# img_mem_arbiter_flat

Fig. 1: img_mem_arbiter_flat, signal wires by layer
Scale: 4 px per um.
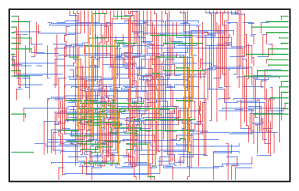

--- src/rtl/img_mem_arbiter_pkg.sv ---
// ------------------------------------------------------------------
// coproc_pkg: shared coprocessor encodings and image geometry. rev 1.0
// ------------------------------------------------------------------
`default_nettype none

package coproc_pkg;

  localparam int IMG_ADDR_W = 8;
  localparam int IMG_DATA_W = 8;

  typedef enum logic [1:0] {
    ST_IDLE  = 2'd0,
    ST_OWN_A = 2'd1,
    ST_OWN_B = 2'd2
  } state_t;

  typedef enum logic {
    OWNER_A = 1'b0,
    OWNER_B = 1'b1
  } owner_t;

endpackage

`default_nettype wire

--- src/rtl/img_mem_arbiter_if.sv ---
// ------------------------------------------------------------------
// img_mem_arbiter_if: both requester ports plus the memory macro port. rev 1.0
// ------------------------------------------------------------------
`default_nettype none

interface img_mem_arbiter_if
  import coproc_pkg::*;
#(
  parameter int ADDR_W = IMG_ADDR_W,
  parameter int DATA_W = IMG_DATA_W
);
  logic              a_req,    b_req;
  logic              a_we,     b_we;
  logic [ADDR_W-1:0] a_addr,   b_addr;
  logic [DATA_W-1:0] a_wdata,  b_wdata;
  logic              a_gnt,    b_gnt;
  logic              a_rvalid, b_rvalid;
  logic [DATA_W-1:0] a_rdata,  b_rdata;
  logic              mem_en;
  logic              mem_we;
  logic [ADDR_W-1:0] mem_addr;
  logic [DATA_W-1:0] mem_wdata;
  logic [DATA_W-1:0] mem_rdata;

  modport slave (
    input  a_req, b_req, a_we, b_we, a_addr, b_addr, a_wdata, b_wdata, mem_rdata,
    output a_gnt, b_gnt, a_rvalid, b_rvalid, a_rdata, b_rdata,
           mem_en, mem_we, mem_addr, mem_wdata
  );

  modport master (
    output a_req, b_req, a_we, b_we, a_addr, b_addr, a_wdata, b_wdata, mem_rdata,
    input  a_gnt, b_gnt, a_rvalid, b_rvalid, a_rdata, b_rdata,
           mem_en, mem_we, mem_addr, mem_wdata
  );

endinterface

`default_nettype wire

--- src/rtl/img_mem_arbiter.sv ---
// ------------------------------------------------------------------
// img_mem_arbiter: round-robin, burst-bounded sharing of the image memory. rev 1.0
// ------------------------------------------------------------------
`default_nettype none

module img_mem_arbiter
  import coproc_pkg::*;
#(
  parameter int ADDR_W    = IMG_ADDR_W,
  parameter int DATA_W    = IMG_DATA_W,
  parameter int MAX_BURST = 4
) (
  input  logic               clk,
  input  logic               reset,
  img_mem_arbiter_if.slave   bus
);

  localparam int CNT_W = (MAX_BURST > 1) ? $clog2(MAX_BURST) : 1;
  localparam logic [CNT_W-1:0] CNT_LAST = CNT_W'(MAX_BURST - 1);

  state_t           state, state_nx;
  owner_t           last_owner, last_owner_nx;
  logic [CNT_W-1:0] beat_cnt, beat_cnt_nx;
  logic             rd_tag_a, rd_tag_b;

  logic              beat_a, beat_b, at_limit;
  logic [ADDR_W-1:0] addr_mux;
  logic [DATA_W-1:0] wdata_mux;

  assign beat_a   = (state == ST_OWN_A) & bus.a_req;
  assign beat_b   = (state == ST_OWN_B) & bus.b_req;
  assign at_limit = (beat_cnt == CNT_LAST);

  always_ff @(posedge clk or posedge reset) begin
    if (reset) begin
      state      <= ST_IDLE;
      last_owner <= OWNER_B;
      beat_cnt   <= '0;
      rd_tag_a   <= 1'b0;
      rd_tag_b   <= 1'b0;
    end else begin
      state      <= state_nx;
      last_owner <= last_owner_nx;
      beat_cnt   <= beat_cnt_nx;
      rd_tag_a   <= beat_a & ~bus.a_we;
      rd_tag_b   <= beat_b & ~bus.b_we;
    end
  end

  always_comb begin
    state_nx      = state;
    beat_cnt_nx   = beat_cnt;
    last_owner_nx = last_owner;
    unique case (state)
      ST_IDLE: begin
        if (bus.a_req && bus.b_req)
          state_nx = (last_owner == OWNER_A) ? ST_OWN_B : ST_OWN_A;
        else if (bus.a_req)
          state_nx = ST_OWN_A;
        else if (bus.b_req)
          state_nx = ST_OWN_B;
      end
      ST_OWN_A: begin
        if (bus.a_req) begin
          if (at_limit) begin
            beat_cnt_nx = '0;
            if (bus.b_req) state_nx = ST_OWN_B;
          end else begin
            beat_cnt_nx = beat_cnt + CNT_W'(1);
          end
        end else begin
          // Release bubble: hand over without a beat.
          beat_cnt_nx = '0;
          state_nx    = bus.b_req ? ST_OWN_B : ST_IDLE;
        end
      end
      ST_OWN_B: begin
        if (bus.b_req) begin
          if (at_limit) begin
            beat_cnt_nx = '0;
            if (bus.a_req) state_nx = ST_OWN_A;
          end else begin
            beat_cnt_nx = beat_cnt + CNT_W'(1);
          end
        end else begin
          beat_cnt_nx = '0;
          state_nx    = bus.a_req ? ST_OWN_A : ST_IDLE;
        end
      end
      default: begin
        state_nx    = ST_IDLE;
        beat_cnt_nx = '0;
      end
    endcase
    if (state_nx == ST_OWN_A && state != ST_OWN_A) last_owner_nx = OWNER_A;
    if (state_nx == ST_OWN_B && state != ST_OWN_B) last_owner_nx = OWNER_B;
  end

  always_comb begin
    addr_mux  = '0;
    wdata_mux = '0;
    if (beat_a) begin
      addr_mux  = bus.a_addr;
      wdata_mux = bus.a_wdata;
    end else if (beat_b) begin
      addr_mux  = bus.b_addr;
      wdata_mux = bus.b_wdata;
    end
  end

  assign bus.a_gnt     = (state == ST_OWN_A);
  assign bus.b_gnt     = (state == ST_OWN_B);
  assign bus.mem_en    = beat_a | beat_b;
  assign bus.mem_we    = (beat_a & bus.a_we) | (beat_b & bus.b_we);
  assign bus.mem_addr  = addr_mux;
  assign bus.mem_wdata = wdata_mux;
  assign bus.a_rvalid  = rd_tag_a;
  assign bus.b_rvalid  = rd_tag_b;
  assign bus.a_rdata   = bus.mem_rdata;
  assign bus.b_rdata   = bus.mem_rdata;

endmodule

`default_nettype wire

--- src/flat_wrapper.sv ---
// flat-port wrapper written by rule: the top's interface ports become plain ports
module img_mem_arbiter_flat import coproc_pkg::*;
#(
  parameter int ADDR_W    = IMG_ADDR_W,
  parameter int DATA_W    = IMG_DATA_W,
  parameter int MAX_BURST = 4
)
  (clk, reset, bus_a_req, bus_b_req, bus_a_we, bus_b_we, bus_a_addr, bus_b_addr, bus_a_wdata, bus_b_wdata, bus_mem_rdata, bus_a_gnt, bus_b_gnt, bus_a_rvalid, bus_b_rvalid, bus_a_rdata, bus_b_rdata, bus_mem_en, bus_mem_we, bus_mem_addr, bus_mem_wdata);
  img_mem_arbiter_if #(.ADDR_W(ADDR_W), .DATA_W(DATA_W)) bus_i ();
  input  logic clk;
  input  logic reset;
  input wire logic [$bits(bus_i.a_req)-1:0] bus_a_req;
  input wire logic [$bits(bus_i.b_req)-1:0] bus_b_req;
  input wire logic [$bits(bus_i.a_we)-1:0] bus_a_we;
  input wire logic [$bits(bus_i.b_we)-1:0] bus_b_we;
  input wire logic [$bits(bus_i.a_addr)-1:0] bus_a_addr;
  input wire logic [$bits(bus_i.b_addr)-1:0] bus_b_addr;
  input wire logic [$bits(bus_i.a_wdata)-1:0] bus_a_wdata;
  input wire logic [$bits(bus_i.b_wdata)-1:0] bus_b_wdata;
  input wire logic [$bits(bus_i.mem_rdata)-1:0] bus_mem_rdata;
  output wire logic [$bits(bus_i.a_gnt)-1:0] bus_a_gnt;
  output wire logic [$bits(bus_i.b_gnt)-1:0] bus_b_gnt;
  output wire logic [$bits(bus_i.a_rvalid)-1:0] bus_a_rvalid;
  output wire logic [$bits(bus_i.b_rvalid)-1:0] bus_b_rvalid;
  output wire logic [$bits(bus_i.a_rdata)-1:0] bus_a_rdata;
  output wire logic [$bits(bus_i.b_rdata)-1:0] bus_b_rdata;
  output wire logic [$bits(bus_i.mem_en)-1:0] bus_mem_en;
  output wire logic [$bits(bus_i.mem_we)-1:0] bus_mem_we;
  output wire logic [$bits(bus_i.mem_addr)-1:0] bus_mem_addr;
  output wire logic [$bits(bus_i.mem_wdata)-1:0] bus_mem_wdata;
  assign bus_i.a_req = bus_a_req;
  assign bus_i.b_req = bus_b_req;
  assign bus_i.a_we = bus_a_we;
  assign bus_i.b_we = bus_b_we;
  assign bus_i.a_addr = bus_a_addr;
  assign bus_i.b_addr = bus_b_addr;
  assign bus_i.a_wdata = bus_a_wdata;
  assign bus_i.b_wdata = bus_b_wdata;
  assign bus_i.mem_rdata = bus_mem_rdata;
  assign bus_a_gnt = bus_i.a_gnt;
  assign bus_b_gnt = bus_i.b_gnt;
  assign bus_a_rvalid = bus_i.a_rvalid;
  assign bus_b_rvalid = bus_i.b_rvalid;
  assign bus_a_rdata = bus_i.a_rdata;
  assign bus_b_rdata = bus_i.b_rdata;
  assign bus_mem_en = bus_i.mem_en;
  assign bus_mem_we = bus_i.mem_we;
  assign bus_mem_addr = bus_i.mem_addr;
  assign bus_mem_wdata = bus_i.mem_wdata;
  img_mem_arbiter #(.ADDR_W(ADDR_W), .DATA_W(DATA_W), .MAX_BURST(MAX_BURST)) u_core (.clk(clk), .reset(reset), .bus(bus_i));
endmodule
--- config.mk ---
export PLATFORM = sky130hd
export DESIGN_NAME = img_mem_arbiter_flat
export DESIGN_NICKNAME = d
export VERILOG_FILES = /design/src/rtl/img_mem_arbiter_pkg.sv /design/src/rtl/img_mem_arbiter_if.sv /design/src/rtl/img_mem_arbiter.sv /design/src/flat_wrapper.sv
export SDC_FILE = /design/constraint.sdc
export NUM_CORES = 1
export LEC_CHECK = 0
export ABC_AREA = 1
export ABC_CLOCK_PERIOD_IN_PS = 1900
export CORE_ASPECT_RATIO = 0.6
export CORE_UTILIZATION = 30
export CTS_BUF_LIST = sky130_fd_sc_hd__clkbuf_8
export DETAILED_ROUTE_END_ITERATION = 6
export GPL_TIMING_DRIVEN = 0
export PLACE_DENSITY_LB_ADDON = 0.25
export SLEW_MARGIN = 5
export SYNTH_ARGS = -nofsm -noshare
export SYNTH_HDL_FRONTEND = slang
export SYNTH_SLANG_ARGS = --single-unit
export TNS_END_PERCENT = 20
--- constraint.sdc ---
create_clock -name clk -period 1.9 [get_ports clk]
set_input_delay 0.38 -clock clk [delete_from_list [all_inputs] [get_ports clk]]
set_output_delay 0.38 -clock clk [all_outputs]
set_load 0.05 [all_outputs]
# word_unpack2

[src/rtl/compress_pkg.sv]
// Shared types and widths for the compression datapath.
package compress_pkg;

    localparam int WORD_W = 64;
    localparam int LINE_W = 128;

    typedef enum logic [1:0] {UNP_IDLE, UNP_LOW, UNP_HIGH} unpack_state_t;

endpackage

[src/rtl/word_unpack2.sv]
// Splits one TOTAL_WIDTH line into two WORD_WIDTH words (lower half first)
// across two valid/ready handshakes, with single-half and end-of-block support.
module word_unpack2
    import compress_pkg::*;
#(
    parameter int TOTAL_WIDTH = LINE_W,
    parameter int WORD_WIDTH  = WORD_W,
    parameter int CNT_WIDTH   = 16
) (
    input  logic                   i_clk,
    input  logic                   i_reset,
    input  logic                   i_valid,
    output logic                   o_ready,
    input  logic [TOTAL_WIDTH-1:0] i_line,
    input  logic                   i_last,
    input  logic                   i_single,
    output logic                   o_valid,
    input  logic                   i_ready,
    output logic [WORD_WIDTH-1:0]  o_word,
    output logic                   o_half,
    output logic                   o_last,
    output logic                   o_busy,
    output logic [CNT_WIDTH-1:0]   o_line_count
);

    generate
        if (TOTAL_WIDTH != 2 * WORD_WIDTH) begin : g_width_check
            $error("word_unpack2: TOTAL_WIDTH must equal 2*WORD_WIDTH");
        end
    endgenerate

    unpack_state_t           state, state_d;
    logic [TOTAL_WIDTH-1:0]  line_q;
    logic                    last_q;
    logic                    single_q;
    logic [CNT_WIDTH-1:0]    cnt_q;
    logic                    final_beat;
    logic                    accept;

    // NOTE: every combinational output gets a default first so no path infers a latch.
    always_comb begin
        state_d = state;
        o_word  = '0;
        o_valid = (state != UNP_IDLE);
        o_half  = (state == UNP_HIGH);
        o_busy  = (state != UNP_IDLE);

        case (state)
            UNP_LOW:  o_word = line_q[WORD_WIDTH-1:0];
            UNP_HIGH: o_word = line_q[TOTAL_WIDTH-1:WORD_WIDTH];
            default:  o_word = '0;
        endcase

        final_beat = o_valid & i_ready &
                     ((state == UNP_HIGH) | ((state == UNP_LOW) & single_q));
        o_last     = o_valid & last_q & ((state == UNP_HIGH) | single_q);
        o_ready    = (state == UNP_IDLE) | final_beat;
        accept     = i_valid & o_ready;

        case (state)
            UNP_IDLE: state_d = UNP_IDLE;
            UNP_LOW:  if (i_ready) state_d = single_q ? UNP_IDLE : UNP_HIGH;
            UNP_HIGH: if (i_ready) state_d = UNP_IDLE;
            default:  state_d = UNP_IDLE;
        endcase

        // A line accepted on its predecessor's final beat starts with no bubble.
        if (accept) state_d = UNP_LOW;
    end

    // NOTE: the line register is reset too, so o_word reads zero until the first capture.
    always_ff @(posedge i_clk or negedge i_reset) begin
        if (!i_reset) begin
            state    <= UNP_IDLE;
            line_q   <= '0;
            last_q   <= 1'b0;
            single_q <= 1'b0;
            cnt_q    <= '0;
        end else begin
            state <= state_d;
            if (accept) begin
                line_q   <= i_line;
                last_q   <= i_last;
                single_q <= i_single;
            end
            if (final_beat) cnt_q <= cnt_q + 1'b1;
        end
    end

    assign o_line_count = cnt_q;

endmodule

[config.mk]
export PLATFORM = sky130hd
export DESIGN_NAME = word_unpack2
export DESIGN_NICKNAME = d
export VERILOG_FILES = /design/src/rtl/compress_pkg.sv /design/src/rtl/word_unpack2.sv
export SDC_FILE = /design/constraint.sdc
export NUM_CORES = 1
export LEC_CHECK = 0
export ABC_AREA = 1
export CORE_MARGIN = 8
export CORE_UTILIZATION = 40
export CTS_CLUSTER_DIAMETER = 60
export CTS_CLUSTER_SIZE = 24
export DETAILED_ROUTE_END_ITERATION = 8
export MAX_ROUTING_LAYER = met4
export PLACE_DENSITY = 0.76
export SYNTH_ARGS = -nofsm -noshare
export SYNTH_HDL_FRONTEND = slang
export SYNTH_SLANG_ARGS = --single-unit
[constraint.sdc]
create_clock -name i_clk -period 3.1 [get_ports i_clk]
set_input_delay 0.62 -clock i_clk [delete_from_list [all_inputs] [get_ports i_clk]]
set_output_delay 0.62 -clock i_clk [all_outputs]
set_load 0.03 [all_outputs]
# player_input_ctrl

==> src/rtl/game_pkg.sv <==
// Shared types and constants for the game controller front end.
// Button indices map raw inputs into the debouncer bank.
package game_pkg;

    typedef enum logic [1:0] {
        DIR_UP    = 2'b00,
        DIR_RIGHT = 2'b01,
        DIR_DOWN  = 2'b10,
        DIR_LEFT  = 2'b11
    } dir_e;

    typedef enum logic [1:0] {
        IDLE   = 2'b00,
        DELAY  = 2'b01,
        REPEAT = 2'b10
    } move_state_e;

    localparam int NUM_BTNS   = 7;
    localparam int BTN_START  = 0;
    localparam int BTN_UP     = 1;
    localparam int BTN_RIGHT  = 2;
    localparam int BTN_DOWN   = 3;
    localparam int BTN_LEFT   = 4;
    localparam int BTN_ATTACK = 5;
    localparam int BTN_DEFEND = 6;

    // Left is the fallback, so callers must only use this while some direction is held.
    function automatic dir_e pick_dir(input logic up, input logic right, input logic down);
        if (up) begin
            return DIR_UP;
        end else if (right) begin
            return DIR_RIGHT;
        end else if (down) begin
            return DIR_DOWN;
        end
        return DIR_LEFT;
    endfunction

endpackage

==> src/rtl/btn_debounce.sv <==
// One push-button channel: 2-flop synchroniser, debounce counter and rise detector.
// o_rise is high for the single cycle in which the debounced level goes 0 -> 1.
module btn_debounce #(
    parameter int DEBOUNCE_CYCLES = 50000
) (
    input  logic clk,
    input  logic rst_n,
    input  logic i_raw,
    output logic o_level,
    output logic o_rise
);

    localparam int CNT_W = $clog2(DEBOUNCE_CYCLES + 1);

    logic             sync_q1;
    logic             sync_q2;
    logic             deb_q;
    logic             deb_prev_q;
    logic [CNT_W-1:0] cnt_q;

    always_ff @(posedge clk or negedge rst_n) begin
        if (!rst_n) begin
            sync_q1 <= 1'b0;
            sync_q2 <= 1'b0;
        end else begin
            sync_q1 <= i_raw;
            sync_q2 <= sync_q1;
        end
    end

    // The level only follows after the synchronised input has differed for a full window.
    always_ff @(posedge clk or negedge rst_n) begin
        if (!rst_n) begin
            deb_q      <= 1'b0;
            deb_prev_q <= 1'b0;
            cnt_q      <= '0;
        end else begin
            deb_prev_q <= deb_q;
            if (sync_q2 == deb_q) begin
                cnt_q <= '0;
            end else if (cnt_q == CNT_W'(DEBOUNCE_CYCLES - 1)) begin
                deb_q <= sync_q2;
                cnt_q <= '0;
            end else begin
                cnt_q <= cnt_q + 1'b1;
            end
        end
    end

    assign o_level = deb_q;
    assign o_rise  = deb_q & ~deb_prev_q;

endmodule

==> src/rtl/player_input_ctrl.sv <==
// Turns raw board buttons into clean game commands: start pulse, direction with
// auto-repeat move pulses, cooldown-limited attack pulse and defend level.
module player_input_ctrl
    import game_pkg::*;
#(
    parameter int DEBOUNCE_CYCLES = 50000,
    parameter int REPEAT_DELAY    = 12500000,
    parameter int REPEAT_CYCLES   = 5000000,
    parameter int ATTACK_COOLDOWN = 25000000
) (
    input  logic       clk,
    input  logic       rst_n,
    input  logic       i_btn_start,
    input  logic       i_btn_up,
    input  logic       i_btn_right,
    input  logic       i_btn_down,
    input  logic       i_btn_left,
    input  logic       i_btn_attack,
    input  logic       i_btn_defend,
    output logic       o_start,
    output logic [1:0] o_dir,
    output logic       o_move,
    output logic       o_attack,
    output logic       o_defend,
    output logic       o_attack_ready
);

    localparam int RCNT_MAX = (REPEAT_DELAY > REPEAT_CYCLES) ? REPEAT_DELAY : REPEAT_CYCLES;
    localparam int RCNT_W   = $clog2(RCNT_MAX + 1);
    localparam int CD_W     = $clog2(ATTACK_COOLDOWN + 1);

    logic [NUM_BTNS-1:0] btn_raw;
    logic [NUM_BTNS-1:0] btn_level;
    logic [NUM_BTNS-1:0] btn_rise;

    assign btn_raw = {i_btn_defend, i_btn_attack, i_btn_left, i_btn_down,
                      i_btn_right, i_btn_up, i_btn_start};

    for (genvar i = 0; i < NUM_BTNS; i++) begin : g_btn
        btn_debounce #(
            .DEBOUNCE_CYCLES(DEBOUNCE_CYCLES)
        ) u_btn (
            .clk    (clk),
            .rst_n  (rst_n),
            .i_raw  (btn_raw[i]),
            .o_level(btn_level[i]),
            .o_rise (btn_rise[i])
        );
    end

    // Start and attack act on edges, directions and defend on levels.
    logic unused_btn_bits;
    assign unused_btn_bits = &{1'b0, btn_level[BTN_START], btn_level[BTN_ATTACK],
                               btn_rise[BTN_UP], btn_rise[BTN_RIGHT], btn_rise[BTN_DOWN],
                               btn_rise[BTN_LEFT], btn_rise[BTN_DEFEND]};

    logic any_held;
    dir_e active_dir;

    assign any_held   = btn_level[BTN_UP] | btn_level[BTN_RIGHT] |
                        btn_level[BTN_DOWN] | btn_level[BTN_LEFT];
    assign active_dir = pick_dir(btn_level[BTN_UP], btn_level[BTN_RIGHT], btn_level[BTN_DOWN]);

    move_state_e       state_q, state_d;
    logic [RCNT_W-1:0] rcnt_q, rcnt_d;
    dir_e              dir_q, dir_d;
    logic              move_q, move_d;

    always_ff @(posedge clk or negedge rst_n) begin
        if (!rst_n) begin
            state_q <= IDLE;
            rcnt_q  <= '0;
            dir_q   <= DIR_UP;
            move_q  <= 1'b0;
        end else begin
            state_q <= state_d;
            rcnt_q  <= rcnt_d;
            dir_q   <= dir_d;
            move_q  <= move_d;
        end
    end

    // A change of active direction restarts the sequence exactly like a fresh press.
    always_comb begin
        state_d = state_q;
        rcnt_d  = rcnt_q;
        dir_d   = dir_q;
        move_d  = 1'b0;
        if (!any_held) begin
            state_d = IDLE;
            rcnt_d  = '0;
        end else if (state_q == IDLE || active_dir != dir_q) begin
            move_d  = 1'b1;
            rcnt_d  = '0;
            state_d = DELAY;
            dir_d   = active_dir;
        end else begin
            case (state_q)
                DELAY: begin
                    if (rcnt_q == RCNT_W'(REPEAT_DELAY - 1)) begin
                        move_d  = 1'b1;
                        rcnt_d  = '0;
                        state_d = REPEAT;
                    end else begin
                        rcnt_d = rcnt_q + 1'b1;
                    end
                end
                REPEAT: begin
                    if (rcnt_q == RCNT_W'(REPEAT_CYCLES - 1)) begin
                        move_d = 1'b1;
                        rcnt_d = '0;
                    end else begin
                        rcnt_d = rcnt_q + 1'b1;
                    end
                end
                default: begin
                    state_d = IDLE;
                    rcnt_d  = '0;
                end
            endcase
        end
    end

    logic [CD_W-1:0] cooldown_q, cooldown_d;
    logic            attack_accept;

    // Defend level blocks attacks, which also covers defend rising on the same cycle.
    assign attack_accept = btn_rise[BTN_ATTACK] && (cooldown_q == '0) && !btn_level[BTN_DEFEND];

    always_comb begin
        cooldown_d = cooldown_q;
        if (attack_accept) begin
            cooldown_d = CD_W'(ATTACK_COOLDOWN);
        end else if (cooldown_q != '0) begin
            cooldown_d = cooldown_q - 1'b1;
        end
    end

    logic start_q, attack_q, defend_q, ready_q;

    always_ff @(posedge clk or negedge rst_n) begin
        if (!rst_n) begin
            cooldown_q <= '0;
            start_q    <= 1'b0;
            attack_q   <= 1'b0;
            defend_q   <= 1'b0;
            ready_q    <= 1'b1;
        end else begin
            cooldown_q <= cooldown_d;
            start_q    <= btn_rise[BTN_START];
            attack_q   <= attack_accept;
            defend_q   <= btn_level[BTN_DEFEND];
            ready_q    <= (cooldown_d == '0);
        end
    end

    assign o_start        = start_q;
    assign o_dir          = dir_q;
    assign o_move         = move_q;
    assign o_attack       = attack_q;
    assign o_defend       = defend_q;
    assign o_attack_ready = ready_q;

endmodule

==> config.mk <==
export PLATFORM = sky130hd
export DESIGN_NAME = player_input_ctrl
export DESIGN_NICKNAME = d
export VERILOG_FILES = /design/src/rtl/game_pkg.sv /design/src/rtl/btn_debounce.sv /design/src/rtl/player_input_ctrl.sv
export SDC_FILE = /design/constraint.sdc
export NUM_CORES = 1
export LEC_CHECK = 0
export CORE_ASPECT_RATIO = 0.7
export CORE_MARGIN = 2
export CORE_UTILIZATION = 56
export DETAILED_ROUTE_END_ITERATION = 7
export HOLD_SLACK_MARGIN = 0.03
export PLACE_DENSITY = 0.76
export SETUP_SLACK_MARGIN = 0.05
export SYNTH_ARGS = -nofsm -noshare
export SYNTH_HDL_FRONTEND = slang
export SYNTH_SLANG_ARGS = --single-unit
==> constraint.sdc <==
create_clock -name clk -period 3.2 [get_ports clk]
set_clock_uncertainty 0.15 [all_clocks]
set_input_delay 0.32 -clock clk [delete_from_list [all_inputs] [get_ports clk]]
set_output_delay 0.32 -clock clk [all_outputs]
set_load 0.02 [all_outputs]
Fig. 2: word_unpack2, the metal 3 layer
Scale: 2 px per um. Cells faint in the background.
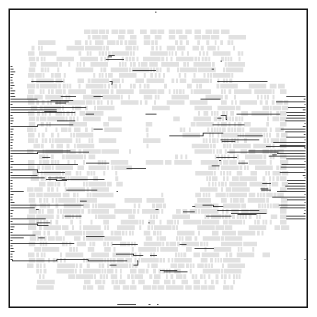
share of all routed wire = 7.0%
nets with wire on the layer = 153
main direction = horizontal
wire length on this layer = 1530 um
longest straight run = 37.5 um
WL final: 22000 um
met3 usage: 4.80%
vias: 6764

==> flow_summary_export.csv, word_unpack2 <==
group,metric,value,unit
setup_path,cp.depth,6,
synthesis,edf_count,0,
routing,drtPass1Iterations,5,
final_layout,postLayoutCellArea,10000,sq um
routing,wl_met3,1530,um
setup_path,rr_endpoint,"line_q[8]",
final_layout,bufAreaShareNonClock,24.2,%
floorplanning,core-area,17200,sq um
final_layout,largest-register,"line_q",
routing,via_per_inst,5.05,
outcome,status,"finished, final reports clean",
setup_path,critPathMaxFanout,39,
global_route,grt-ovfl-total,0,
final_layout,final_layout_top_logic_cells,"436 x nand2_1, 182 x clkdlybuf4s50_1, 148 x dfrtp_1",
final_layout,clkbuf_count,18,
sta,skew,0.00684,ns
setup_path,cp-end-kind,"output port",
power,power_frac_seq,38.8,%
sta,fin_setup_tns,0,ns
clock_tree,post_cts_buffers,0,
place,pre_cts_ws,0.365,ns
sta,relSlewSlack,42.8,%
clock_tree,clock-root-buffer,"clkbuf_16",
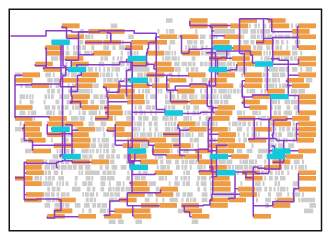
Fig. 3. Clock network drawn from the DEF (player_input_ctrl).
Scale: 2 px per um.
purple -> clock wires  # length 2180 um
cyan -> cells driving clock nets  # count 17
orange -> flip-flops  # count 193
routed clock nets = 18

Fig. 4: player_input_ctrl, sequential cells coloured by netlist name
Scale: 2 px per um. Other sequential cells in the stronger grey, the rest of the logic in the fainter grey.
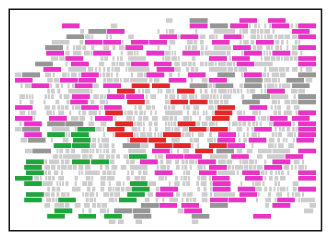
magenta -> `g_btn.u_btn.cnt_q`  # sequential cells 112, where spread over the die
green -> `cooldown_q`  # sequential cells 25
red -> `rcnt_q`  # sequential cells 24, where middle
not coloured = 32

==> flow_summary_export.csv, player_input_ctrl <==
group,metric,value,unit
synthesis,muxShareOfSynthArea,1.24,%
floorplanning,fp-row-count,38,
sta,finalSetupViolCount,0,
setup_path,r2r_cells,10,
power,internal_power,3.91,mW
final_layout,bufAreaShareNonClock,2.98,%
routing,vias,6154,
place,portBuffers,15,
sta,hold_viol,0,
flow_run,cap_violations,0,
global_route,met1_usage,31.1,%
floorplanning,dieArea,17100,sq um
synthesis,fa_ha_area_share,1.67,%
setup_path,cp-end-kind,"register",
synthesis,ys_ff,193,
floorplanning,die_x,155,um
final_layout,largest_register_ffs,112,
clock_tree,cts_tree,"done",
floorplanning,nWellTaps,200,
final_layout,nonClockBufferCount,31,
floorplanning,core_util_floorplan,57.6,%
outcome,status,"finished, final reports clean",
sta,clock.fmax,331,MHz
final_layout,fin_cells,1138,
final_layout,seq_area_share,47.8,%
final_layout,flop_area,4830,sq um
routing,highest_layer,"met4",
power,power_leader,"sequential cells",
sta,drv_slew,0,
Fig. 5: img_mem_arbiter_flat, wire density map
Scale: 8 px per um. The die is cut into 14 by 9 equal tiles; dark purple is low, yellow is high, scaled to the fullest tile. Values are wire area over tile area, all layers added.
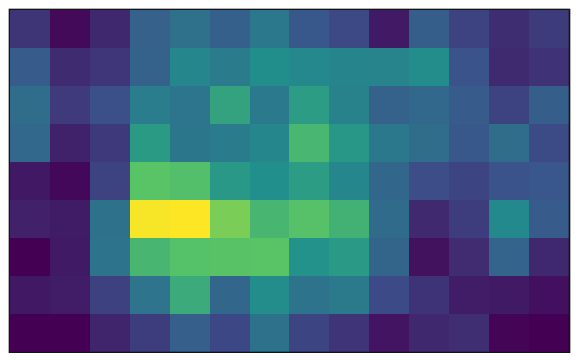
tiles over half the peak = 18%
densest ninth of the die = middle
emptiest ninth of the die = bottom right
vias: 1374
WL final: 4750 um
all-layer global routing usage: 27.5%
wire per inst: 18.5 um

## Picture notes: Fig. 1
blue -> met1  # wire length 1690 um
red -> met2  # wire length 2380 um
green -> met3  # wire length 395 um
orange -> met4  # wire length 284 um

==> flow_summary_export.csv, img_mem_arbiter_flat <==
group,metric,value,unit
synthesis,edf_count,0,
final_layout,logic_gates,95,
place,portBuffers,74,
outcome,status,"finished with violations",
power,comb_cell_power,2.34,mW
synthesis,synth_cell_type_count,20,
sta,finalSetupViolCount,17,
synthesis,yosys_cells,133,
floorplanning,die_height,42.7,um
final_layout,clk_share,2.04,%
synthesis,fa_ha_area_share,7.55,%
place,place_inst,239,
routing,wl_met3,394,um
sta,layout_setup_ws,-0.116,ns
power,internal_power,1.28,mW
outcome,failed_checks,"negative setup slack",
floorplanning,nWellTaps,32,
setup_path,slowest_stage,"dfrtp_2",
synthesis,fp_nets,184,
clock_tree,clkTransAtPathRegs,0.04,ns
setup_path,critPathTopFamily,"buffers and inverters",
setup_path,cp.depth,8,
power,pwr-share-clk,7.5,%
setup_path,r2r_slack,0.19,ns
sta,drv_slew,0,
power,powerClk,212,uW
synthesis,synth-main-ff-cell,"dfrtp_1",

# popcount_scheduler

Fig. 6: popcount_scheduler, sequential cells coloured by netlist name
Scale: 4 px per um. Other sequential cells in the stronger grey, the rest of the logic in the fainter grey.
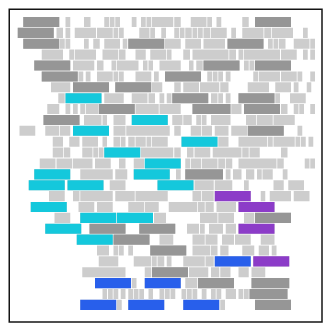

$ cat src/rtl/popcount_scheduler.sv
// Round-robin front end sharing one popcount counter among REQ_N requesters.
// Issue is registered one cycle after transfer; results are routed back through an in-order tag FIFO.
module popcount_scheduler #(
    parameter int DATA_W  = 16,
    parameter int REQ_N   = 4,
    parameter int MAX_OUT = 8,
    localparam int CNT_W  = $clog2(DATA_W) + 2,
    localparam int ID_W   = $clog2(REQ_N)
) (
    input  logic                           clk_i,
    input  logic                           arst_i,
    input  logic [REQ_N-1:0][DATA_W-1:0]   req_data_i,
    input  logic [REQ_N-1:0]               req_val_i,
    output logic [REQ_N-1:0]               req_ready_o,
    output logic [DATA_W-1:0]              pc_data_o,
    output logic                           pc_data_val_o,
    input  logic [CNT_W-1:0]               pc_data_i,
    input  logic                           pc_data_val_i,
    output logic [CNT_W-1:0]               res_data_o,
    output logic [ID_W-1:0]                res_id_o,
    output logic                           res_val_o,
    output logic                           busy_o,
    output logic                           err_o
);

    localparam int PTR_W = (MAX_OUT > 1) ? $clog2(MAX_OUT) : 1;
    localparam int OUT_W = $clog2(MAX_OUT) + 1;
    localparam logic [OUT_W-1:0] OUT_MAX    = OUT_W'(MAX_OUT);
    localparam logic [ID_W-1:0]  LAST_RESET = ID_W'(REQ_N - 1);

    logic [1:0]        rst_sync_q, rst_sync_d;
    logic              rst_s;

    logic [ID_W-1:0]   last_grant_q, last_grant_d;
    logic [OUT_W-1:0]  cnt_q, cnt_d;
    logic [PTR_W-1:0]  wr_ptr_q, wr_ptr_d;
    logic [PTR_W-1:0]  rd_ptr_q, rd_ptr_d;
    logic [ID_W-1:0]   tag_mem_q [MAX_OUT];
    logic [ID_W-1:0]   tag_mem_d [MAX_OUT];

    logic [DATA_W-1:0] pc_data_q, pc_data_d;
    logic              pc_val_q, pc_val_d;
    logic [CNT_W-1:0]  res_data_q, res_data_d;
    logic [ID_W-1:0]   res_id_q, res_id_d;
    logic              res_val_q, res_val_d;
    logic              err_q, err_d;

    logic              grant_found;
    logic [ID_W-1:0]   grant_idx;
    logic [ID_W-1:0]   cand_id;
    int                cand;
    logic              can_issue;
    logic              xfer;
    logic              pop;

    // Assertion follows arst_i immediately; release is delayed two edges so every flop
    // below sees the same deassertion edge.
    always_comb begin
        rst_sync_d = {rst_sync_q[0], 1'b0};
    end

    always_ff @(posedge clk_i or posedge arst_i) begin
        if (arst_i) begin
            rst_sync_q <= 2'b11;
        end else begin
            rst_sync_q <= rst_sync_d;
        end
    end

    assign rst_s = rst_sync_q[1];

    always_comb begin
        grant_found = 1'b0;
        grant_idx   = '0;
        cand        = 0;
        cand_id     = '0;
        for (int i = 1; i <= REQ_N; i++) begin
            cand    = (int'(last_grant_q) + i) % REQ_N;
            cand_id = ID_W'(cand);
            if (!grant_found && req_val_i[cand_id]) begin
                grant_found = 1'b1;
                grant_idx   = cand_id;
            end
        end
    end

    // Stall is judged on the registered count, so a same-cycle pop never frees a slot early.
    assign can_issue = !rst_s && (cnt_q != OUT_MAX);
    assign xfer      = can_issue && grant_found;
    assign pop       = pc_data_val_i && (cnt_q != '0);

    always_comb begin
        req_ready_o = '0;
        if (xfer) begin
            req_ready_o[grant_idx] = 1'b1;
        end
    end

    always_comb begin
        last_grant_d = last_grant_q;
        wr_ptr_d     = wr_ptr_q;
        rd_ptr_d     = rd_ptr_q;
        tag_mem_d    = tag_mem_q;
        cnt_d        = cnt_q;
        pc_val_d     = xfer;
        pc_data_d    = pc_data_q;
        res_val_d    = pop;
        res_data_d   = res_data_q;
        res_id_d     = res_id_q;
        err_d        = err_q | (pc_data_val_i && (cnt_q == '0));

        if (xfer) begin
            last_grant_d        = grant_idx;
            pc_data_d           = req_data_i[grant_idx];
            tag_mem_d[wr_ptr_q] = grant_idx;
            wr_ptr_d            = wr_ptr_q + PTR_W'(1);
        end

        if (pop) begin
            res_data_d = pc_data_i;
            res_id_d   = tag_mem_q[rd_ptr_q];
            rd_ptr_d   = rd_ptr_q + PTR_W'(1);
        end

        case ({xfer, pop})
            2'b10:   cnt_d = cnt_q + OUT_W'(1);
            2'b01:   cnt_d = cnt_q - OUT_W'(1);
            default: cnt_d = cnt_q;
        endcase
    end

    always_ff @(posedge clk_i or posedge rst_s) begin
        if (rst_s) begin
            last_grant_q <= LAST_RESET;
            cnt_q        <= '0;
            wr_ptr_q     <= '0;
            rd_ptr_q     <= '0;
            for (int i = 0; i < MAX_OUT; i++) begin
                tag_mem_q[i] <= '0;
            end
            pc_val_q     <= 1'b0;
            pc_data_q    <= '0;
            res_val_q    <= 1'b0;
            res_data_q   <= '0;
            res_id_q     <= '0;
            err_q        <= 1'b0;
        end else begin
            last_grant_q <= last_grant_d;
            cnt_q        <= cnt_d;
            wr_ptr_q     <= wr_ptr_d;
            rd_ptr_q     <= rd_ptr_d;
            tag_mem_q    <= tag_mem_d;
            pc_val_q     <= pc_val_d;
            pc_data_q    <= pc_data_d;
            res_val_q    <= res_val_d;
            res_data_q   <= res_data_d;
            res_id_q     <= res_id_d;
            err_q        <= err_d;
        end
    end

    assign pc_data_o     = pc_data_q;
    assign pc_data_val_o = pc_val_q;
    assign res_data_o    = res_data_q;
    assign res_id_o      = res_id_q;
    assign res_val_o     = res_val_q;
    assign busy_o        = (cnt_q != '0);
    assign err_o         = err_q;

endmodule

$ cat config.mk
export PLATFORM = sky130hd
export DESIGN_NAME = popcount_scheduler
export DESIGN_NICKNAME = d
export VERILOG_FILES = /design/src/rtl/popcount_scheduler.sv
export SDC_FILE = /design/constraint.sdc
export NUM_CORES = 1
export LEC_CHECK = 0
export CORE_MARGIN = 1
export CORE_UTILIZATION = 55
export DETAILED_ROUTE_END_ITERATION = 6
export DONT_BUFFER_PORTS = 1
export PLACE_DENSITY = 0.75
export SKIP_CTS_REPAIR_TIMING = 1
export SLEW_MARGIN = 20
export SYNTH_ARGS = -nofsm -noshare
export SYNTH_HDL_FRONTEND = slang
export SYNTH_SLANG_ARGS = --single-unit
$ cat constraint.sdc
create_clock -name clk_i -period 2.4 [get_ports clk_i]
set_input_delay 0.48 -clock clk_i [delete_from_list [all_inputs] [get_ports clk_i]]
set_output_delay 0.48 -clock clk_i [all_outputs]
set_load 0.05 [all_outputs]
# dct_bfly_in

[src/rtl/dct_pkg.sv]
// Shared widths, FSM state type and sign-extension helper
// for the DCT input butterfly stage.
package dct_pkg;

  localparam int PIX_W   = 8;
  localparam int STORE_W = 9;
  localparam int X_W     = 12;
  localparam int ROW_LEN = 8;
  localparam int CNT_W   = 4;

  typedef enum logic [1:0] {
    S_IDLE,
    S_EVEN,
    S_ODD
  } state_e;

  function automatic logic [X_W-1:0] sext(
    input logic [STORE_W-1:0] v
  );
    return {{(X_W-STORE_W){v[STORE_W-1]}}, v};
  endfunction

endpackage

[src/rtl/dct_row_buf.sv]
// Ping-pong row buffer: two 8-entry banks with write pointer,
// write/read bank selects and per-bank full flags.
module dct_row_buf
  import dct_pkg::*;
(
  input  logic                       sys_clk,
  input  logic                       sys_rst_n,
  input  logic                       wr_en,
  input  logic [STORE_W-1:0]         wr_data,
  input  logic                       rel,
  output logic                       pix_ready,
  output logic                       rd_full,
  output logic                       alt_full,
  output logic [ROW_LEN*STORE_W-1:0] rd_row
);

  logic [STORE_W-1:0] mem [0:1][0:ROW_LEN-1];
  logic [2:0]         wr_ptr;
  logic               wr_bank;
  logic               rd_bank;
  logic [1:0]         full_q;
  logic [1:0]         full_d;
  logic               wr_ok;
  logic               wr_last;

  // The bank being written is only full when both banks are.
  assign pix_ready = !full_q[wr_bank];
  assign wr_ok     = wr_en && pix_ready;
  assign wr_last   = wr_ok && (wr_ptr == 3'(ROW_LEN-1));
  assign rd_full   = full_q[rd_bank];
  assign alt_full  = full_q[!rd_bank];

  // Release and row completion always target different banks.
  always_comb begin
    full_d = full_q;
    if (rel)
      full_d[rd_bank] = 1'b0;
    if (wr_last)
      full_d[wr_bank] = 1'b1;
  end

  // Pointer, bank selects and full flags.
  always_ff @(posedge sys_clk or negedge sys_rst_n) begin
    if (!sys_rst_n) begin
      wr_ptr  <= '0;
      wr_bank <= 1'b0;
      rd_bank <= 1'b0;
      full_q  <= '0;
    end else begin
      full_q <= full_d;
      if (wr_ok)
        wr_ptr <= wr_ptr + 3'd1;
      if (wr_last)
        wr_bank <= !wr_bank;
      if (rel)
        rd_bank <= !rd_bank;
    end
  end

  // Pixel storage; contents are qualified by the full flags.
  always_ff @(posedge sys_clk) begin
    if (wr_ok)
      mem[wr_bank][wr_ptr] <= wr_data;
  end

  for (genvar g = 0; g < ROW_LEN; g++) begin : g_rd
    assign rd_row[g*STORE_W +: STORE_W] = mem[rd_bank][g];
  end

endmodule

[src/rtl/dct_bfly_in.sv]
// DCT input butterfly: buffers rows, emits even/odd groups to DA.
// Optional LEVEL_SHIFT_EN stores pixels as pix_data-128.
module dct_bfly_in
  import dct_pkg::*;
#(
  parameter int HOLD_CYC = 6
) (
  input  logic             sys_clk,
  input  logic             sys_rst_n,
  input  logic             pix_valid,
  input  logic [PIX_W-1:0] pix_data,
  output logic             pix_ready,
  output logic [X_W-1:0]   X0,
  output logic [X_W-1:0]   X1,
  output logic [X_W-1:0]   X2,
  output logic [X_W-1:0]   X3,
  output logic             DA_start,
  output logic             grp_odd
);

  logic [STORE_W-1:0]         st;
  logic [ROW_LEN*STORE_W-1:0] rd_row;
  logic                       rd_full;
  logic                       alt_full;
  logic                       rel;
  logic                       load;
  logic                       last;
  state_e                     state_q;
  state_e                     state_d;
  logic [CNT_W-1:0]           cnt_q;
  logic [CNT_W-1:0]           cnt_d;
  logic [X_W-1:0]             sum [4];
  logic [X_W-1:0]             dif [4];

`ifdef LEVEL_SHIFT_EN
  assign st = {1'b0, pix_data} - STORE_W'(128);
`else
  assign st = {1'b0, pix_data};
`endif

  dct_row_buf u_buf (
    .sys_clk   (sys_clk),
    .sys_rst_n (sys_rst_n),
    .wr_en     (pix_valid),
    .wr_data   (st),
    .rel       (rel),
    .pix_ready (pix_ready),
    .rd_full   (rd_full),
    .alt_full  (alt_full),
    .rd_row    (rd_row)
  );

  for (genvar g = 0; g < 4; g++) begin : g_bf
    logic [X_W-1:0] a;
    logic [X_W-1:0] b;
    assign a      = sext(rd_row[g*STORE_W +: STORE_W]);
    assign b      = sext(rd_row[(7-g)*STORE_W +: STORE_W]);
    assign sum[g] = a + b;
    assign dif[g] = a - b;
  end

  assign last = (cnt_q == CNT_W'(HOLD_CYC-1));

  // State and hold-counter registers.
  always_ff @(posedge sys_clk or negedge sys_rst_n) begin
    if (!sys_rst_n) begin
      state_q <= S_IDLE;
      cnt_q   <= '0;
    end else begin
      state_q <= state_d;
      cnt_q   <= cnt_d;
    end
  end

  // Next state; load fires in the first cycle of each group.
  always_comb begin
    state_d = state_q;
    cnt_d   = cnt_q;
    rel     = 1'b0;
    load    = 1'b0;
    unique case (state_q)
      S_IDLE: begin
        cnt_d = '0;
        if (rd_full)
          state_d = S_EVEN;
      end
      S_EVEN: begin
        load = (cnt_q == '0);
        if (last) begin
          cnt_d   = '0;
          state_d = S_ODD;
        end else begin
          cnt_d = cnt_q + 1'b1;
        end
      end
      S_ODD: begin
        load = (cnt_q == '0);
        if (last) begin
          rel     = 1'b1;
          cnt_d   = '0;
          state_d = alt_full ? S_EVEN : S_IDLE;
        end else begin
          cnt_d = cnt_q + 1'b1;
        end
      end
      default: begin
        cnt_d   = '0;
        state_d = S_IDLE;
      end
    endcase
  end

  // Registered group outputs, updated only with the pulse.
  always_ff @(posedge sys_clk or negedge sys_rst_n) begin
    if (!sys_rst_n) begin
      DA_start <= 1'b0;
      grp_odd  <= 1'b0;
      X0       <= '0;
      X1       <= '0;
      X2       <= '0;
      X3       <= '0;
    end else begin
      DA_start <= load;
      if (load) begin
        grp_odd <= (state_q == S_ODD);
        X0 <= (state_q == S_ODD) ? dif[0] : sum[0];
        X1 <= (state_q == S_ODD) ? dif[1] : sum[1];
        X2 <= (state_q == S_ODD) ? dif[2] : sum[2];
        X3 <= (state_q == S_ODD) ? dif[3] : sum[3];
      end
    end
  end

endmodule

[config.mk]
export PLATFORM = sky130hd
export DESIGN_NAME = dct_bfly_in
export DESIGN_NICKNAME = d
export VERILOG_FILES = /design/src/rtl/dct_pkg.sv /design/src/rtl/dct_row_buf.sv /design/src/rtl/dct_bfly_in.sv
export SDC_FILE = /design/constraint.sdc
export NUM_CORES = 1
export LEC_CHECK = 0
export CAP_MARGIN = 15
export CORE_MARGIN = 10
export CORE_UTILIZATION = 54
export DETAILED_ROUTE_END_ITERATION = 10
export GPL_TIMING_DRIVEN = 0
export HOLD_SLACK_MARGIN = 0.15
export PLACE_DENSITY_LB_ADDON = 0.05
export SYNTH_ARGS = -nofsm -noshare
export SYNTH_HDL_FRONTEND = slang
export SYNTH_SLANG_ARGS = --single-unit
[constraint.sdc]
create_clock -name sys_clk -period 2.88 [get_ports sys_clk]
set_input_delay 0.576 -clock sys_clk [delete_from_list [all_inputs] [get_ports sys_clk]]
set_output_delay 0.576 -clock sys_clk [all_outputs]
set_load 0.01 [all_outputs]
Fig. 7: popcount_scheduler, track usage over the die
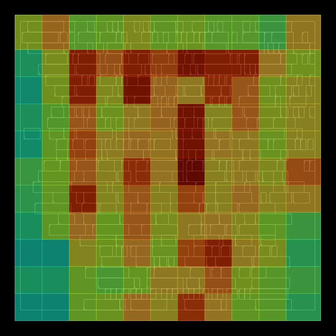
routing usage on met2: 38.5%
M1 GR Usage: 27.1%
all-layer global routing usage: 23.2%
Top Usage Layer GRT: met2
final core occ: 68.1%

Fig. 8: popcount_scheduler, the metal 3 layer
Scale: 4 px per um. Cells faint in the background.
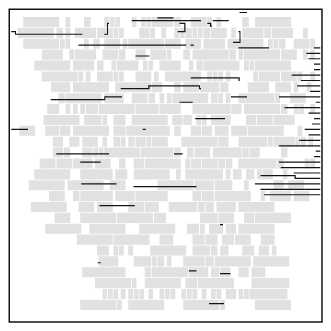
nets with wire on the layer = 47
main direction = horizontal
wire length on this layer = 388 um
longest straight run = 26.7 um
share of all routed wire = 5.2%
met3 usage: 6.59%
vias: 2467
WL final: 7410 um

About Fig. 6:
purple -> `cnt_q`  # sequential cells 4
blue -> `res_data_o`  # sequential cells 6, where bottom middle
cyan -> `tag_mem_q`  # sequential cells 16
Reg area: 1430 sq um
seq pwr: 2.45 mW
flop share of the area: 38.2%

==> flow_summary_export.csv, popcount_scheduler <==
group,metric,value,unit
routing,dr.first_iter.drc_count,159,
synthesis,synthSimpleGateAreaFrac,17.5,%
power,finalPower,5.67,mW
synthesis,ys_area,3160,sq um
power,power_leader,"sequential cells",
synthesis,synthAoiAreaFrac,14.5,%
final_layout,antenna_cells,0,
setup_path,critPathTopFamily,"flip-flops",
routing,ant_nets,0,
routing,wl_met3,388,um
final_layout,inverters,6,
setup_path,cp.depth,6,
power,powerClk,968,uW
synthesis,synthArstFlopShare,100,%
global_route,grt_pass1_vias,2348,
setup_path,cp-start-kind,"register",
outcome,status,"finished, final reports clean",
clock_tree,clock-root-buffer,"clkbuf_8",
sta,finalSetupViolCount,0,
Fig. 9: dct_bfly_in, track usage over the die
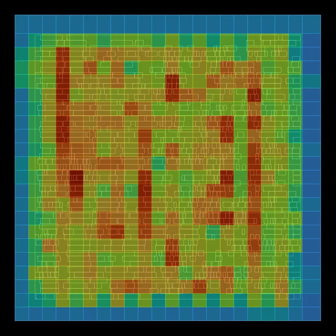
all-layer global routing usage: 19.4%
Top Usage Layer GRT: met1
met3 usage: 4.83%
wire per inst: 20.9 um

==> flow_summary_export.csv, dct_bfly_in <==
group,metric,value,unit
sta,finalSetupViolCount,0,
synthesis,xor_share,2.07,%
final_layout,largest_register_ffs,128,
synthesis,synth.most_common_cell,"edfxtp_1",
routing,via_per_inst,5.74,
synthesis,synthArstFlopShare,30.1,%
final_layout,num-nets-final,981,
final_layout,inverters,67,
setup_path,reg2reg_from,"u_buf.rd_bank",
setup_path,critPathTopFamily,"simple AND/OR/NAND/NOR gates",
global_route,grt_pass1_wl,35600,um
synthesis,syn_area,9730,sq um
final_layout,lay_top_count,"edfxtp_1",
sta,tightest_slew,1.08,ns
power,comb_cell_power,4.46,mW
routing,wl_met3,1810,um
place,pre_cts_ws,-0.628,ns
final_layout,bufAreaShareNonClock,8.89,%
setup_path,critPathMaxFanout,6,
routing,wl_met1,11300,um
final_layout,logic_gates,511,
outcome,status,"finished, final reports clean",
place,post-dp-hpwl,17600,um
synthesis,synthTopCellsByCount,"128 x edfxtp_1, 73 x ha_1, 67 x inv_1",
power,p_leak,4.71,nW
power,ir_worst_vdd,598,uV
power,p_comb_share,43.0,%

==> gallery <==
Clock network drawn from the DEF.
shot_01.png
Scale: 4 px per um.
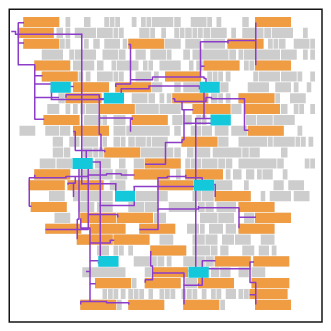
shot_02.png
Scale: 2 px per um.
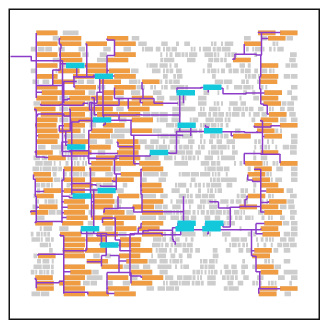
dct_bfly_in: shot_02.png
popcount_scheduler: shot_01.png
- most sequential cells: shot_02.png


# rst_seq

Fig. 10: rst_seq, sequential cells coloured by netlist name
Scale: 4 px per um. Other sequential cells in the stronger grey, the rest of the logic in the fainter grey.
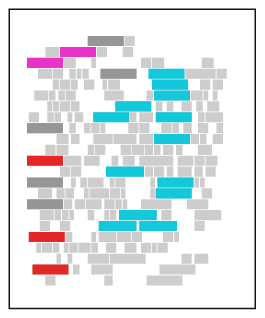

`config.mk`:
```
export PLATFORM = sky130hd
export DESIGN_NAME = rst_seq
export DESIGN_NICKNAME = d
export VERILOG_FILES = /design/src/rtl/rst_seq_pkg.sv /design/src/rtl/rst_seq.sv
export SDC_FILE = /design/constraint.sdc
export NUM_CORES = 1
export LEC_CHECK = 0
export CAP_MARGIN = 20
export CORE_ASPECT_RATIO = 1.25
export CORE_MARGIN = 4
export CORE_UTILIZATION = 40
export DETAILED_ROUTE_END_ITERATION = 6
export SETUP_SLACK_MARGIN = 0.05
export SYNTH_ARGS = -nofsm -noshare
export SYNTH_HDL_FRONTEND = slang
export SYNTH_SLANG_ARGS = --single-unit
```
`constraint.sdc`:
```
create_clock -name i_clk -period 1.9 [get_ports i_clk]
set_clock_uncertainty 0.05 [all_clocks]
set_input_delay 0.475 -clock i_clk [delete_from_list [all_inputs] [get_ports i_clk]]
set_output_delay 0.475 -clock i_clk [all_outputs]
set_load 0.05 [all_outputs]
```
`src/rtl/rst_seq_pkg.sv`:
```
`default_nettype none
// ============================================================================
// Module   : rst_seq_pkg
// Brief    : Shared types and helpers for the staged reset sequencer.
// Revision : 1.0 - initial release
// ============================================================================
package rst_seq_pkg;

    typedef enum logic [2:0] {
        S_BUS_WAIT     = 3'd0,
        S_PERIPH_WAIT  = 3'd1,
        S_MEMINIT_REQ  = 3'd2,
        S_MEMINIT_WAIT = 3'd3,
        S_CPU_WAIT     = 3'd4,
        S_RUN          = 3'd5,
        S_WARM_HOLD    = 3'd6
    } rst_seq_state_e;

    typedef enum logic [1:0] {
        POR = 2'b00,
        SW  = 2'b01,
        WDT = 2'b10
    } rst_cause_e;

    // One spare bit above the largest load value; the counter saturates at 0.
    function automatic int cnt_width(input int a, input int b, input int c);
        int m;
        m = a;
        if (b > m) m = b;
        if (c > m) m = c;
        return $clog2(m) + 1;
    endfunction

endpackage
`default_nettype wire

```
`src/rtl/rst_seq.sv`:
```
`default_nettype none
// ============================================================================
// Module   : rst_seq
// Brief    : Staged bus/peripheral/CPU reset release with memory-init gating
//            and warm-reset re-sequencing.
// Revision : 1.0 - initial release
// ============================================================================
module rst_seq
    import rst_seq_pkg::*;
#(
    parameter int STAGE_DELAY_p     = 16,
    parameter int SWRST_HOLD_p      = 32,
    parameter int MEMINIT_TIMEOUT_p = 4096
) (
    input  logic       i_clk,
    input  logic       i_rst_n,
    input  logic       i_swrst_req,
    input  logic       i_wdt_bark,
    input  logic       i_meminit_done,
    output logic       o_bus_rst_n,
    output logic       o_periph_rst_n,
    output logic       o_cpu_rst_n,
    output logic       o_meminit_start,
    output logic [1:0] o_rst_cause,
    output logic       o_meminit_timeout,
    output logic       o_ready
);

    localparam int CW = cnt_width(STAGE_DELAY_p, SWRST_HOLD_p, MEMINIT_TIMEOUT_p);

    localparam logic [CW-1:0] c_stage_load   = CW'(STAGE_DELAY_p - 1);
    localparam logic [CW-1:0] c_hold_load    = CW'(SWRST_HOLD_p - 1);
    localparam logic [CW-1:0] c_meminit_load = CW'(MEMINIT_TIMEOUT_p - 1);

    rst_seq_state_e  state_q,  state_d;
    logic [CW-1:0]   cnt_q,    cnt_d;
    logic            bus_q,    bus_d;
    logic            periph_q, periph_d;
    logic            cpu_q,    cpu_d;
    logic            start_q,  start_d;
    logic            tmo_q,    tmo_d;
    logic            ready_q,  ready_d;
    rst_cause_e      cause_q,  cause_d;
    logic            cnt_zero;

    assign cnt_zero = (cnt_q == '0);

    always_ff @(posedge i_clk or negedge i_rst_n) begin
        if (!i_rst_n) begin
            state_q  <= S_BUS_WAIT;
            cnt_q    <= c_stage_load;
            bus_q    <= 1'b0;
            periph_q <= 1'b0;
            cpu_q    <= 1'b0;
            start_q  <= 1'b0;
            tmo_q    <= 1'b0;
            ready_q  <= 1'b0;
            cause_q  <= POR;
        end else begin
            state_q  <= state_d;
            cnt_q    <= cnt_d;
            bus_q    <= bus_d;
            periph_q <= periph_d;
            cpu_q    <= cpu_d;
            start_q  <= start_d;
            tmo_q    <= tmo_d;
            ready_q  <= ready_d;
            cause_q  <= cause_d;
        end
    end

    always_comb begin
        state_d  = state_q;
        cnt_d    = cnt_zero ? cnt_q : cnt_q - 1'b1;
        bus_d    = bus_q;
        periph_d = periph_q;
        cpu_d    = cpu_q;
        tmo_d    = tmo_q;
        ready_d  = ready_q;
        cause_d  = cause_q;
        // Registered copy of the request state: the pulse is visible while
        // the FSM sits in S_MEMINIT_WAIT's first cycle, one clock after entry.
        start_d  = (state_q == S_MEMINIT_REQ);

        case (state_q)
            S_BUS_WAIT: begin
                if (cnt_zero) begin
                    bus_d   = 1'b1;
                    state_d = S_PERIPH_WAIT;
                    cnt_d   = c_stage_load;
                end
            end
            S_PERIPH_WAIT: begin
                if (cnt_zero) begin
                    periph_d = 1'b1;
                    tmo_d    = 1'b0;
                    state_d  = S_MEMINIT_REQ;
                end
            end
            S_MEMINIT_REQ: begin
                state_d = S_MEMINIT_WAIT;
                cnt_d   = c_meminit_load;
            end
            S_MEMINIT_WAIT: begin
                // Done takes priority over a coincident timeout.
                if (i_meminit_done) begin
                    state_d = S_CPU_WAIT;
                    cnt_d   = c_stage_load;
                end else if (cnt_zero) begin
                    tmo_d   = 1'b1;
                    state_d = S_CPU_WAIT;
                    cnt_d   = c_stage_load;
                end
            end
            S_CPU_WAIT: begin
                if (cnt_zero) begin
                    cpu_d   = 1'b1;
                    ready_d = 1'b1;
                    state_d = S_RUN;
                end
            end
            S_RUN: begin
                if (i_wdt_bark || i_swrst_req) begin
                    cpu_d    = 1'b0;
                    periph_d = 1'b0;
                    ready_d  = 1'b0;
                    cause_d  = i_wdt_bark ? WDT : SW;
                    state_d  = S_WARM_HOLD;
                    cnt_d    = c_hold_load;
                end
            end
            S_WARM_HOLD: begin
                if (cnt_zero) begin
                    state_d = S_PERIPH_WAIT;
                    cnt_d   = c_stage_load;
                end
            end
            default: begin
                state_d = S_BUS_WAIT;
                cnt_d   = c_stage_load;
            end
        endcase
    end

    assign o_bus_rst_n       = bus_q;
    assign o_periph_rst_n    = periph_q;
    assign o_cpu_rst_n       = cpu_q;
    assign o_meminit_start   = start_q;
    assign o_rst_cause       = cause_q;
    assign o_meminit_timeout = tmo_q;
    assign o_ready           = ready_q;

endmodule
`default_nettype wire

```
# pc_ctrl

### src/rtl/pc_ctrl.sv
// PC sequencing controller: arbitrates memory stalls, illegal-opcode traps and
// external interrupts. Optional performance counters: PC_CTRL_PERFCNT_EN.
module pc_ctrl #(
  parameter int SYNC_STAGES = 2  // irq synchroniser depth, 2..4
) (
  input  logic        clk,
  input  logic        reset,
  input  logic        irq,
  input  logic        illop,
  input  logic        mem_busy,
  input  logic [31:0] ia,
  input  logic [31:0] PCp4,
  output logic        Stall,
  output logic [1:0]  PCSel,
  output logic [31:0] XP,
  output logic        irq_ack,
  output logic [31:0] instr_count,
  output logic [31:0] stall_count,
  output logic [31:0] trap_count,
  output logic        fsm_state,
  output logic        irq_pend
);

  typedef enum logic {
    RUN  = 1'b0,
    TRAP = 1'b1
  } state_t;

  localparam logic [1:0]  SEL_DEFAULT = 2'b00;
  localparam logic [1:0]  SEL_XADR    = 2'b01;
  localparam logic [1:0]  SEL_ILLOP   = 2'b10;
  localparam logic [31:0] XP_RESET    = 32'h8000_0000;

  state_t                 state;
  state_t                 state_next;
  logic [SYNC_STAGES-1:0] sync_q;
  logic                   sync_prev;
  logic                   pend_q;
  logic [31:0]            xp_q;
  logic                   irq_edge;
  logic                   stall_c;
  logic [1:0]             sel_c;
  logic                   ack_c;
  logic                   capture_c;
  logic                   unused_ia_bits;

  // Only the supervisor bit of the instruction address matters here.
  assign unused_ia_bits = ^ia[30:0];

  assign irq_edge = sync_q[SYNC_STAGES-1] & ~sync_prev;

  // Valid/ready-free sideband: pc consumes Stall/PCSel/irq_ack in the same
  // cycle they are asserted; the trap is committed at the next rising edge.
  always_comb begin
    stall_c    = 1'b0;
    sel_c      = SEL_DEFAULT;
    ack_c      = 1'b0;
    capture_c  = 1'b0;
    state_next = RUN;
    if (!reset) begin
      state_next = RUN;
    end else if (mem_busy) begin
      stall_c    = 1'b1;
      state_next = state;
    end else if (illop) begin
      sel_c      = SEL_ILLOP;
      capture_c  = 1'b1;
      state_next = TRAP;
    end else if (state == RUN && pend_q && !ia[31]) begin
      sel_c      = SEL_XADR;
      ack_c      = 1'b1;
      capture_c  = 1'b1;
      state_next = TRAP;
    end else begin
      state_next = RUN;
    end
  end

  always_ff @(posedge clk) begin
    if (!reset) begin
      state     <= RUN;
      sync_q    <= {SYNC_STAGES{1'b0}};
      sync_prev <= 1'b0;
      pend_q    <= 1'b0;
      xp_q      <= XP_RESET;
    end else begin
      state     <= state_next;
      sync_q    <= {sync_q[SYNC_STAGES-2:0], irq};
      sync_prev <= sync_q[SYNC_STAGES-1];
      // A fresh edge in the ack cycle keeps the request pending.
      pend_q    <= irq_edge | (pend_q & ~ack_c);
      if (capture_c) xp_q <= PCp4;
    end
  end

  assign Stall     = stall_c;
  assign PCSel     = sel_c;
  assign irq_ack   = ack_c;
  assign XP        = reset ? xp_q : XP_RESET;
  assign fsm_state = state;
  assign irq_pend  = pend_q;

`ifdef PC_CTRL_PERFCNT_EN
  logic [31:0] instr_q;
  logic [31:0] stall_q;
  logic [31:0] trap_q;

  always_ff @(posedge clk) begin
    if (!reset) begin
      instr_q <= 32'd0;
      stall_q <= 32'd0;
      trap_q  <= 32'd0;
    end else begin
      if (!stall_c && sel_c == SEL_DEFAULT) instr_q <= instr_q + 32'd1;
      if (stall_c) stall_q <= stall_q + 32'd1;
      if (sel_c == SEL_XADR || sel_c == SEL_ILLOP) trap_q <= trap_q + 32'd1;
    end
  end

  assign instr_count = reset ? instr_q : 32'd0;
  assign stall_count = reset ? stall_q : 32'd0;
  assign trap_count  = reset ? trap_q  : 32'd0;
`else
  assign instr_count = 32'd0;
  assign stall_count = 32'd0;
  assign trap_count  = 32'd0;
`endif

endmodule

### config.mk
export PLATFORM = sky130hd
export DESIGN_NAME = pc_ctrl
export DESIGN_NICKNAME = d
export VERILOG_FILES = /design/src/rtl/pc_ctrl.sv
export SDC_FILE = /design/constraint.sdc
export NUM_CORES = 1
export LEC_CHECK = 0
export CELL_PAD_IN_SITES_DETAIL_PLACEMENT = 1
export CELL_PAD_IN_SITES_GLOBAL_PLACEMENT = 2
export CORE_MARGIN = 3
export CORE_UTILIZATION = 15
export CTS_CLUSTER_SIZE = 12
export DETAILED_ROUTE_END_ITERATION = 8
export GPL_TIMING_DRIVEN = 1
export PLACE_DENSITY = 0.78
export SETUP_SLACK_MARGIN = 0.02
export SLEW_MARGIN = 20
export SYNTH_ARGS = -nofsm -noshare
export SYNTH_HDL_FRONTEND = slang
export SYNTH_SLANG_ARGS = --single-unit
### constraint.sdc
create_clock -name clk -period 1.45 [get_ports clk]
set_clock_uncertainty 0.2 [all_clocks]
set_input_delay 0.29 -clock clk [delete_from_list [all_inputs] [get_ports clk]]
set_output_delay 0.29 -clock clk [all_outputs]
set_load 0.01 [all_outputs]
Fig. 11: pc_ctrl, the metal 3 layer
Scale: 2 px per um. Cells faint in the background.
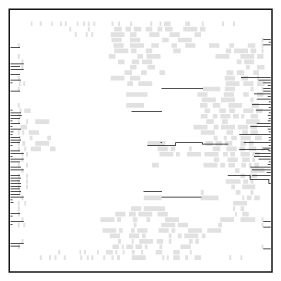
longest straight run = 20.5 um
main direction = horizontal
wire length on this layer = 517 um
share of all routed wire = 8.9%
nets with wire on the layer = 91

Fig. 12: pc_ctrl, sequential cells coloured by netlist name
Scale: 2 px per um. Other sequential cells in the stronger grey, the rest of the logic in the fainter grey.
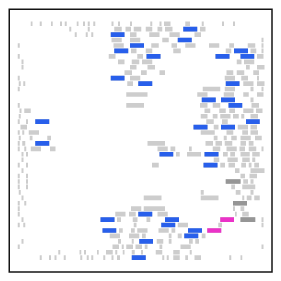
blue -> `xp_q`  # sequential cells 32
magenta -> `sync_q`  # sequential cells 2
seq pwr: 1.09 mW
Reg area: 743 sq um

==> flow_summary_export.csv, pc_ctrl <==
group,metric,value,unit
outcome,status,"finished with violations",
outcome,failed_checks,"negative setup slack",
routing,vias,1500,
power,p_comb_share,18.4,%
setup_path,crit_arrival,1.64,ns
floorplanning,nWellTaps,184,
setup_path,critical_path_class,"reg2reg",
setup_path,cp-end-kind,"register",
synthesis,avgSynthCellArea,10.6,sq um
place,pre_cts_ws,-0.921,ns
final_layout,layout-drive-gt1-share,41.7,%
routing,wl_met2,3000,um
setup_path,cp.required,1.42,ns
final_layout,inverters,1,
synthesis,yosys_cells,220,
global_route,top_usage_layer,"met2",
power,p_leak,1.63,nW
synthesis,top_logic_kind,"buffers and inverters",
routing,drt_wl_total,5830,um
sta,layout_setup_ws,-0.220,ns
sta,finalSetupViolCount,36,
power,sw_frac_of_total,23.4,%
synthesis,largest_area_cell,"dfxtp_1",
setup_path,crit_path_start,"irq_pend",
Fig. 13: rst_seq, signal wires by layer
Scale: 4 px per um.
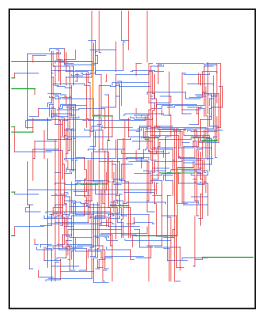
red -> met2  # wire length 1890 um
orange -> met4  # wire length 41.5 um
green -> met3  # wire length 107 um
blue -> met1  # wire length 1460 um
vias: 1264
WL final: 3500 um
wire per inst: 15.6 um

Fig. 14: rst_seq, the metal 3 layer
Scale: 4 px per um. Cells faint in the background.
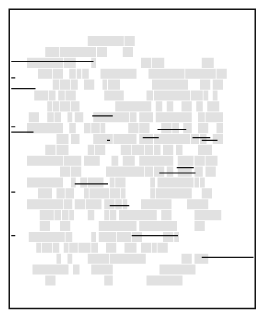
share of all routed wire = 3.1%
nets with wire on the layer = 15
main direction = horizontal
longest straight run = 20.2 um

## Picture notes: Fig. 10
magenta -> `o_rst_cause`  # sequential cells 2
cyan -> `cnt_q`  # sequential cells 13
red -> `state_q`  # sequential cells 3
not coloured = 5

==> flow_summary_export.csv, rst_seq <==
group,metric,value,unit
outcome,status,"finished, final reports clean",
final_layout,fin_cells,225,
place,pre_cts_ws,-0.219,ns
synthesis,yosysSeqAreaShare,41.1,%
global_route,grt_use_met3,2.60,%
synthesis,top_cell_area_share,33.7,%
setup_path,rr_endpoint,"cnt_q[0]",
floorplanning,ios,13,
global_route,grt_max_degree,24,
final_layout,fillCellCount,289,
final_layout,num-nets-final,197,
flow_run,warnings,30,
global_route,met2_usage,30.6,%
floorplanning,die_x,61.1,um
synthesis,muxShareOfSynthArea,2.22,%

==> notes/layouts.md <==
Pictures saved along the way, in no particular order.

Clock network drawn from the DEF.
(a)
Scale: 3 px per um.
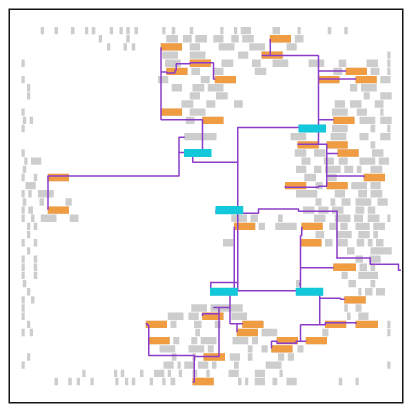
(b)
Scale: 4 px per um.
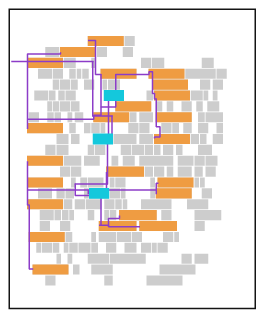
pc_ctrl is (a).
rst_seq is (b).

Key to (b):
purple -> clock wires  # length 292 um
orange -> flip-flops  # count 23
cyan -> cells driving clock nets  # count 3
routed clock nets = 4


# ym3438_ch_mixer

Fig. 15: ym3438_ch_mixer, signal wires by layer
Scale: 3 px per um.
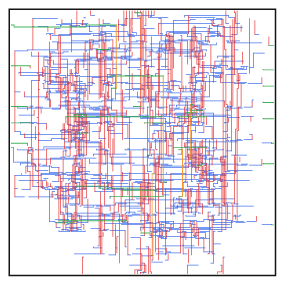

### src/rtl/ym3438_ch_mixer.sv
// Six-channel left/right mixer for the time-multiplexed YM3438 channel DAC stream.
// Accumulates one frame of offset-binary channel values per pan bit and emits a saturated sample per frame.
module ym3438_ch_mixer #(
  parameter int OUT_WIDTH = 12
) (
  input  logic                        MCLK,
  input  logic                        reset,
  input  logic                        c1,
  input  logic                        sync,
  input  logic [8:0]                  ch_out,
  input  logic [1:0]                  ch_pan,
  output logic signed [OUT_WIDTH-1:0] out_l,
  output logic signed [OUT_WIDTH-1:0] out_r,
  output logic                        sample_valid,
  output logic                        frame_err
);

  localparam logic [1:0] S_IDLE = 2'd0;
  localparam logic [1:0] S_RUN  = 2'd1;
  localparam logic [1:0] S_HOLD = 2'd2;

  localparam logic signed [16:0] SAT_MAX = 17'((1 << (OUT_WIDTH - 1)) - 1);
  localparam logic signed [16:0] SAT_MIN = 17'(-(1 << (OUT_WIDTH - 1)));

  logic [1:0]                  state_q, state_d;
  logic [2:0]                  cnt_q, cnt_d;
  logic signed [11:0]          acc_l_q, acc_l_d;
  logic signed [11:0]          acc_r_q, acc_r_d;
  logic signed [OUT_WIDTH-1:0] out_l_q, out_l_d;
  logic signed [OUT_WIDTH-1:0] out_r_q, out_r_d;
  logic                        valid_q, valid_d;
  logic                        err_q, err_d;

  logic signed [8:0]  ch_val;
  logic signed [11:0] con_l, con_r;
  logic signed [11:0] sum_l, sum_r;

  // Clamp to the output range; for OUT_WIDTH >= 12 the clamp never fires and this is a sign extension.
  function automatic logic [OUT_WIDTH-1:0] saturate(input logic signed [11:0] x);
    logic signed [16:0] x_ext;
    x_ext = 17'(x);
    if (x_ext > SAT_MAX) begin
      x_ext = SAT_MAX;
    end else if (x_ext < SAT_MIN) begin
      x_ext = SAT_MIN;
    end
    return x_ext[OUT_WIDTH-1:0];
  endfunction

  assign ch_val = {~ch_out[8], ch_out[7:0]};
  assign con_l  = ch_pan[1] ? 12'(ch_val) : 12'sd0;
  assign con_r  = ch_pan[0] ? 12'(ch_val) : 12'sd0;
  assign sum_l  = acc_l_q + con_l;
  assign sum_r  = acc_r_q + con_r;

  always_comb begin
    // NOTE: every next-state signal takes a default first so no path leaves it unassigned (no latches).
    state_d = state_q;
    cnt_d   = cnt_q;
    acc_l_d = acc_l_q;
    acc_r_d = acc_r_q;
    out_l_d = out_l_q;
    out_r_d = out_r_q;
    valid_d = 1'b0;
    err_d   = 1'b0;

    if (c1) begin
      case (state_q)
        S_RUN: begin
          if (sync) begin
            err_d   = 1'b1;
            acc_l_d = con_l;
            acc_r_d = con_r;
            cnt_d   = 3'd1;
          end else if (cnt_q == 3'd5) begin
            out_l_d = saturate(sum_l);
            out_r_d = saturate(sum_r);
            valid_d = 1'b1;
            cnt_d   = 3'd0;
            state_d = S_HOLD;
          end else begin
            acc_l_d = sum_l;
            acc_r_d = sum_r;
            cnt_d   = cnt_q + 3'd1;
          end
        end
        default: begin
          // IDLE and HOLD both wait for a sync tick to open a frame.
          if (sync) begin
            acc_l_d = con_l;
            acc_r_d = con_r;
            cnt_d   = 3'd1;
            state_d = S_RUN;
          end
        end
      endcase
    end
  end

  // NOTE: sequential state uses non-blocking assignments so all registers update from pre-edge values.
  always_ff @(posedge MCLK or posedge reset) begin
    if (reset) begin
      state_q <= S_IDLE;
      cnt_q   <= 3'd0;
      acc_l_q <= '0;
      acc_r_q <= '0;
      out_l_q <= '0;
      out_r_q <= '0;
      valid_q <= 1'b0;
      err_q   <= 1'b0;
    end else begin
      state_q <= state_d;
      cnt_q   <= cnt_d;
      acc_l_q <= acc_l_d;
      acc_r_q <= acc_r_d;
      out_l_q <= out_l_d;
      out_r_q <= out_r_d;
      valid_q <= valid_d;
      err_q   <= err_d;
    end
  end

  assign out_l        = out_l_q;
  assign out_r        = out_r_q;
  assign sample_valid = valid_q;
  assign frame_err    = err_q;

endmodule

### config.mk
export PLATFORM = sky130hd
export DESIGN_NAME = ym3438_ch_mixer
export DESIGN_NICKNAME = d
export VERILOG_FILES = /design/src/rtl/ym3438_ch_mixer.sv
export SDC_FILE = /design/constraint.sdc
export NUM_CORES = 1
export LEC_CHECK = 0
export CAP_MARGIN = 40
export CORE_UTILIZATION = 47
export DETAILED_ROUTE_END_ITERATION = 16
export GPL_ROUTABILITY_DRIVEN = 0
export HOLD_SLACK_MARGIN = 0.05
export PLACE_DENSITY_LB_ADDON = 0.25
export SYNTH_ARGS = -nofsm -noshare
export SYNTH_HDL_FRONTEND = slang
export SYNTH_SLANG_ARGS = --single-unit
### constraint.sdc
create_clock -name MCLK -period 3 [get_ports MCLK]
set_clock_uncertainty 0.2 [all_clocks]
set_input_delay 0.3 -clock MCLK [delete_from_list [all_inputs] [get_ports MCLK]]
set_output_delay 0.3 -clock MCLK [all_outputs]
set_load 0.01 [all_outputs]
# addr_shift_seq

## config.mk

```make
export PLATFORM = sky130hd
export DESIGN_NAME = addr_shift_seq
export DESIGN_NICKNAME = d
export VERILOG_FILES = /design/src/rtl/shift_pkg.sv /design/src/rtl/addr_shift_seq_shift1.sv /design/src/rtl/addr_shift_seq.sv
export SDC_FILE = /design/constraint.sdc
export NUM_CORES = 1
export LEC_CHECK = 0
export ABC_AREA = 1
export CORE_AREA = 2 2 73 75
export CTS_CLUSTER_SIZE = 14
export DETAILED_ROUTE_END_ITERATION = 6
export DIE_AREA = 0 0 75 77
export PLACE_DENSITY = 0.78
export SYNTH_ARGS = -nofsm -noshare
export SYNTH_HDL_FRONTEND = slang
export SYNTH_SLANG_ARGS = --single-unit
```

## constraint.sdc

```tcl
create_clock -name clock -period 1.6 [get_ports clock]
set_input_delay 0.4 -clock clock [delete_from_list [all_inputs] [get_ports clock]]
set_output_delay 0.4 -clock clock [all_outputs]
set_load 0.01 [all_outputs]
```

## src/rtl/shift_pkg.sv

```systemverilog
// Shared definitions for the iterative address shifter: direction codes and FSM states.
package shift_pkg;

  localparam logic LEFT_SHIFT  = 1'b0;
  localparam logic RIGHT_SHIFT = 1'b1;

  typedef enum logic [1:0] {
    IDLE  = 2'd0,
    SHIFT = 2'd1,
    DONE  = 2'd2
  } state_e;

endpackage

```

## src/rtl/addr_shift_seq_shift1.sv

```systemverilog
// Combinational single-position shifter; ADDR_SHIFT_ROTATE_EN turns each step into a rotate.
module shift1
  import shift_pkg::*;
#(
  parameter int WIDTH = 32
) (
  input  logic [WIDTH-1:0] address,
  input  logic             dir,
  output logic [WIDTH-1:0] result
);

  // Select the one-bit move for the requested direction
  always_comb begin
    result = address;
    if (dir == RIGHT_SHIFT) begin
`ifdef ADDR_SHIFT_ROTATE_EN
      result = {address[0], address[WIDTH-1:1]};
`else
      result = {1'b0, address[WIDTH-1:1]};
`endif
    end else begin
`ifdef ADDR_SHIFT_ROTATE_EN
      result = {address[WIDTH-2:0], address[WIDTH-1]};
`else
      result = {address[WIDTH-2:0], 1'b0};
`endif
    end
  end

endmodule

```

## src/rtl/addr_shift_seq.sv

```systemverilog
// Iterative multi-bit address shifter: one single-bit step per clock between two valid/ready handshakes.
// Optional rotate mode via ADDR_SHIFT_ROTATE_EN (implemented in shift1).
module addr_shift_seq
  import shift_pkg::*;
#(
  parameter int WIDTH = 32,
  parameter int AMT_W = 5
) (
  input  logic             clock,
  input  logic             reset_n,
  input  logic             in_valid,
  output logic             in_ready,
  input  logic [WIDTH-1:0] in_addr,
  input  logic             in_dir,
  input  logic [AMT_W-1:0] in_amt,
  output logic             out_valid,
  input  logic             out_ready,
  output logic [WIDTH-1:0] out_addr,
  output logic             out_dir
);

  state_e             state_q, state_d;
  logic [WIDTH-1:0]   work_q, work_d;
  logic               dir_q, dir_d;
  logic [AMT_W-1:0]   cnt_q, cnt_d;
  logic [WIDTH-1:0]   step_s;

  shift1 #(.WIDTH(WIDTH)) u_shift1 (
    .address (work_q),
    .dir     (dir_q),
    .result  (step_s)
  );

  // Next-state and datapath update
  always_comb begin
    state_d = state_q;
    work_d  = work_q;
    dir_d   = dir_q;
    cnt_d   = cnt_q;
    case (state_q)
      IDLE: begin
        if (in_valid) begin
          work_d  = in_addr;
          dir_d   = in_dir;
          cnt_d   = in_amt;
          state_d = (in_amt == {AMT_W{1'b0}}) ? DONE : SHIFT;
        end else begin
          state_d = IDLE;
        end
      end
      SHIFT: begin
        work_d = step_s;
        cnt_d  = cnt_q - {{(AMT_W-1){1'b0}}, 1'b1};
        // Last step when this cycle's shift consumes the final count
        if (cnt_q == {{(AMT_W-1){1'b0}}, 1'b1}) begin
          state_d = DONE;
        end else begin
          state_d = SHIFT;
        end
      end
      DONE: begin
        if (out_ready) begin
          state_d = IDLE;
        end else begin
          state_d = DONE;
        end
      end
      default: begin
        state_d = IDLE;
      end
    endcase
  end

  // State and working registers with synchronous active-low reset
  always_ff @(posedge clock) begin
    if (!reset_n) begin
      state_q <= IDLE;
      work_q  <= {WIDTH{1'b0}};
      dir_q   <= 1'b0;
      cnt_q   <= {AMT_W{1'b0}};
    end else begin
      state_q <= state_d;
      work_q  <= work_d;
      dir_q   <= dir_d;
      cnt_q   <= cnt_d;
    end
  end

  assign in_ready  = (state_q == IDLE);
  assign out_valid = (state_q == DONE);
  assign out_addr  = work_q;
  assign out_dir   = dir_q;

endmodule
```

Fig. 16: ym3438_ch_mixer, track usage over the die
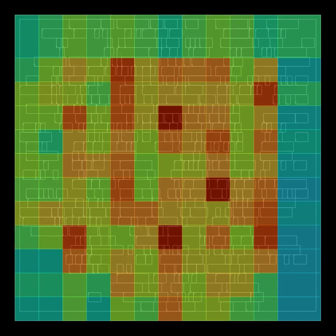
M1 GR Usage: 27.4%
final core occ: 58.0%
routing usage on met2: 36.0%

About Fig. 15:
orange -> met4  # wire length 191 um
green -> met3  # wire length 277 um
red -> met2  # wire length 3670 um
blue -> met1  # wire length 3460 um
all-layer global routing usage: 21.2%
WL final: 7590 um
vias: 2828
wire per inst: 14.3 um

==> flow_summary_export.csv, ym3438_ch_mixer <==
group,metric,value,unit
power,finalPower,3.37,mW
floorplanning,die_height,88.3,um
clock_tree,cts_buffers,5,
sta,period_needed,2.70,ns
setup_path,critPathTopFamily,"AND-OR/OR-AND gates",
power,powerSeq,1.21,mW
sta,grt_setup_unrepaired,"false",
synthesis,synth.most_common_cell,"nand2_1",
outcome,status,"finished, final reports clean",
synthesis,ys_area,3500,sq um
clock_tree,clkTransAtPathRegs,0.10,ns
sta,timing.hold.ws,0.129,ns
clock_tree,cts_resized,0,
final_layout,lay_top_count,"nand2_1",
synthesis,fa_ha_area_share,9.72,%
power,pwr-share-clk,12.0,%
Fig. 17: addr_shift_seq, the metal 3 layer
Scale: 4 px per um. Cells faint in the background.
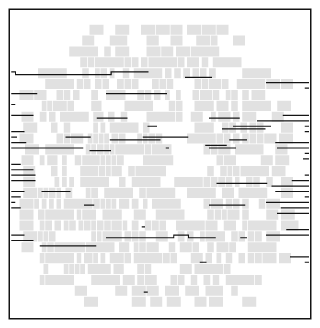
nets with wire on the layer = 55
longest straight run = 23.9 um
main direction = horizontal
vias: 2374
WL final: 5840 um

==> flow_summary_export.csv, addr_shift_seq <==
group,metric,value,unit
synthesis,ys_warn_count,0,
routing,wl_met2,2890,um
place,place_inst,444,
synthesis,synthArstFlopShare,0,%
outcome,status,"finished, final reports clean",
setup_path,cp-end-kind,"output port",
final_layout,final_layout_top_logic_cells,"76 x a21oi_1, 56 x o21ai_1, 41 x clkdlybuf4s50_1",
setup_path,r2r_cells,8,
synthesis,ys_ff,40,
global_route,antenna_found_initial,0,
final_layout,largest_register_ffs,32,
synthesis,fp_nets,354,
power,p_comb_share,31.6,%
routing,highest_layer,"met4",
floorplanning,die_x,75,um
routing,wl_met3,410,um
clock_tree,clk_latency,0.29,ns
final_layout,seq_area_share,26.0,%
power,powerSeq,1.22,mW
setup_path,cp.required,1.20,ns
clock_tree,max-clock-path-buffers,2,

# spi_controller

Fig. 18: spi_controller, clock network drawn from the DEF
Scale: 4 px per um.
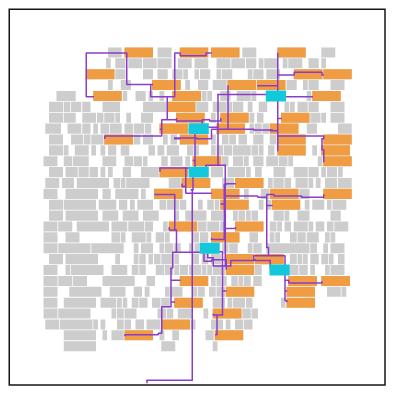

<file path="config.mk">
export PLATFORM = sky130hd
export DESIGN_NAME = spi_controller
export DESIGN_NICKNAME = d
export VERILOG_FILES = /design/src/rtl/spi_controller.sv
export SDC_FILE = /design/constraint.sdc
export NUM_CORES = 1
export LEC_CHECK = 0
export ABC_AREA = 0
export CAP_MARGIN = 10
export CORE_MARGIN = 8
export CORE_UTILIZATION = 56
export CTS_CLUSTER_SIZE = 10
export DETAILED_ROUTE_END_ITERATION = 8
export GPL_TIMING_DRIVEN = 0
export PLACE_DENSITY = 0.83
export SLEW_MARGIN = 10
export SYNTH_ARGS = -nofsm -noshare
export SYNTH_HDL_FRONTEND = slang
export SYNTH_SLANG_ARGS = --single-unit
export TNS_END_PERCENT = 30
</file>
<file path="constraint.sdc">
create_clock -name clk -period 8 [get_ports clk]
set_input_delay 1.6 -clock clk [delete_from_list [all_inputs] [get_ports clk]]
set_output_delay 1.6 -clock clk [all_outputs]
set_load 0.05 [all_outputs]
</file>
<file path="src/rtl/spi_controller.sv">
// spi_controller: mode-0 SPI initiator exchanging one full-duplex packet per val/rdy transaction
module spi_controller #(
  parameter int BIT_WIDTH = 20,
  parameter int CLK_DIV   = 1
) (
  input  logic                         clk,
  input  logic                         reset,
  input  logic                         send_val,
  output logic                         send_rdy,
  input  logic [BIT_WIDTH-1:0]         send_msg,
  input  logic [$clog2(BIT_WIDTH):0]   packet_size,
  output logic                         recv_val,
  input  logic                         recv_rdy,
  output logic [BIT_WIDTH-1:0]         recv_msg,
  output logic                         cs,
  output logic                         sclk,
  output logic                         mosi,
  input  logic                         miso
);
  localparam int PW = $clog2(BIT_WIDTH) + 1;
  localparam int CW = CLK_DIV > 1 ? $clog2(CLK_DIV) : 1;
  typedef enum logic [2:0] {IDLE, START, HIGH, LOW, STOP, DONE} state_t;
  state_t               state;
  logic [CW-1:0]        cnt;
  logic [PW-1:0]        bits, ps;
  logic [BIT_WIDTH-1:0] sh, sh_init;
  logic                 last;
  always_comb begin
    ps      = (packet_size == '0 || packet_size > PW'(BIT_WIDTH)) ? PW'(BIT_WIDTH) : packet_size;
    sh_init = send_msg << (PW'(BIT_WIDTH) - ps);
    last    = cnt == CW'(CLK_DIV - 1);
  end
  always_ff @(posedge clk) begin
    if (reset) begin
      state    <= IDLE;
      cnt      <= '0;
      bits     <= '0;
      sh       <= '0;
      send_rdy <= 1'b0;
      recv_val <= 1'b0;
      recv_msg <= '0;
      cs       <= 1'b1;
      sclk     <= 1'b0;
      mosi     <= 1'b0;
    end else begin
      cnt <= (state == IDLE || state == DONE || last) ? '0 : cnt + 1'b1;
      case (state)
        IDLE: begin
          send_rdy <= 1'b1;
          cs       <= 1'b1;
          sclk     <= 1'b0;
          if (send_val && send_rdy) begin
            state    <= START;
            send_rdy <= 1'b0;
            bits     <= ps;
            sh       <= sh_init;
            recv_msg <= '0;
            cs       <= 1'b0;
            mosi     <= sh_init[BIT_WIDTH-1];
          end
        end
        START: if (last) begin
          state <= HIGH;
          sclk  <= 1'b1;
        end
        HIGH: if (last) begin
          state    <= LOW;
          sclk     <= 1'b0;
          recv_msg <= {recv_msg[BIT_WIDTH-2:0], miso};
          bits     <= bits - 1'b1;
          sh       <= sh << 1;
          mosi     <= sh[BIT_WIDTH-2];
        end
        LOW: if (last) begin
          state <= bits == '0 ? STOP : HIGH;
          cs    <= bits == '0;
          sclk  <= bits != '0;
        end
        STOP: if (last) begin
          state    <= DONE;
          recv_val <= 1'b1;
        end
        DONE: if (recv_rdy) begin
          state    <= IDLE;
          recv_val <= 1'b0;
          send_rdy <= 1'b1;
        end
        default: state <= IDLE;
      endcase
    end
  end
endmodule

</file>
# touch_pwm_ctrl

===== src/rtl/touch_pwm_ctrl.sv =====
// Two-button touch controller: in_1 cycles the selected PWM channel, in_2 steps
// its duty. Raw inputs are synchronised and debounced before edge detection.
module touch_pwm_ctrl #(
  parameter int CH      = 3,
  parameter int PWM_W   = 8,
  parameter int STEP    = 32,
  parameter int DEB_CNT = 48000,
  localparam int SEL_W  = (CH > 1) ? $clog2(CH) : 1
) (
  input  logic                  clk,
  input  logic                  rst_n,
  input  logic                  in_1,
  input  logic                  in_2,
  output logic [CH-1:0]         pwm_o,
  output logic [SEL_W-1:0]      sel_o,
  output logic [CH*PWM_W-1:0]   duty_o
);

  localparam int DC_W = $clog2(DEB_CNT);

  // Index 0 carries in_1 (channel select), index 1 carries in_2 (duty step).
  logic [1:0]          sync1_q, sync1_d;
  logic [1:0]          sync2_q, sync2_d;
  logic [1:0]          deb_q, deb_d;
  logic [1:0]          deb_prev_q, deb_prev_d;
  logic [DC_W-1:0]     dcnt_q [2];
  logic [DC_W-1:0]     dcnt_d [2];
  logic [SEL_W-1:0]    sel_q, sel_d;
  logic [CH*PWM_W-1:0] duty_q, duty_d;
  logic [PWM_W-1:0]    cnt_q, cnt_d;
  logic [CH-1:0]       pwm_q, pwm_d;
  logic [1:0]          press;
  logic [PWM_W-1:0]    cur_duty;
  logic [PWM_W:0]      sum;

  always_comb begin
    sync1_d    = {in_2, in_1};
    sync2_d    = sync1_q;
    deb_prev_d = deb_q;
    deb_d      = deb_q;
    for (int i = 0; i < 2; i++) begin
      dcnt_d[i] = '0;
      if (sync2_q[i] != deb_q[i]) begin
        if (dcnt_q[i] == DC_W'(DEB_CNT - 1)) deb_d[i] = sync2_q[i];
        else dcnt_d[i] = dcnt_q[i] + DC_W'(1);
      end
    end
  end

  assign press = deb_q & ~deb_prev_q;

  // Duty step uses the pre-advance selection when both presses coincide.
  always_comb begin
    sel_d    = sel_q;
    duty_d   = duty_q;
    cur_duty = '0;
    for (int c = 0; c < CH; c++) begin
      if (sel_q == SEL_W'(c)) cur_duty = duty_q[c*PWM_W +: PWM_W];
    end
    sum = {1'b0, cur_duty} + (PWM_W + 1)'(STEP);
    for (int c = 0; c < CH; c++) begin
      if (press[1] && (sel_q == SEL_W'(c)))
        duty_d[c*PWM_W +: PWM_W] = sum[PWM_W] ? '0 : sum[PWM_W-1:0];
    end
    if (press[0]) sel_d = (sel_q == SEL_W'(CH - 1)) ? '0 : sel_q + SEL_W'(1);
  end

  always_comb begin
    cnt_d = cnt_q + PWM_W'(1);
    pwm_d = '0;
    for (int c = 0; c < CH; c++) begin
      pwm_d[c] = cnt_q < duty_q[c*PWM_W +: PWM_W];
    end
  end

  always_ff @(posedge clk or negedge rst_n) begin
    if (!rst_n) begin
      sync1_q    <= '0;
      sync2_q    <= '0;
      deb_q      <= '0;
      deb_prev_q <= '0;
      dcnt_q[0]  <= '0;
      dcnt_q[1]  <= '0;
      sel_q      <= '0;
      duty_q     <= '0;
      cnt_q      <= '0;
      pwm_q      <= '0;
    end else begin
      sync1_q    <= sync1_d;
      sync2_q    <= sync2_d;
      deb_q      <= deb_d;
      deb_prev_q <= deb_prev_d;
      dcnt_q[0]  <= dcnt_d[0];
      dcnt_q[1]  <= dcnt_d[1];
      sel_q      <= sel_d;
      duty_q     <= duty_d;
      cnt_q      <= cnt_d;
      pwm_q      <= pwm_d;
    end
  end

  assign pwm_o  = pwm_q;
  assign sel_o  = sel_q;
  assign duty_o = duty_q;

endmodule

===== config.mk =====
export PLATFORM = sky130hd
export DESIGN_NAME = touch_pwm_ctrl
export DESIGN_NICKNAME = d
export VERILOG_FILES = /design/src/rtl/touch_pwm_ctrl.sv
export SDC_FILE = /design/constraint.sdc
export NUM_CORES = 1
export LEC_CHECK = 0
export ABC_AREA = 0
export CORE_MARGIN = 1
export CORE_UTILIZATION = 57
export CTS_CLUSTER_DIAMETER = 200
export DETAILED_ROUTE_END_ITERATION = 6
export PLACE_DENSITY = 0.79
export SLEW_MARGIN = 30
export SYNTH_ARGS = -nofsm -noshare
export SYNTH_HDL_FRONTEND = slang
export SYNTH_SLANG_ARGS = --single-unit

===== constraint.sdc =====
create_clock -name clk -period 2.5 [get_ports clk]
set_clock_uncertainty 0.1 [all_clocks]
set_input_delay 0.25 -clock clk [delete_from_list [all_inputs] [get_ports clk]]
set_output_delay 0.25 -clock clk [all_outputs]
set_load 0.01 [all_outputs]

# cordic_iter_ctrl

`src/rtl/cordic_iter_ctrl.sv`:
```
// Iterative 8-bit CORDIC rotation-mode sequencer: one micro-rotation per clock,
// direction from the sign of the residual angle, registered results with a done pulse.
module cordic_iter_ctrl #(
  parameter int ITERATIONS = 7
) (
  input  logic              clk,
  input  logic              rst_n,
  input  logic              start,
  input  logic signed [7:0] x_in,
  input  logic signed [7:0] y_in,
  input  logic signed [7:0] z_in,
  output logic              busy,
  output logic              done,
  output logic signed [7:0] x_out,
  output logic signed [7:0] y_out,
  output logic signed [7:0] z_out,
  output logic [1:0]        state_dbg
);

  typedef enum logic [1:0] {
    IDLE = 2'd0,
    RUN  = 2'd1,
    DONE = 2'd2
  } state_t;

  localparam logic [2:0] LAST_ITER = 3'(ITERATIONS - 1);

  state_t            state, state_nxt;
  logic [2:0]        iter;
  logic signed [7:0] xw, yw, zw;
  logic signed [7:0] x_nxt, y_nxt, z_nxt;
  logic signed [7:0] x_sh, y_sh, atan_val;
  logic              d_neg;

  // round(atan(2^-i) * 64), angle scale 1 rad = 64 LSB
  always_comb begin
    atan_val = 8'sd0;
    case (iter)
      3'd0:    atan_val = 8'sd50;
      3'd1:    atan_val = 8'sd30;
      3'd2:    atan_val = 8'sd16;
      3'd3:    atan_val = 8'sd8;
      3'd4:    atan_val = 8'sd4;
      3'd5:    atan_val = 8'sd2;
      3'd6:    atan_val = 8'sd1;
      default: atan_val = 8'sd0;
    endcase
  end

  // One micro-rotation from pre-edge values; all sums wrap at 8 bits.
  always_comb begin
    d_neg = zw[7];
    x_sh  = xw >>> iter;
    y_sh  = yw >>> iter;
    if (d_neg) begin
      x_nxt = xw + y_sh;
      y_nxt = yw - x_sh;
      z_nxt = zw + atan_val;
    end else begin
      x_nxt = xw - y_sh;
      y_nxt = yw + x_sh;
      z_nxt = zw - atan_val;
    end
  end

  always_comb begin
    state_nxt = state;
    case (state)
      IDLE:    if (start) state_nxt = RUN;
      RUN:     if (iter == LAST_ITER) state_nxt = DONE;
      DONE:    state_nxt = IDLE;
      default: state_nxt = IDLE;
    endcase
  end

  always_ff @(posedge clk or negedge rst_n) begin
    if (!rst_n) begin
      state <= IDLE;
    end else begin
      state <= state_nxt;
    end
  end

  always_ff @(posedge clk or negedge rst_n) begin
    if (!rst_n) begin
      iter  <= 3'd0;
      xw    <= 8'sd0;
      yw    <= 8'sd0;
      zw    <= 8'sd0;
      x_out <= 8'sd0;
      y_out <= 8'sd0;
      z_out <= 8'sd0;
    end else begin
      if (state == IDLE && start) begin
        xw   <= x_in;
        yw   <= y_in;
        zw   <= z_in;
        iter <= 3'd0;
      end else if (state == RUN) begin
        xw   <= x_nxt;
        yw   <= y_nxt;
        zw   <= z_nxt;
        iter <= iter + 3'd1;
        // Results only move on the final iteration; they hold across later runs.
        if (iter == LAST_ITER) begin
          x_out <= x_nxt;
          y_out <= y_nxt;
          z_out <= z_nxt;
        end
      end
    end
  end

  assign busy      = (state == RUN);
  assign done      = (state == DONE);
  assign state_dbg = state;

endmodule

```
`config.mk`:
```
export PLATFORM = sky130hd
export DESIGN_NAME = cordic_iter_ctrl
export DESIGN_NICKNAME = d
export VERILOG_FILES = /design/src/rtl/cordic_iter_ctrl.sv
export SDC_FILE = /design/constraint.sdc
export NUM_CORES = 1
export LEC_CHECK = 0
export ABC_CLOCK_PERIOD_IN_PS = 7100
export CAP_MARGIN = 20
export CORE_MARGIN = 5
export CORE_UTILIZATION = 30
export CTS_BUF_LIST = sky130_fd_sc_hd__clkbuf_4
export CTS_CLUSTER_DIAMETER = 50
export CTS_CLUSTER_SIZE = 8
export DETAILED_ROUTE_END_ITERATION = 10
export PLACE_DENSITY = 0.54
export SETUP_SLACK_MARGIN = 0.3
export SKIP_LAST_GASP = 1
export SYNTH_ARGS = -nofsm -noshare
export SYNTH_HDL_FRONTEND = slang
export SYNTH_SLANG_ARGS = --single-unit
```
`constraint.sdc`:
```
create_clock -name clk -period 7.1 [get_ports clk]
set_input_delay 1.42 -clock clk [delete_from_list [all_inputs] [get_ports clk]]
set_output_delay 1.42 -clock clk [all_outputs]
set_load 0.01 [all_outputs]
```
# vga_line_scanout_flat

File: src/rtl/vga_line_scanout_if.sv
// VRAM line-fetch port between the scan-out engine (master) and the VRAM
// arbiter (slave); vram_turn tells the text writers when the port is theirs.
interface vga_line_scanout_if #(
    parameter int LINE_W = 640
);
    logic              vram_rd;
    logic [8:0]        vram_addr;
    logic [LINE_W-1:0] vram_line;
    logic              vram_valid;
    logic              vram_turn;

    modport master (
        output vram_rd,
        output vram_addr,
        output vram_turn,
        input  vram_line,
        input  vram_valid
    );

    modport slave (
        input  vram_rd,
        input  vram_addr,
        input  vram_turn,
        output vram_line,
        output vram_valid
    );
endinterface

File: src/rtl/vga_line_scanout.sv
// Monochrome VGA scan-out: fetches the next display line from VRAM during
// horizontal blanking into a double buffer and shifts it out with sync.
module vga_line_scanout #(
    parameter int         CLK_DIV   = 4,
    parameter int         H_VISIBLE = 640,
    parameter int         H_FRONT   = 16,
    parameter int         H_SYNC    = 96,
    parameter int         H_BACK    = 48,
    parameter int         V_VISIBLE = 480,
    parameter int         V_FRONT   = 10,
    parameter int         V_SYNC    = 2,
    parameter int         V_BACK    = 33,
    parameter logic [7:0] FG_COLOR  = 8'hFF,
    parameter logic [7:0] BG_COLOR  = 8'h00
) (
    input  logic               clk,
    input  logic               rst_n,
    vga_line_scanout_if.master vram,
    output logic               hsync,
    output logic               vsync,
    output logic [7:0]         rgb,
    output logic               underrun
);
    localparam logic [7:0] DIV_LAST   = 8'(CLK_DIV - 1);
    localparam logic [9:0] H_VIS      = 10'(H_VISIBLE);
    localparam logic [9:0] HS_START   = 10'(H_VISIBLE + H_FRONT);
    localparam logic [9:0] HS_END     = 10'(H_VISIBLE + H_FRONT + H_SYNC);
    localparam logic [9:0] H_LAST     = 10'(H_VISIBLE + H_FRONT + H_SYNC + H_BACK - 1);
    localparam logic [9:0] V_VIS      = 10'(V_VISIBLE);
    localparam logic [9:0] V_LAST_VIS = 10'(V_VISIBLE - 1);
    localparam logic [9:0] VS_START   = 10'(V_VISIBLE + V_FRONT);
    localparam logic [9:0] VS_END     = 10'(V_VISIBLE + V_FRONT + V_SYNC);
    localparam logic [9:0] V_LAST     = 10'(V_VISIBLE + V_FRONT + V_SYNC + V_BACK - 1);
    localparam logic [H_VISIBLE-1:0] PIX_ONE = {{(H_VISIBLE-1){1'b0}}, 1'b1};

    localparam logic [1:0] ST_IDLE  = 2'd0;
    localparam logic [1:0] ST_REQ   = 2'd1;
    localparam logic [1:0] ST_WAIT  = 2'd2;
    localparam logic [1:0] ST_READY = 2'd3;

    logic [7:0]           div_r;
    logic [9:0]           hcount_r;
    logic [9:0]           vcount_r;
    logic [1:0]           state_r;
    logic [1:0]           state_s;
    logic [H_VISIBLE-1:0] fetch_buf_r;
    logic [H_VISIBLE-1:0] disp_buf_r;
    logic                 hsync_r;
    logic                 vsync_r;
    logic [7:0]           rgb_r;
    logic                 underrun_r;
    logic                 vram_rd_r;
    logic [8:0]           vram_addr_r;
    logic                 vram_turn_r;

    logic                 tick_s;
    logic                 h_wrap_s;
    logic                 has_next_s;
    logic [8:0]           next_line_s;
    logic                 fetch_start_s;
    logic                 accept_s;
    logic                 pix_s;
    logic                 visible_s;

    // Timing decode: pixel tick, line wrap, next-line selection and pixel lookup.
    always_comb begin
        tick_s        = (div_r == DIV_LAST);
        h_wrap_s      = tick_s && (hcount_r == H_LAST);
        has_next_s    = 1'b0;
        next_line_s   = 9'd0;
        if (vcount_r < V_LAST_VIS) begin
            has_next_s  = 1'b1;
            next_line_s = vcount_r[8:0] + 9'd1;
        end else if (vcount_r == V_LAST) begin
            has_next_s  = 1'b1;
            next_line_s = 9'd0;
        end else begin
            has_next_s  = 1'b0;
            next_line_s = 9'd0;
        end
        fetch_start_s = tick_s && (hcount_r == H_VIS) && has_next_s;
        accept_s      = (state_r == ST_WAIT) && vram.vram_valid;
        pix_s         = |(disp_buf_r & (PIX_ONE << hcount_r));
        visible_s     = (hcount_r < H_VIS) && (vcount_r < V_VIS);
    end

    // Fetch FSM next state; the line wrap always returns to IDLE.
    always_comb begin
        state_s = state_r;
        if (h_wrap_s) begin
            state_s = ST_IDLE;
        end else begin
            case (state_r)
                ST_IDLE:  state_s = fetch_start_s ? ST_REQ : ST_IDLE;
                ST_REQ:   state_s = ST_WAIT;
                ST_WAIT:  state_s = accept_s ? ST_READY : ST_WAIT;
                ST_READY: state_s = ST_READY;
                default:  state_s = ST_IDLE;
            endcase
        end
    end

    // Pixel-tick divider and horizontal/vertical position counters.
    always_ff @(posedge clk) begin
        if (!rst_n) begin
            div_r    <= 8'd0;
            hcount_r <= 10'd0;
            vcount_r <= 10'd0;
        end else begin
            div_r <= tick_s ? 8'd0 : div_r + 8'd1;
            if (tick_s) begin
                if (hcount_r == H_LAST) begin
                    hcount_r <= 10'd0;
                    vcount_r <= (vcount_r == V_LAST) ? 10'd0 : vcount_r + 10'd1;
                end else begin
                    hcount_r <= hcount_r + 10'd1;
                end
            end
        end
    end

    // Fetch FSM state, line buffers and the sticky underrun flag.
    always_ff @(posedge clk) begin
        if (!rst_n) begin
            state_r     <= ST_IDLE;
            fetch_buf_r <= '0;
            disp_buf_r  <= '0;
            underrun_r  <= 1'b0;
        end else begin
            state_r <= state_s;
            if (accept_s) begin
                fetch_buf_r <= vram.vram_line;
            end
            // Data arriving on the wrap tick itself still makes the deadline.
            if (h_wrap_s) begin
                if (accept_s) begin
                    disp_buf_r <= vram.vram_line;
                end else if (state_r == ST_READY) begin
                    disp_buf_r <= fetch_buf_r;
                end else if ((state_r == ST_REQ) || (state_r == ST_WAIT)) begin
                    disp_buf_r <= '0;
                    underrun_r <= 1'b1;
                end
            end
        end
    end

    // Registered video and VRAM-port outputs, one clk behind the counters.
    always_ff @(posedge clk) begin
        if (!rst_n) begin
            hsync_r     <= 1'b1;
            vsync_r     <= 1'b1;
            rgb_r       <= 8'h00;
            vram_rd_r   <= 1'b0;
            vram_addr_r <= 9'd0;
            vram_turn_r <= 1'b1;
        end else begin
            hsync_r     <= !((hcount_r >= HS_START) && (hcount_r < HS_END));
            vsync_r     <= !((vcount_r >= VS_START) && (vcount_r < VS_END));
            rgb_r       <= visible_s ? (pix_s ? FG_COLOR : BG_COLOR) : 8'h00;
            vram_rd_r   <= (state_s == ST_REQ);
            vram_addr_r <= (state_s == ST_REQ) ? next_line_s : vram_addr_r;
            vram_turn_r <= !((state_s == ST_REQ) || (state_s == ST_WAIT));
        end
    end

    assign hsync          = hsync_r;
    assign vsync          = vsync_r;
    assign rgb            = rgb_r;
    assign underrun       = underrun_r;
    assign vram.vram_rd   = vram_rd_r;
    assign vram.vram_addr = vram_addr_r;
    assign vram.vram_turn = vram_turn_r;
endmodule

File: src/flat_wrapper.sv
// flat-port wrapper written by rule: the top's interface ports become plain ports
module vga_line_scanout_flat 
#(
    parameter int         CLK_DIV   = 4,
    parameter int         H_VISIBLE = 640,
    parameter int         H_FRONT   = 16,
    parameter int         H_SYNC    = 96,
    parameter int         H_BACK    = 48,
    parameter int         V_VISIBLE = 480,
    parameter int         V_FRONT   = 10,
    parameter int         V_SYNC    = 2,
    parameter int         V_BACK    = 33,
    parameter logic [7:0] FG_COLOR  = 8'hFF,
    parameter logic [7:0] BG_COLOR  = 8'h00
)
  (clk, rst_n, hsync, vsync, rgb, underrun, vram_vram_rd, vram_vram_addr, vram_vram_turn, vram_vram_line, vram_vram_valid);
  vga_line_scanout_if #(.LINE_W((24))) vram_i ();
  input  logic clk;
  input  logic rst_n;
  output logic hsync;
  output logic vsync;
  output logic [7:0] rgb;
  output logic underrun;
  output wire logic [$bits(vram_i.vram_rd)-1:0] vram_vram_rd;
  output wire logic [$bits(vram_i.vram_addr)-1:0] vram_vram_addr;
  output wire logic [$bits(vram_i.vram_turn)-1:0] vram_vram_turn;
  input wire logic [$bits(vram_i.vram_line)-1:0] vram_vram_line;
  input wire logic [$bits(vram_i.vram_valid)-1:0] vram_vram_valid;
  assign vram_vram_rd = vram_i.vram_rd;
  assign vram_vram_addr = vram_i.vram_addr;
  assign vram_vram_turn = vram_i.vram_turn;
  assign vram_i.vram_line = vram_vram_line;
  assign vram_i.vram_valid = vram_vram_valid;
  vga_line_scanout #(.CLK_DIV(CLK_DIV), .H_VISIBLE(H_VISIBLE), .H_FRONT(H_FRONT), .H_SYNC(H_SYNC), .H_BACK(H_BACK), .V_VISIBLE(V_VISIBLE), .V_FRONT(V_FRONT), .V_SYNC(V_SYNC), .V_BACK(V_BACK), .FG_COLOR(FG_COLOR), .BG_COLOR(BG_COLOR)) u_core (.clk(clk), .rst_n(rst_n), .vram(vram_i), .hsync(hsync), .vsync(vsync), .rgb(rgb), .underrun(underrun));
endmodule
File: config.mk
export PLATFORM = sky130hd
export DESIGN_NAME = vga_line_scanout_flat
export DESIGN_NICKNAME = d
export VERILOG_FILES = /design/src/rtl/vga_line_scanout_if.sv /design/src/rtl/vga_line_scanout.sv /design/src/flat_wrapper.sv
export SDC_FILE = /design/constraint.sdc
export NUM_CORES = 1
export LEC_CHECK = 0
export ABC_AREA = 1
export CAP_MARGIN = 40
export CORE_ASPECT_RATIO = 2
export CORE_MARGIN = 2
export CORE_UTILIZATION = 50
export DETAILED_ROUTE_END_ITERATION = 10
export HOLD_SLACK_MARGIN = 0.03
export PLACE_DENSITY = 0.76
export SKIP_LAST_GASP = 1
export SLEW_MARGIN = 20
export SYNTH_ARGS = -nofsm -noshare
export SYNTH_HDL_FRONTEND = slang
export SYNTH_SLANG_ARGS = --single-unit
export TNS_END_PERCENT = 20
File: constraint.sdc
create_clock -name clk -period 3.7 [get_ports clk]
set_input_delay 0.555 -clock clk [delete_from_list [all_inputs] [get_ports clk]]
set_output_delay 0.555 -clock clk [all_outputs]
set_load 0.05 [all_outputs]

## Gallery

Sequential cells coloured by netlist name.
Scale: 3 px per um. Other sequential cells in the stronger grey, the rest of the logic in the fainter grey.
picture 1
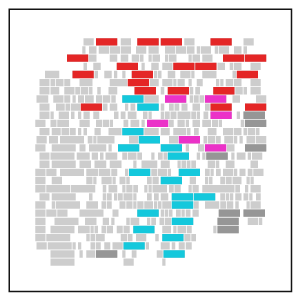
picture 2
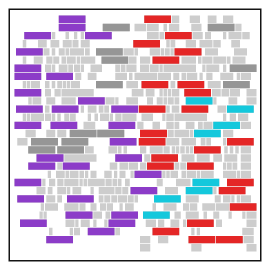
picture 3
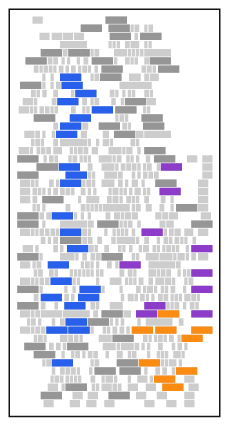
spi_controller: picture 1
touch_pwm_ctrl: picture 2
vga_line_scanout_flat: picture 3

Fig. 19: vga_line_scanout_flat, clock network drawn from the DEF
Scale: 4 px per um.
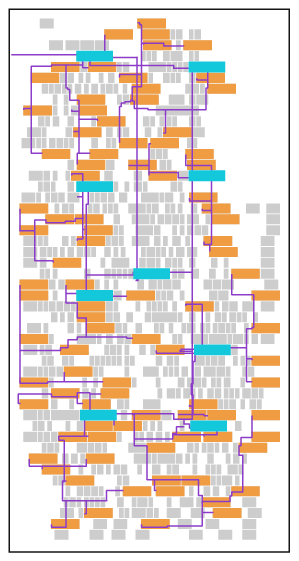
cyan -> cells driving clock nets  # count 9
orange -> flip-flops  # count 93
purple -> clock wires  # length 1120 um
flops lie = spread over the die

Fig. 20: vga_line_scanout_flat, the metal 3 layer
Scale: 3 px per um. Cells faint in the background.
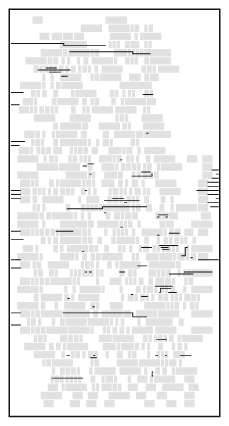
nets with wire on the layer = 60
share of all routed wire = 3.3%
wire length on this layer = 337 um

==> flow_summary_export.csv, vga_line_scanout_flat <==
group,metric,value,unit
synthesis,top_logic_kind,"simple AND/OR/NAND/NOR gates",
setup_path,r2r_slack,1.28,ns
sta,grt_setup_unrepaired,"false",
final_layout,nonClockBufferCount,52,
hold_path,min-delay-start,"u_core.div_r[0]",
sta,finalSetupViolCount,0,
clock_tree,htreeDepth,3,
floorplanning,core-area,8530,sq um
final_layout,clk_share,5.93,%
sta,drv_slew,0,
outcome,status,"finished, final reports clean",
floorplanning,ios,49,
setup_path,cp-endpoint,"u_core.vram.vram_addr[3]",
synthesis,largest_area_cell,"dfxtp_1",
setup_path,slowest_stage,"clkdlybuf4s50_1",
sta,layout_setup_ws,1.18,ns
setup_path,critical_path_class,"in2reg",
routing,wl_met2,5400,um
synthesis,synth-main-ff-cell,"dfxtp_1",
clock_tree,clkTransAtPathRegs,0.07,ns
routing,wl_per_cell,13.5,um
synthesis,syn_area,4310,sq um
floorplanning,die_x,69.6,um
hold_path,hold_depth,1,
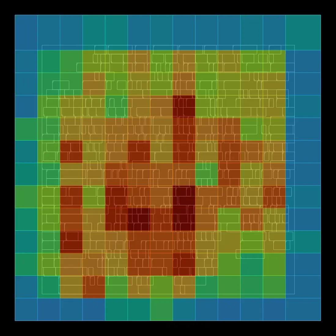
Fig. 21. Track usage over the die (spi_controller).
met3 usage: 3.61%
wire per inst: 17.6 um
M1 GR Usage: 27.6%
all-layer global routing usage: 21.4%

## Picture notes: Fig. 18
orange -> flip-flops  # count 54
purple -> clock wires  # length 626 um
cyan -> cells driving clock nets  # count 5
routed clock nets = 6
Setup Skew: 0.00983 ns
worst-skew pair later-pin latency: 0.32 ns

==> flow_summary_export.csv, spi_controller <==
group,metric,value,unit
outcome,status,"finished, final reports clean",
final_layout,postLayoutCellArea,4090,sq um
clock_tree,cts.hold.buffers_added,0,
final_layout,largest-register,"recv_msg",
final_layout,post-route-util,69.6,%
clock_tree,clock-root-buffer,"clkbuf_8",
synthesis,xor_share,1.49,%
final_layout,inverters,8,
sta,finalClockPeriodUsage,62.1,%
global_route,grt-ovfl-total,0,
clock_tree,clkTransAtPathRegs,0.09,ns
clock_tree,htreeDepth,2,
routing,wl_met1,4020,um
final_layout,flop_area,1080,sq um
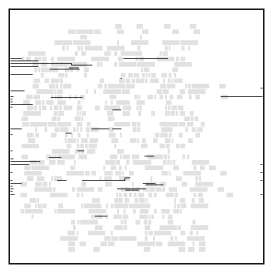
Fig. 22. The metal 3 layer (cordic_iter_ctrl).
Scale: 2 px per um. Cells faint in the background.
nets with wire on the layer = 42
main direction = horizontal
share of all routed wire = 3.0%
longest straight run = 30.4 um
wire length on this layer = 333 um
WL final: 11200 um
met3 usage: 2.40%
vias: 3400

==> flow_summary_export.csv, cordic_iter_ctrl <==
group,metric,value,unit
place,place_inst,658,
global_route,met1_usage,19.5,%
final_layout,fillCellCount,1371,
routing,via_per_inst,5.11,
flow_run,cap_violations,0,
synthesis,largest_area_cell,"dfrtp_1",
place,gp_congestion,0.855,
synthesis,top_cell_area_share,32.6,%
clock_tree,cts_tree,"done",
sta,finalClockPeriodUsage,62.3,%
sta,clock.fmax,226,MHz
floorplanning,core_util_floorplan,30.6,%
synthesis,synthArstFlopShare,100,%
setup_path,r2r_slack,2.68,ns
flow_run,warnings,29,
sta,period_needed,4.42,ns
setup_path,r2r_cells,15,
outcome,status,"finished, final reports clean",
final_layout,logic_gates,354,
floorplanning,ios,55,
setup_path,rr_endpoint,"zw[7]",
floorplanning,die_x,126,um
global_route,grt_max_degree,54,
setup_path,cp-endpoint,"zw[7]",
synthesis,ys_warn_count,0,
routing,drc_errors,0,
hold_path,min_delay_worst_endpoint,"x_out[6]",
Fig. 23: touch_pwm_ctrl, the metal 3 layer
Scale: 3 px per um. Cells faint in the background.
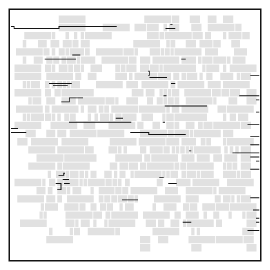
wire length on this layer = 211 um
main direction = horizontal
WL final: 7130 um
vias: 2712
met3 usage: 3.78%

==> flow_summary_export.csv, touch_pwm_ctrl <==
group,metric,value,unit
setup_path,critPathTopFamily,"simple AND/OR/NAND/NOR gates",
sta,finalSetupViolCount,0,
synthesis,top_cell_area_share,51.1,%
final_layout,inverters,32,
clock_tree,post_cts_buffers,0,
synthesis,fa_ha_area_share,8.29,%
setup_path,crit_path_start,"sel_o[0]",
final_layout,flop_area,1930,sq um
clock_tree,clkTransAtPathRegs,0.08,ns
synthesis,ys_ff,77,
setup_path,path_buffers,1,
outcome,status,"finished, final reports clean",
final_layout,logic_area,1690,sq um
synthesis,ys_area,3770,sq um


==> layout pictures side by side <==
Track usage over the die.
Plate I
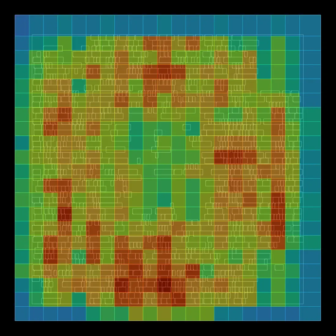
Plate II
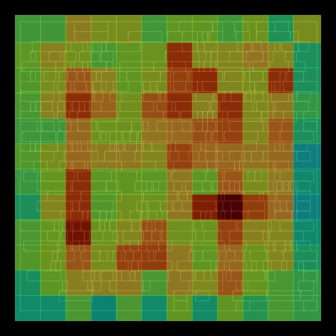
Plate III
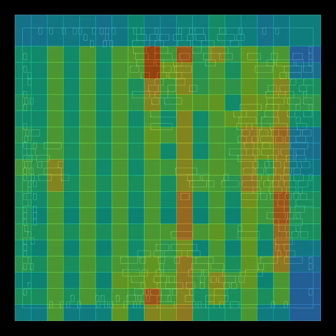
Plate IV
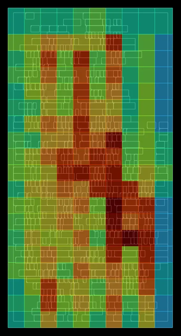
Plate V
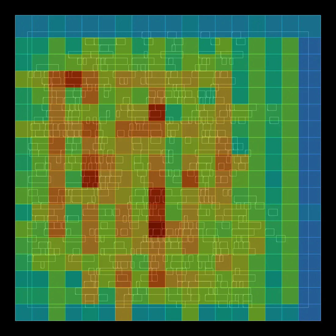
Plate VI
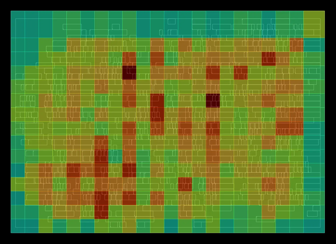
| from | picture |
|---|---|
| touch_pwm_ctrl | Plate II |
| player_input_ctrl | Plate VI |
| pc_ctrl | Plate III |
| vga_line_scanout_flat | Plate IV |
| cordic_iter_ctrl | Plate V |
| word_unpack2 | Plate I |
Of these, lowest track usage: Plate III
Of these, least wire per cell: Plate III


==> layout pictures side by side <==
The metal 3 layer.
image #1
Scale: 3 px per um. Cells faint in the background.
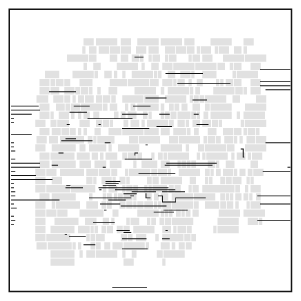
image #2
Scale: 2 px per um. Cells faint in the background.
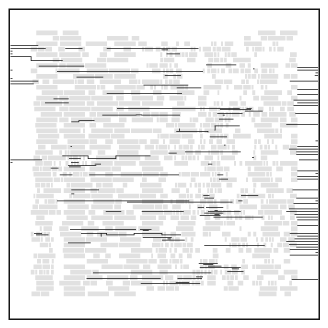
image #3
Scale: 4 px per um. Cells faint in the background.
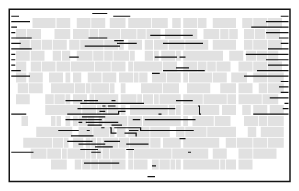
image #4
Scale: 2 px per um. Cells faint in the background.
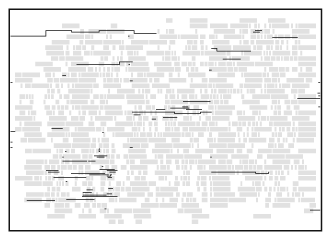
image #5
Scale: 3 px per um. Cells faint in the background.
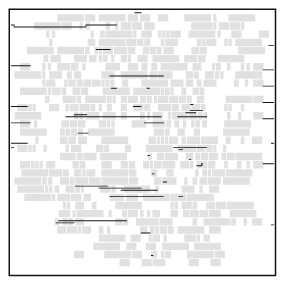
Image #2 comes from dct_bfly_in.
Image #1 comes from spi_controller.
Image #5 comes from ym3438_ch_mixer.
Image #4 comes from player_input_ctrl.
Image #3 comes from img_mem_arbiter_flat.
- smallest die: image #3
- largest die: image #2

Key to image #3:
wire length on this layer = 395 um
share of all routed wire = 8.3%

Power and IR drop assume default switching activity.
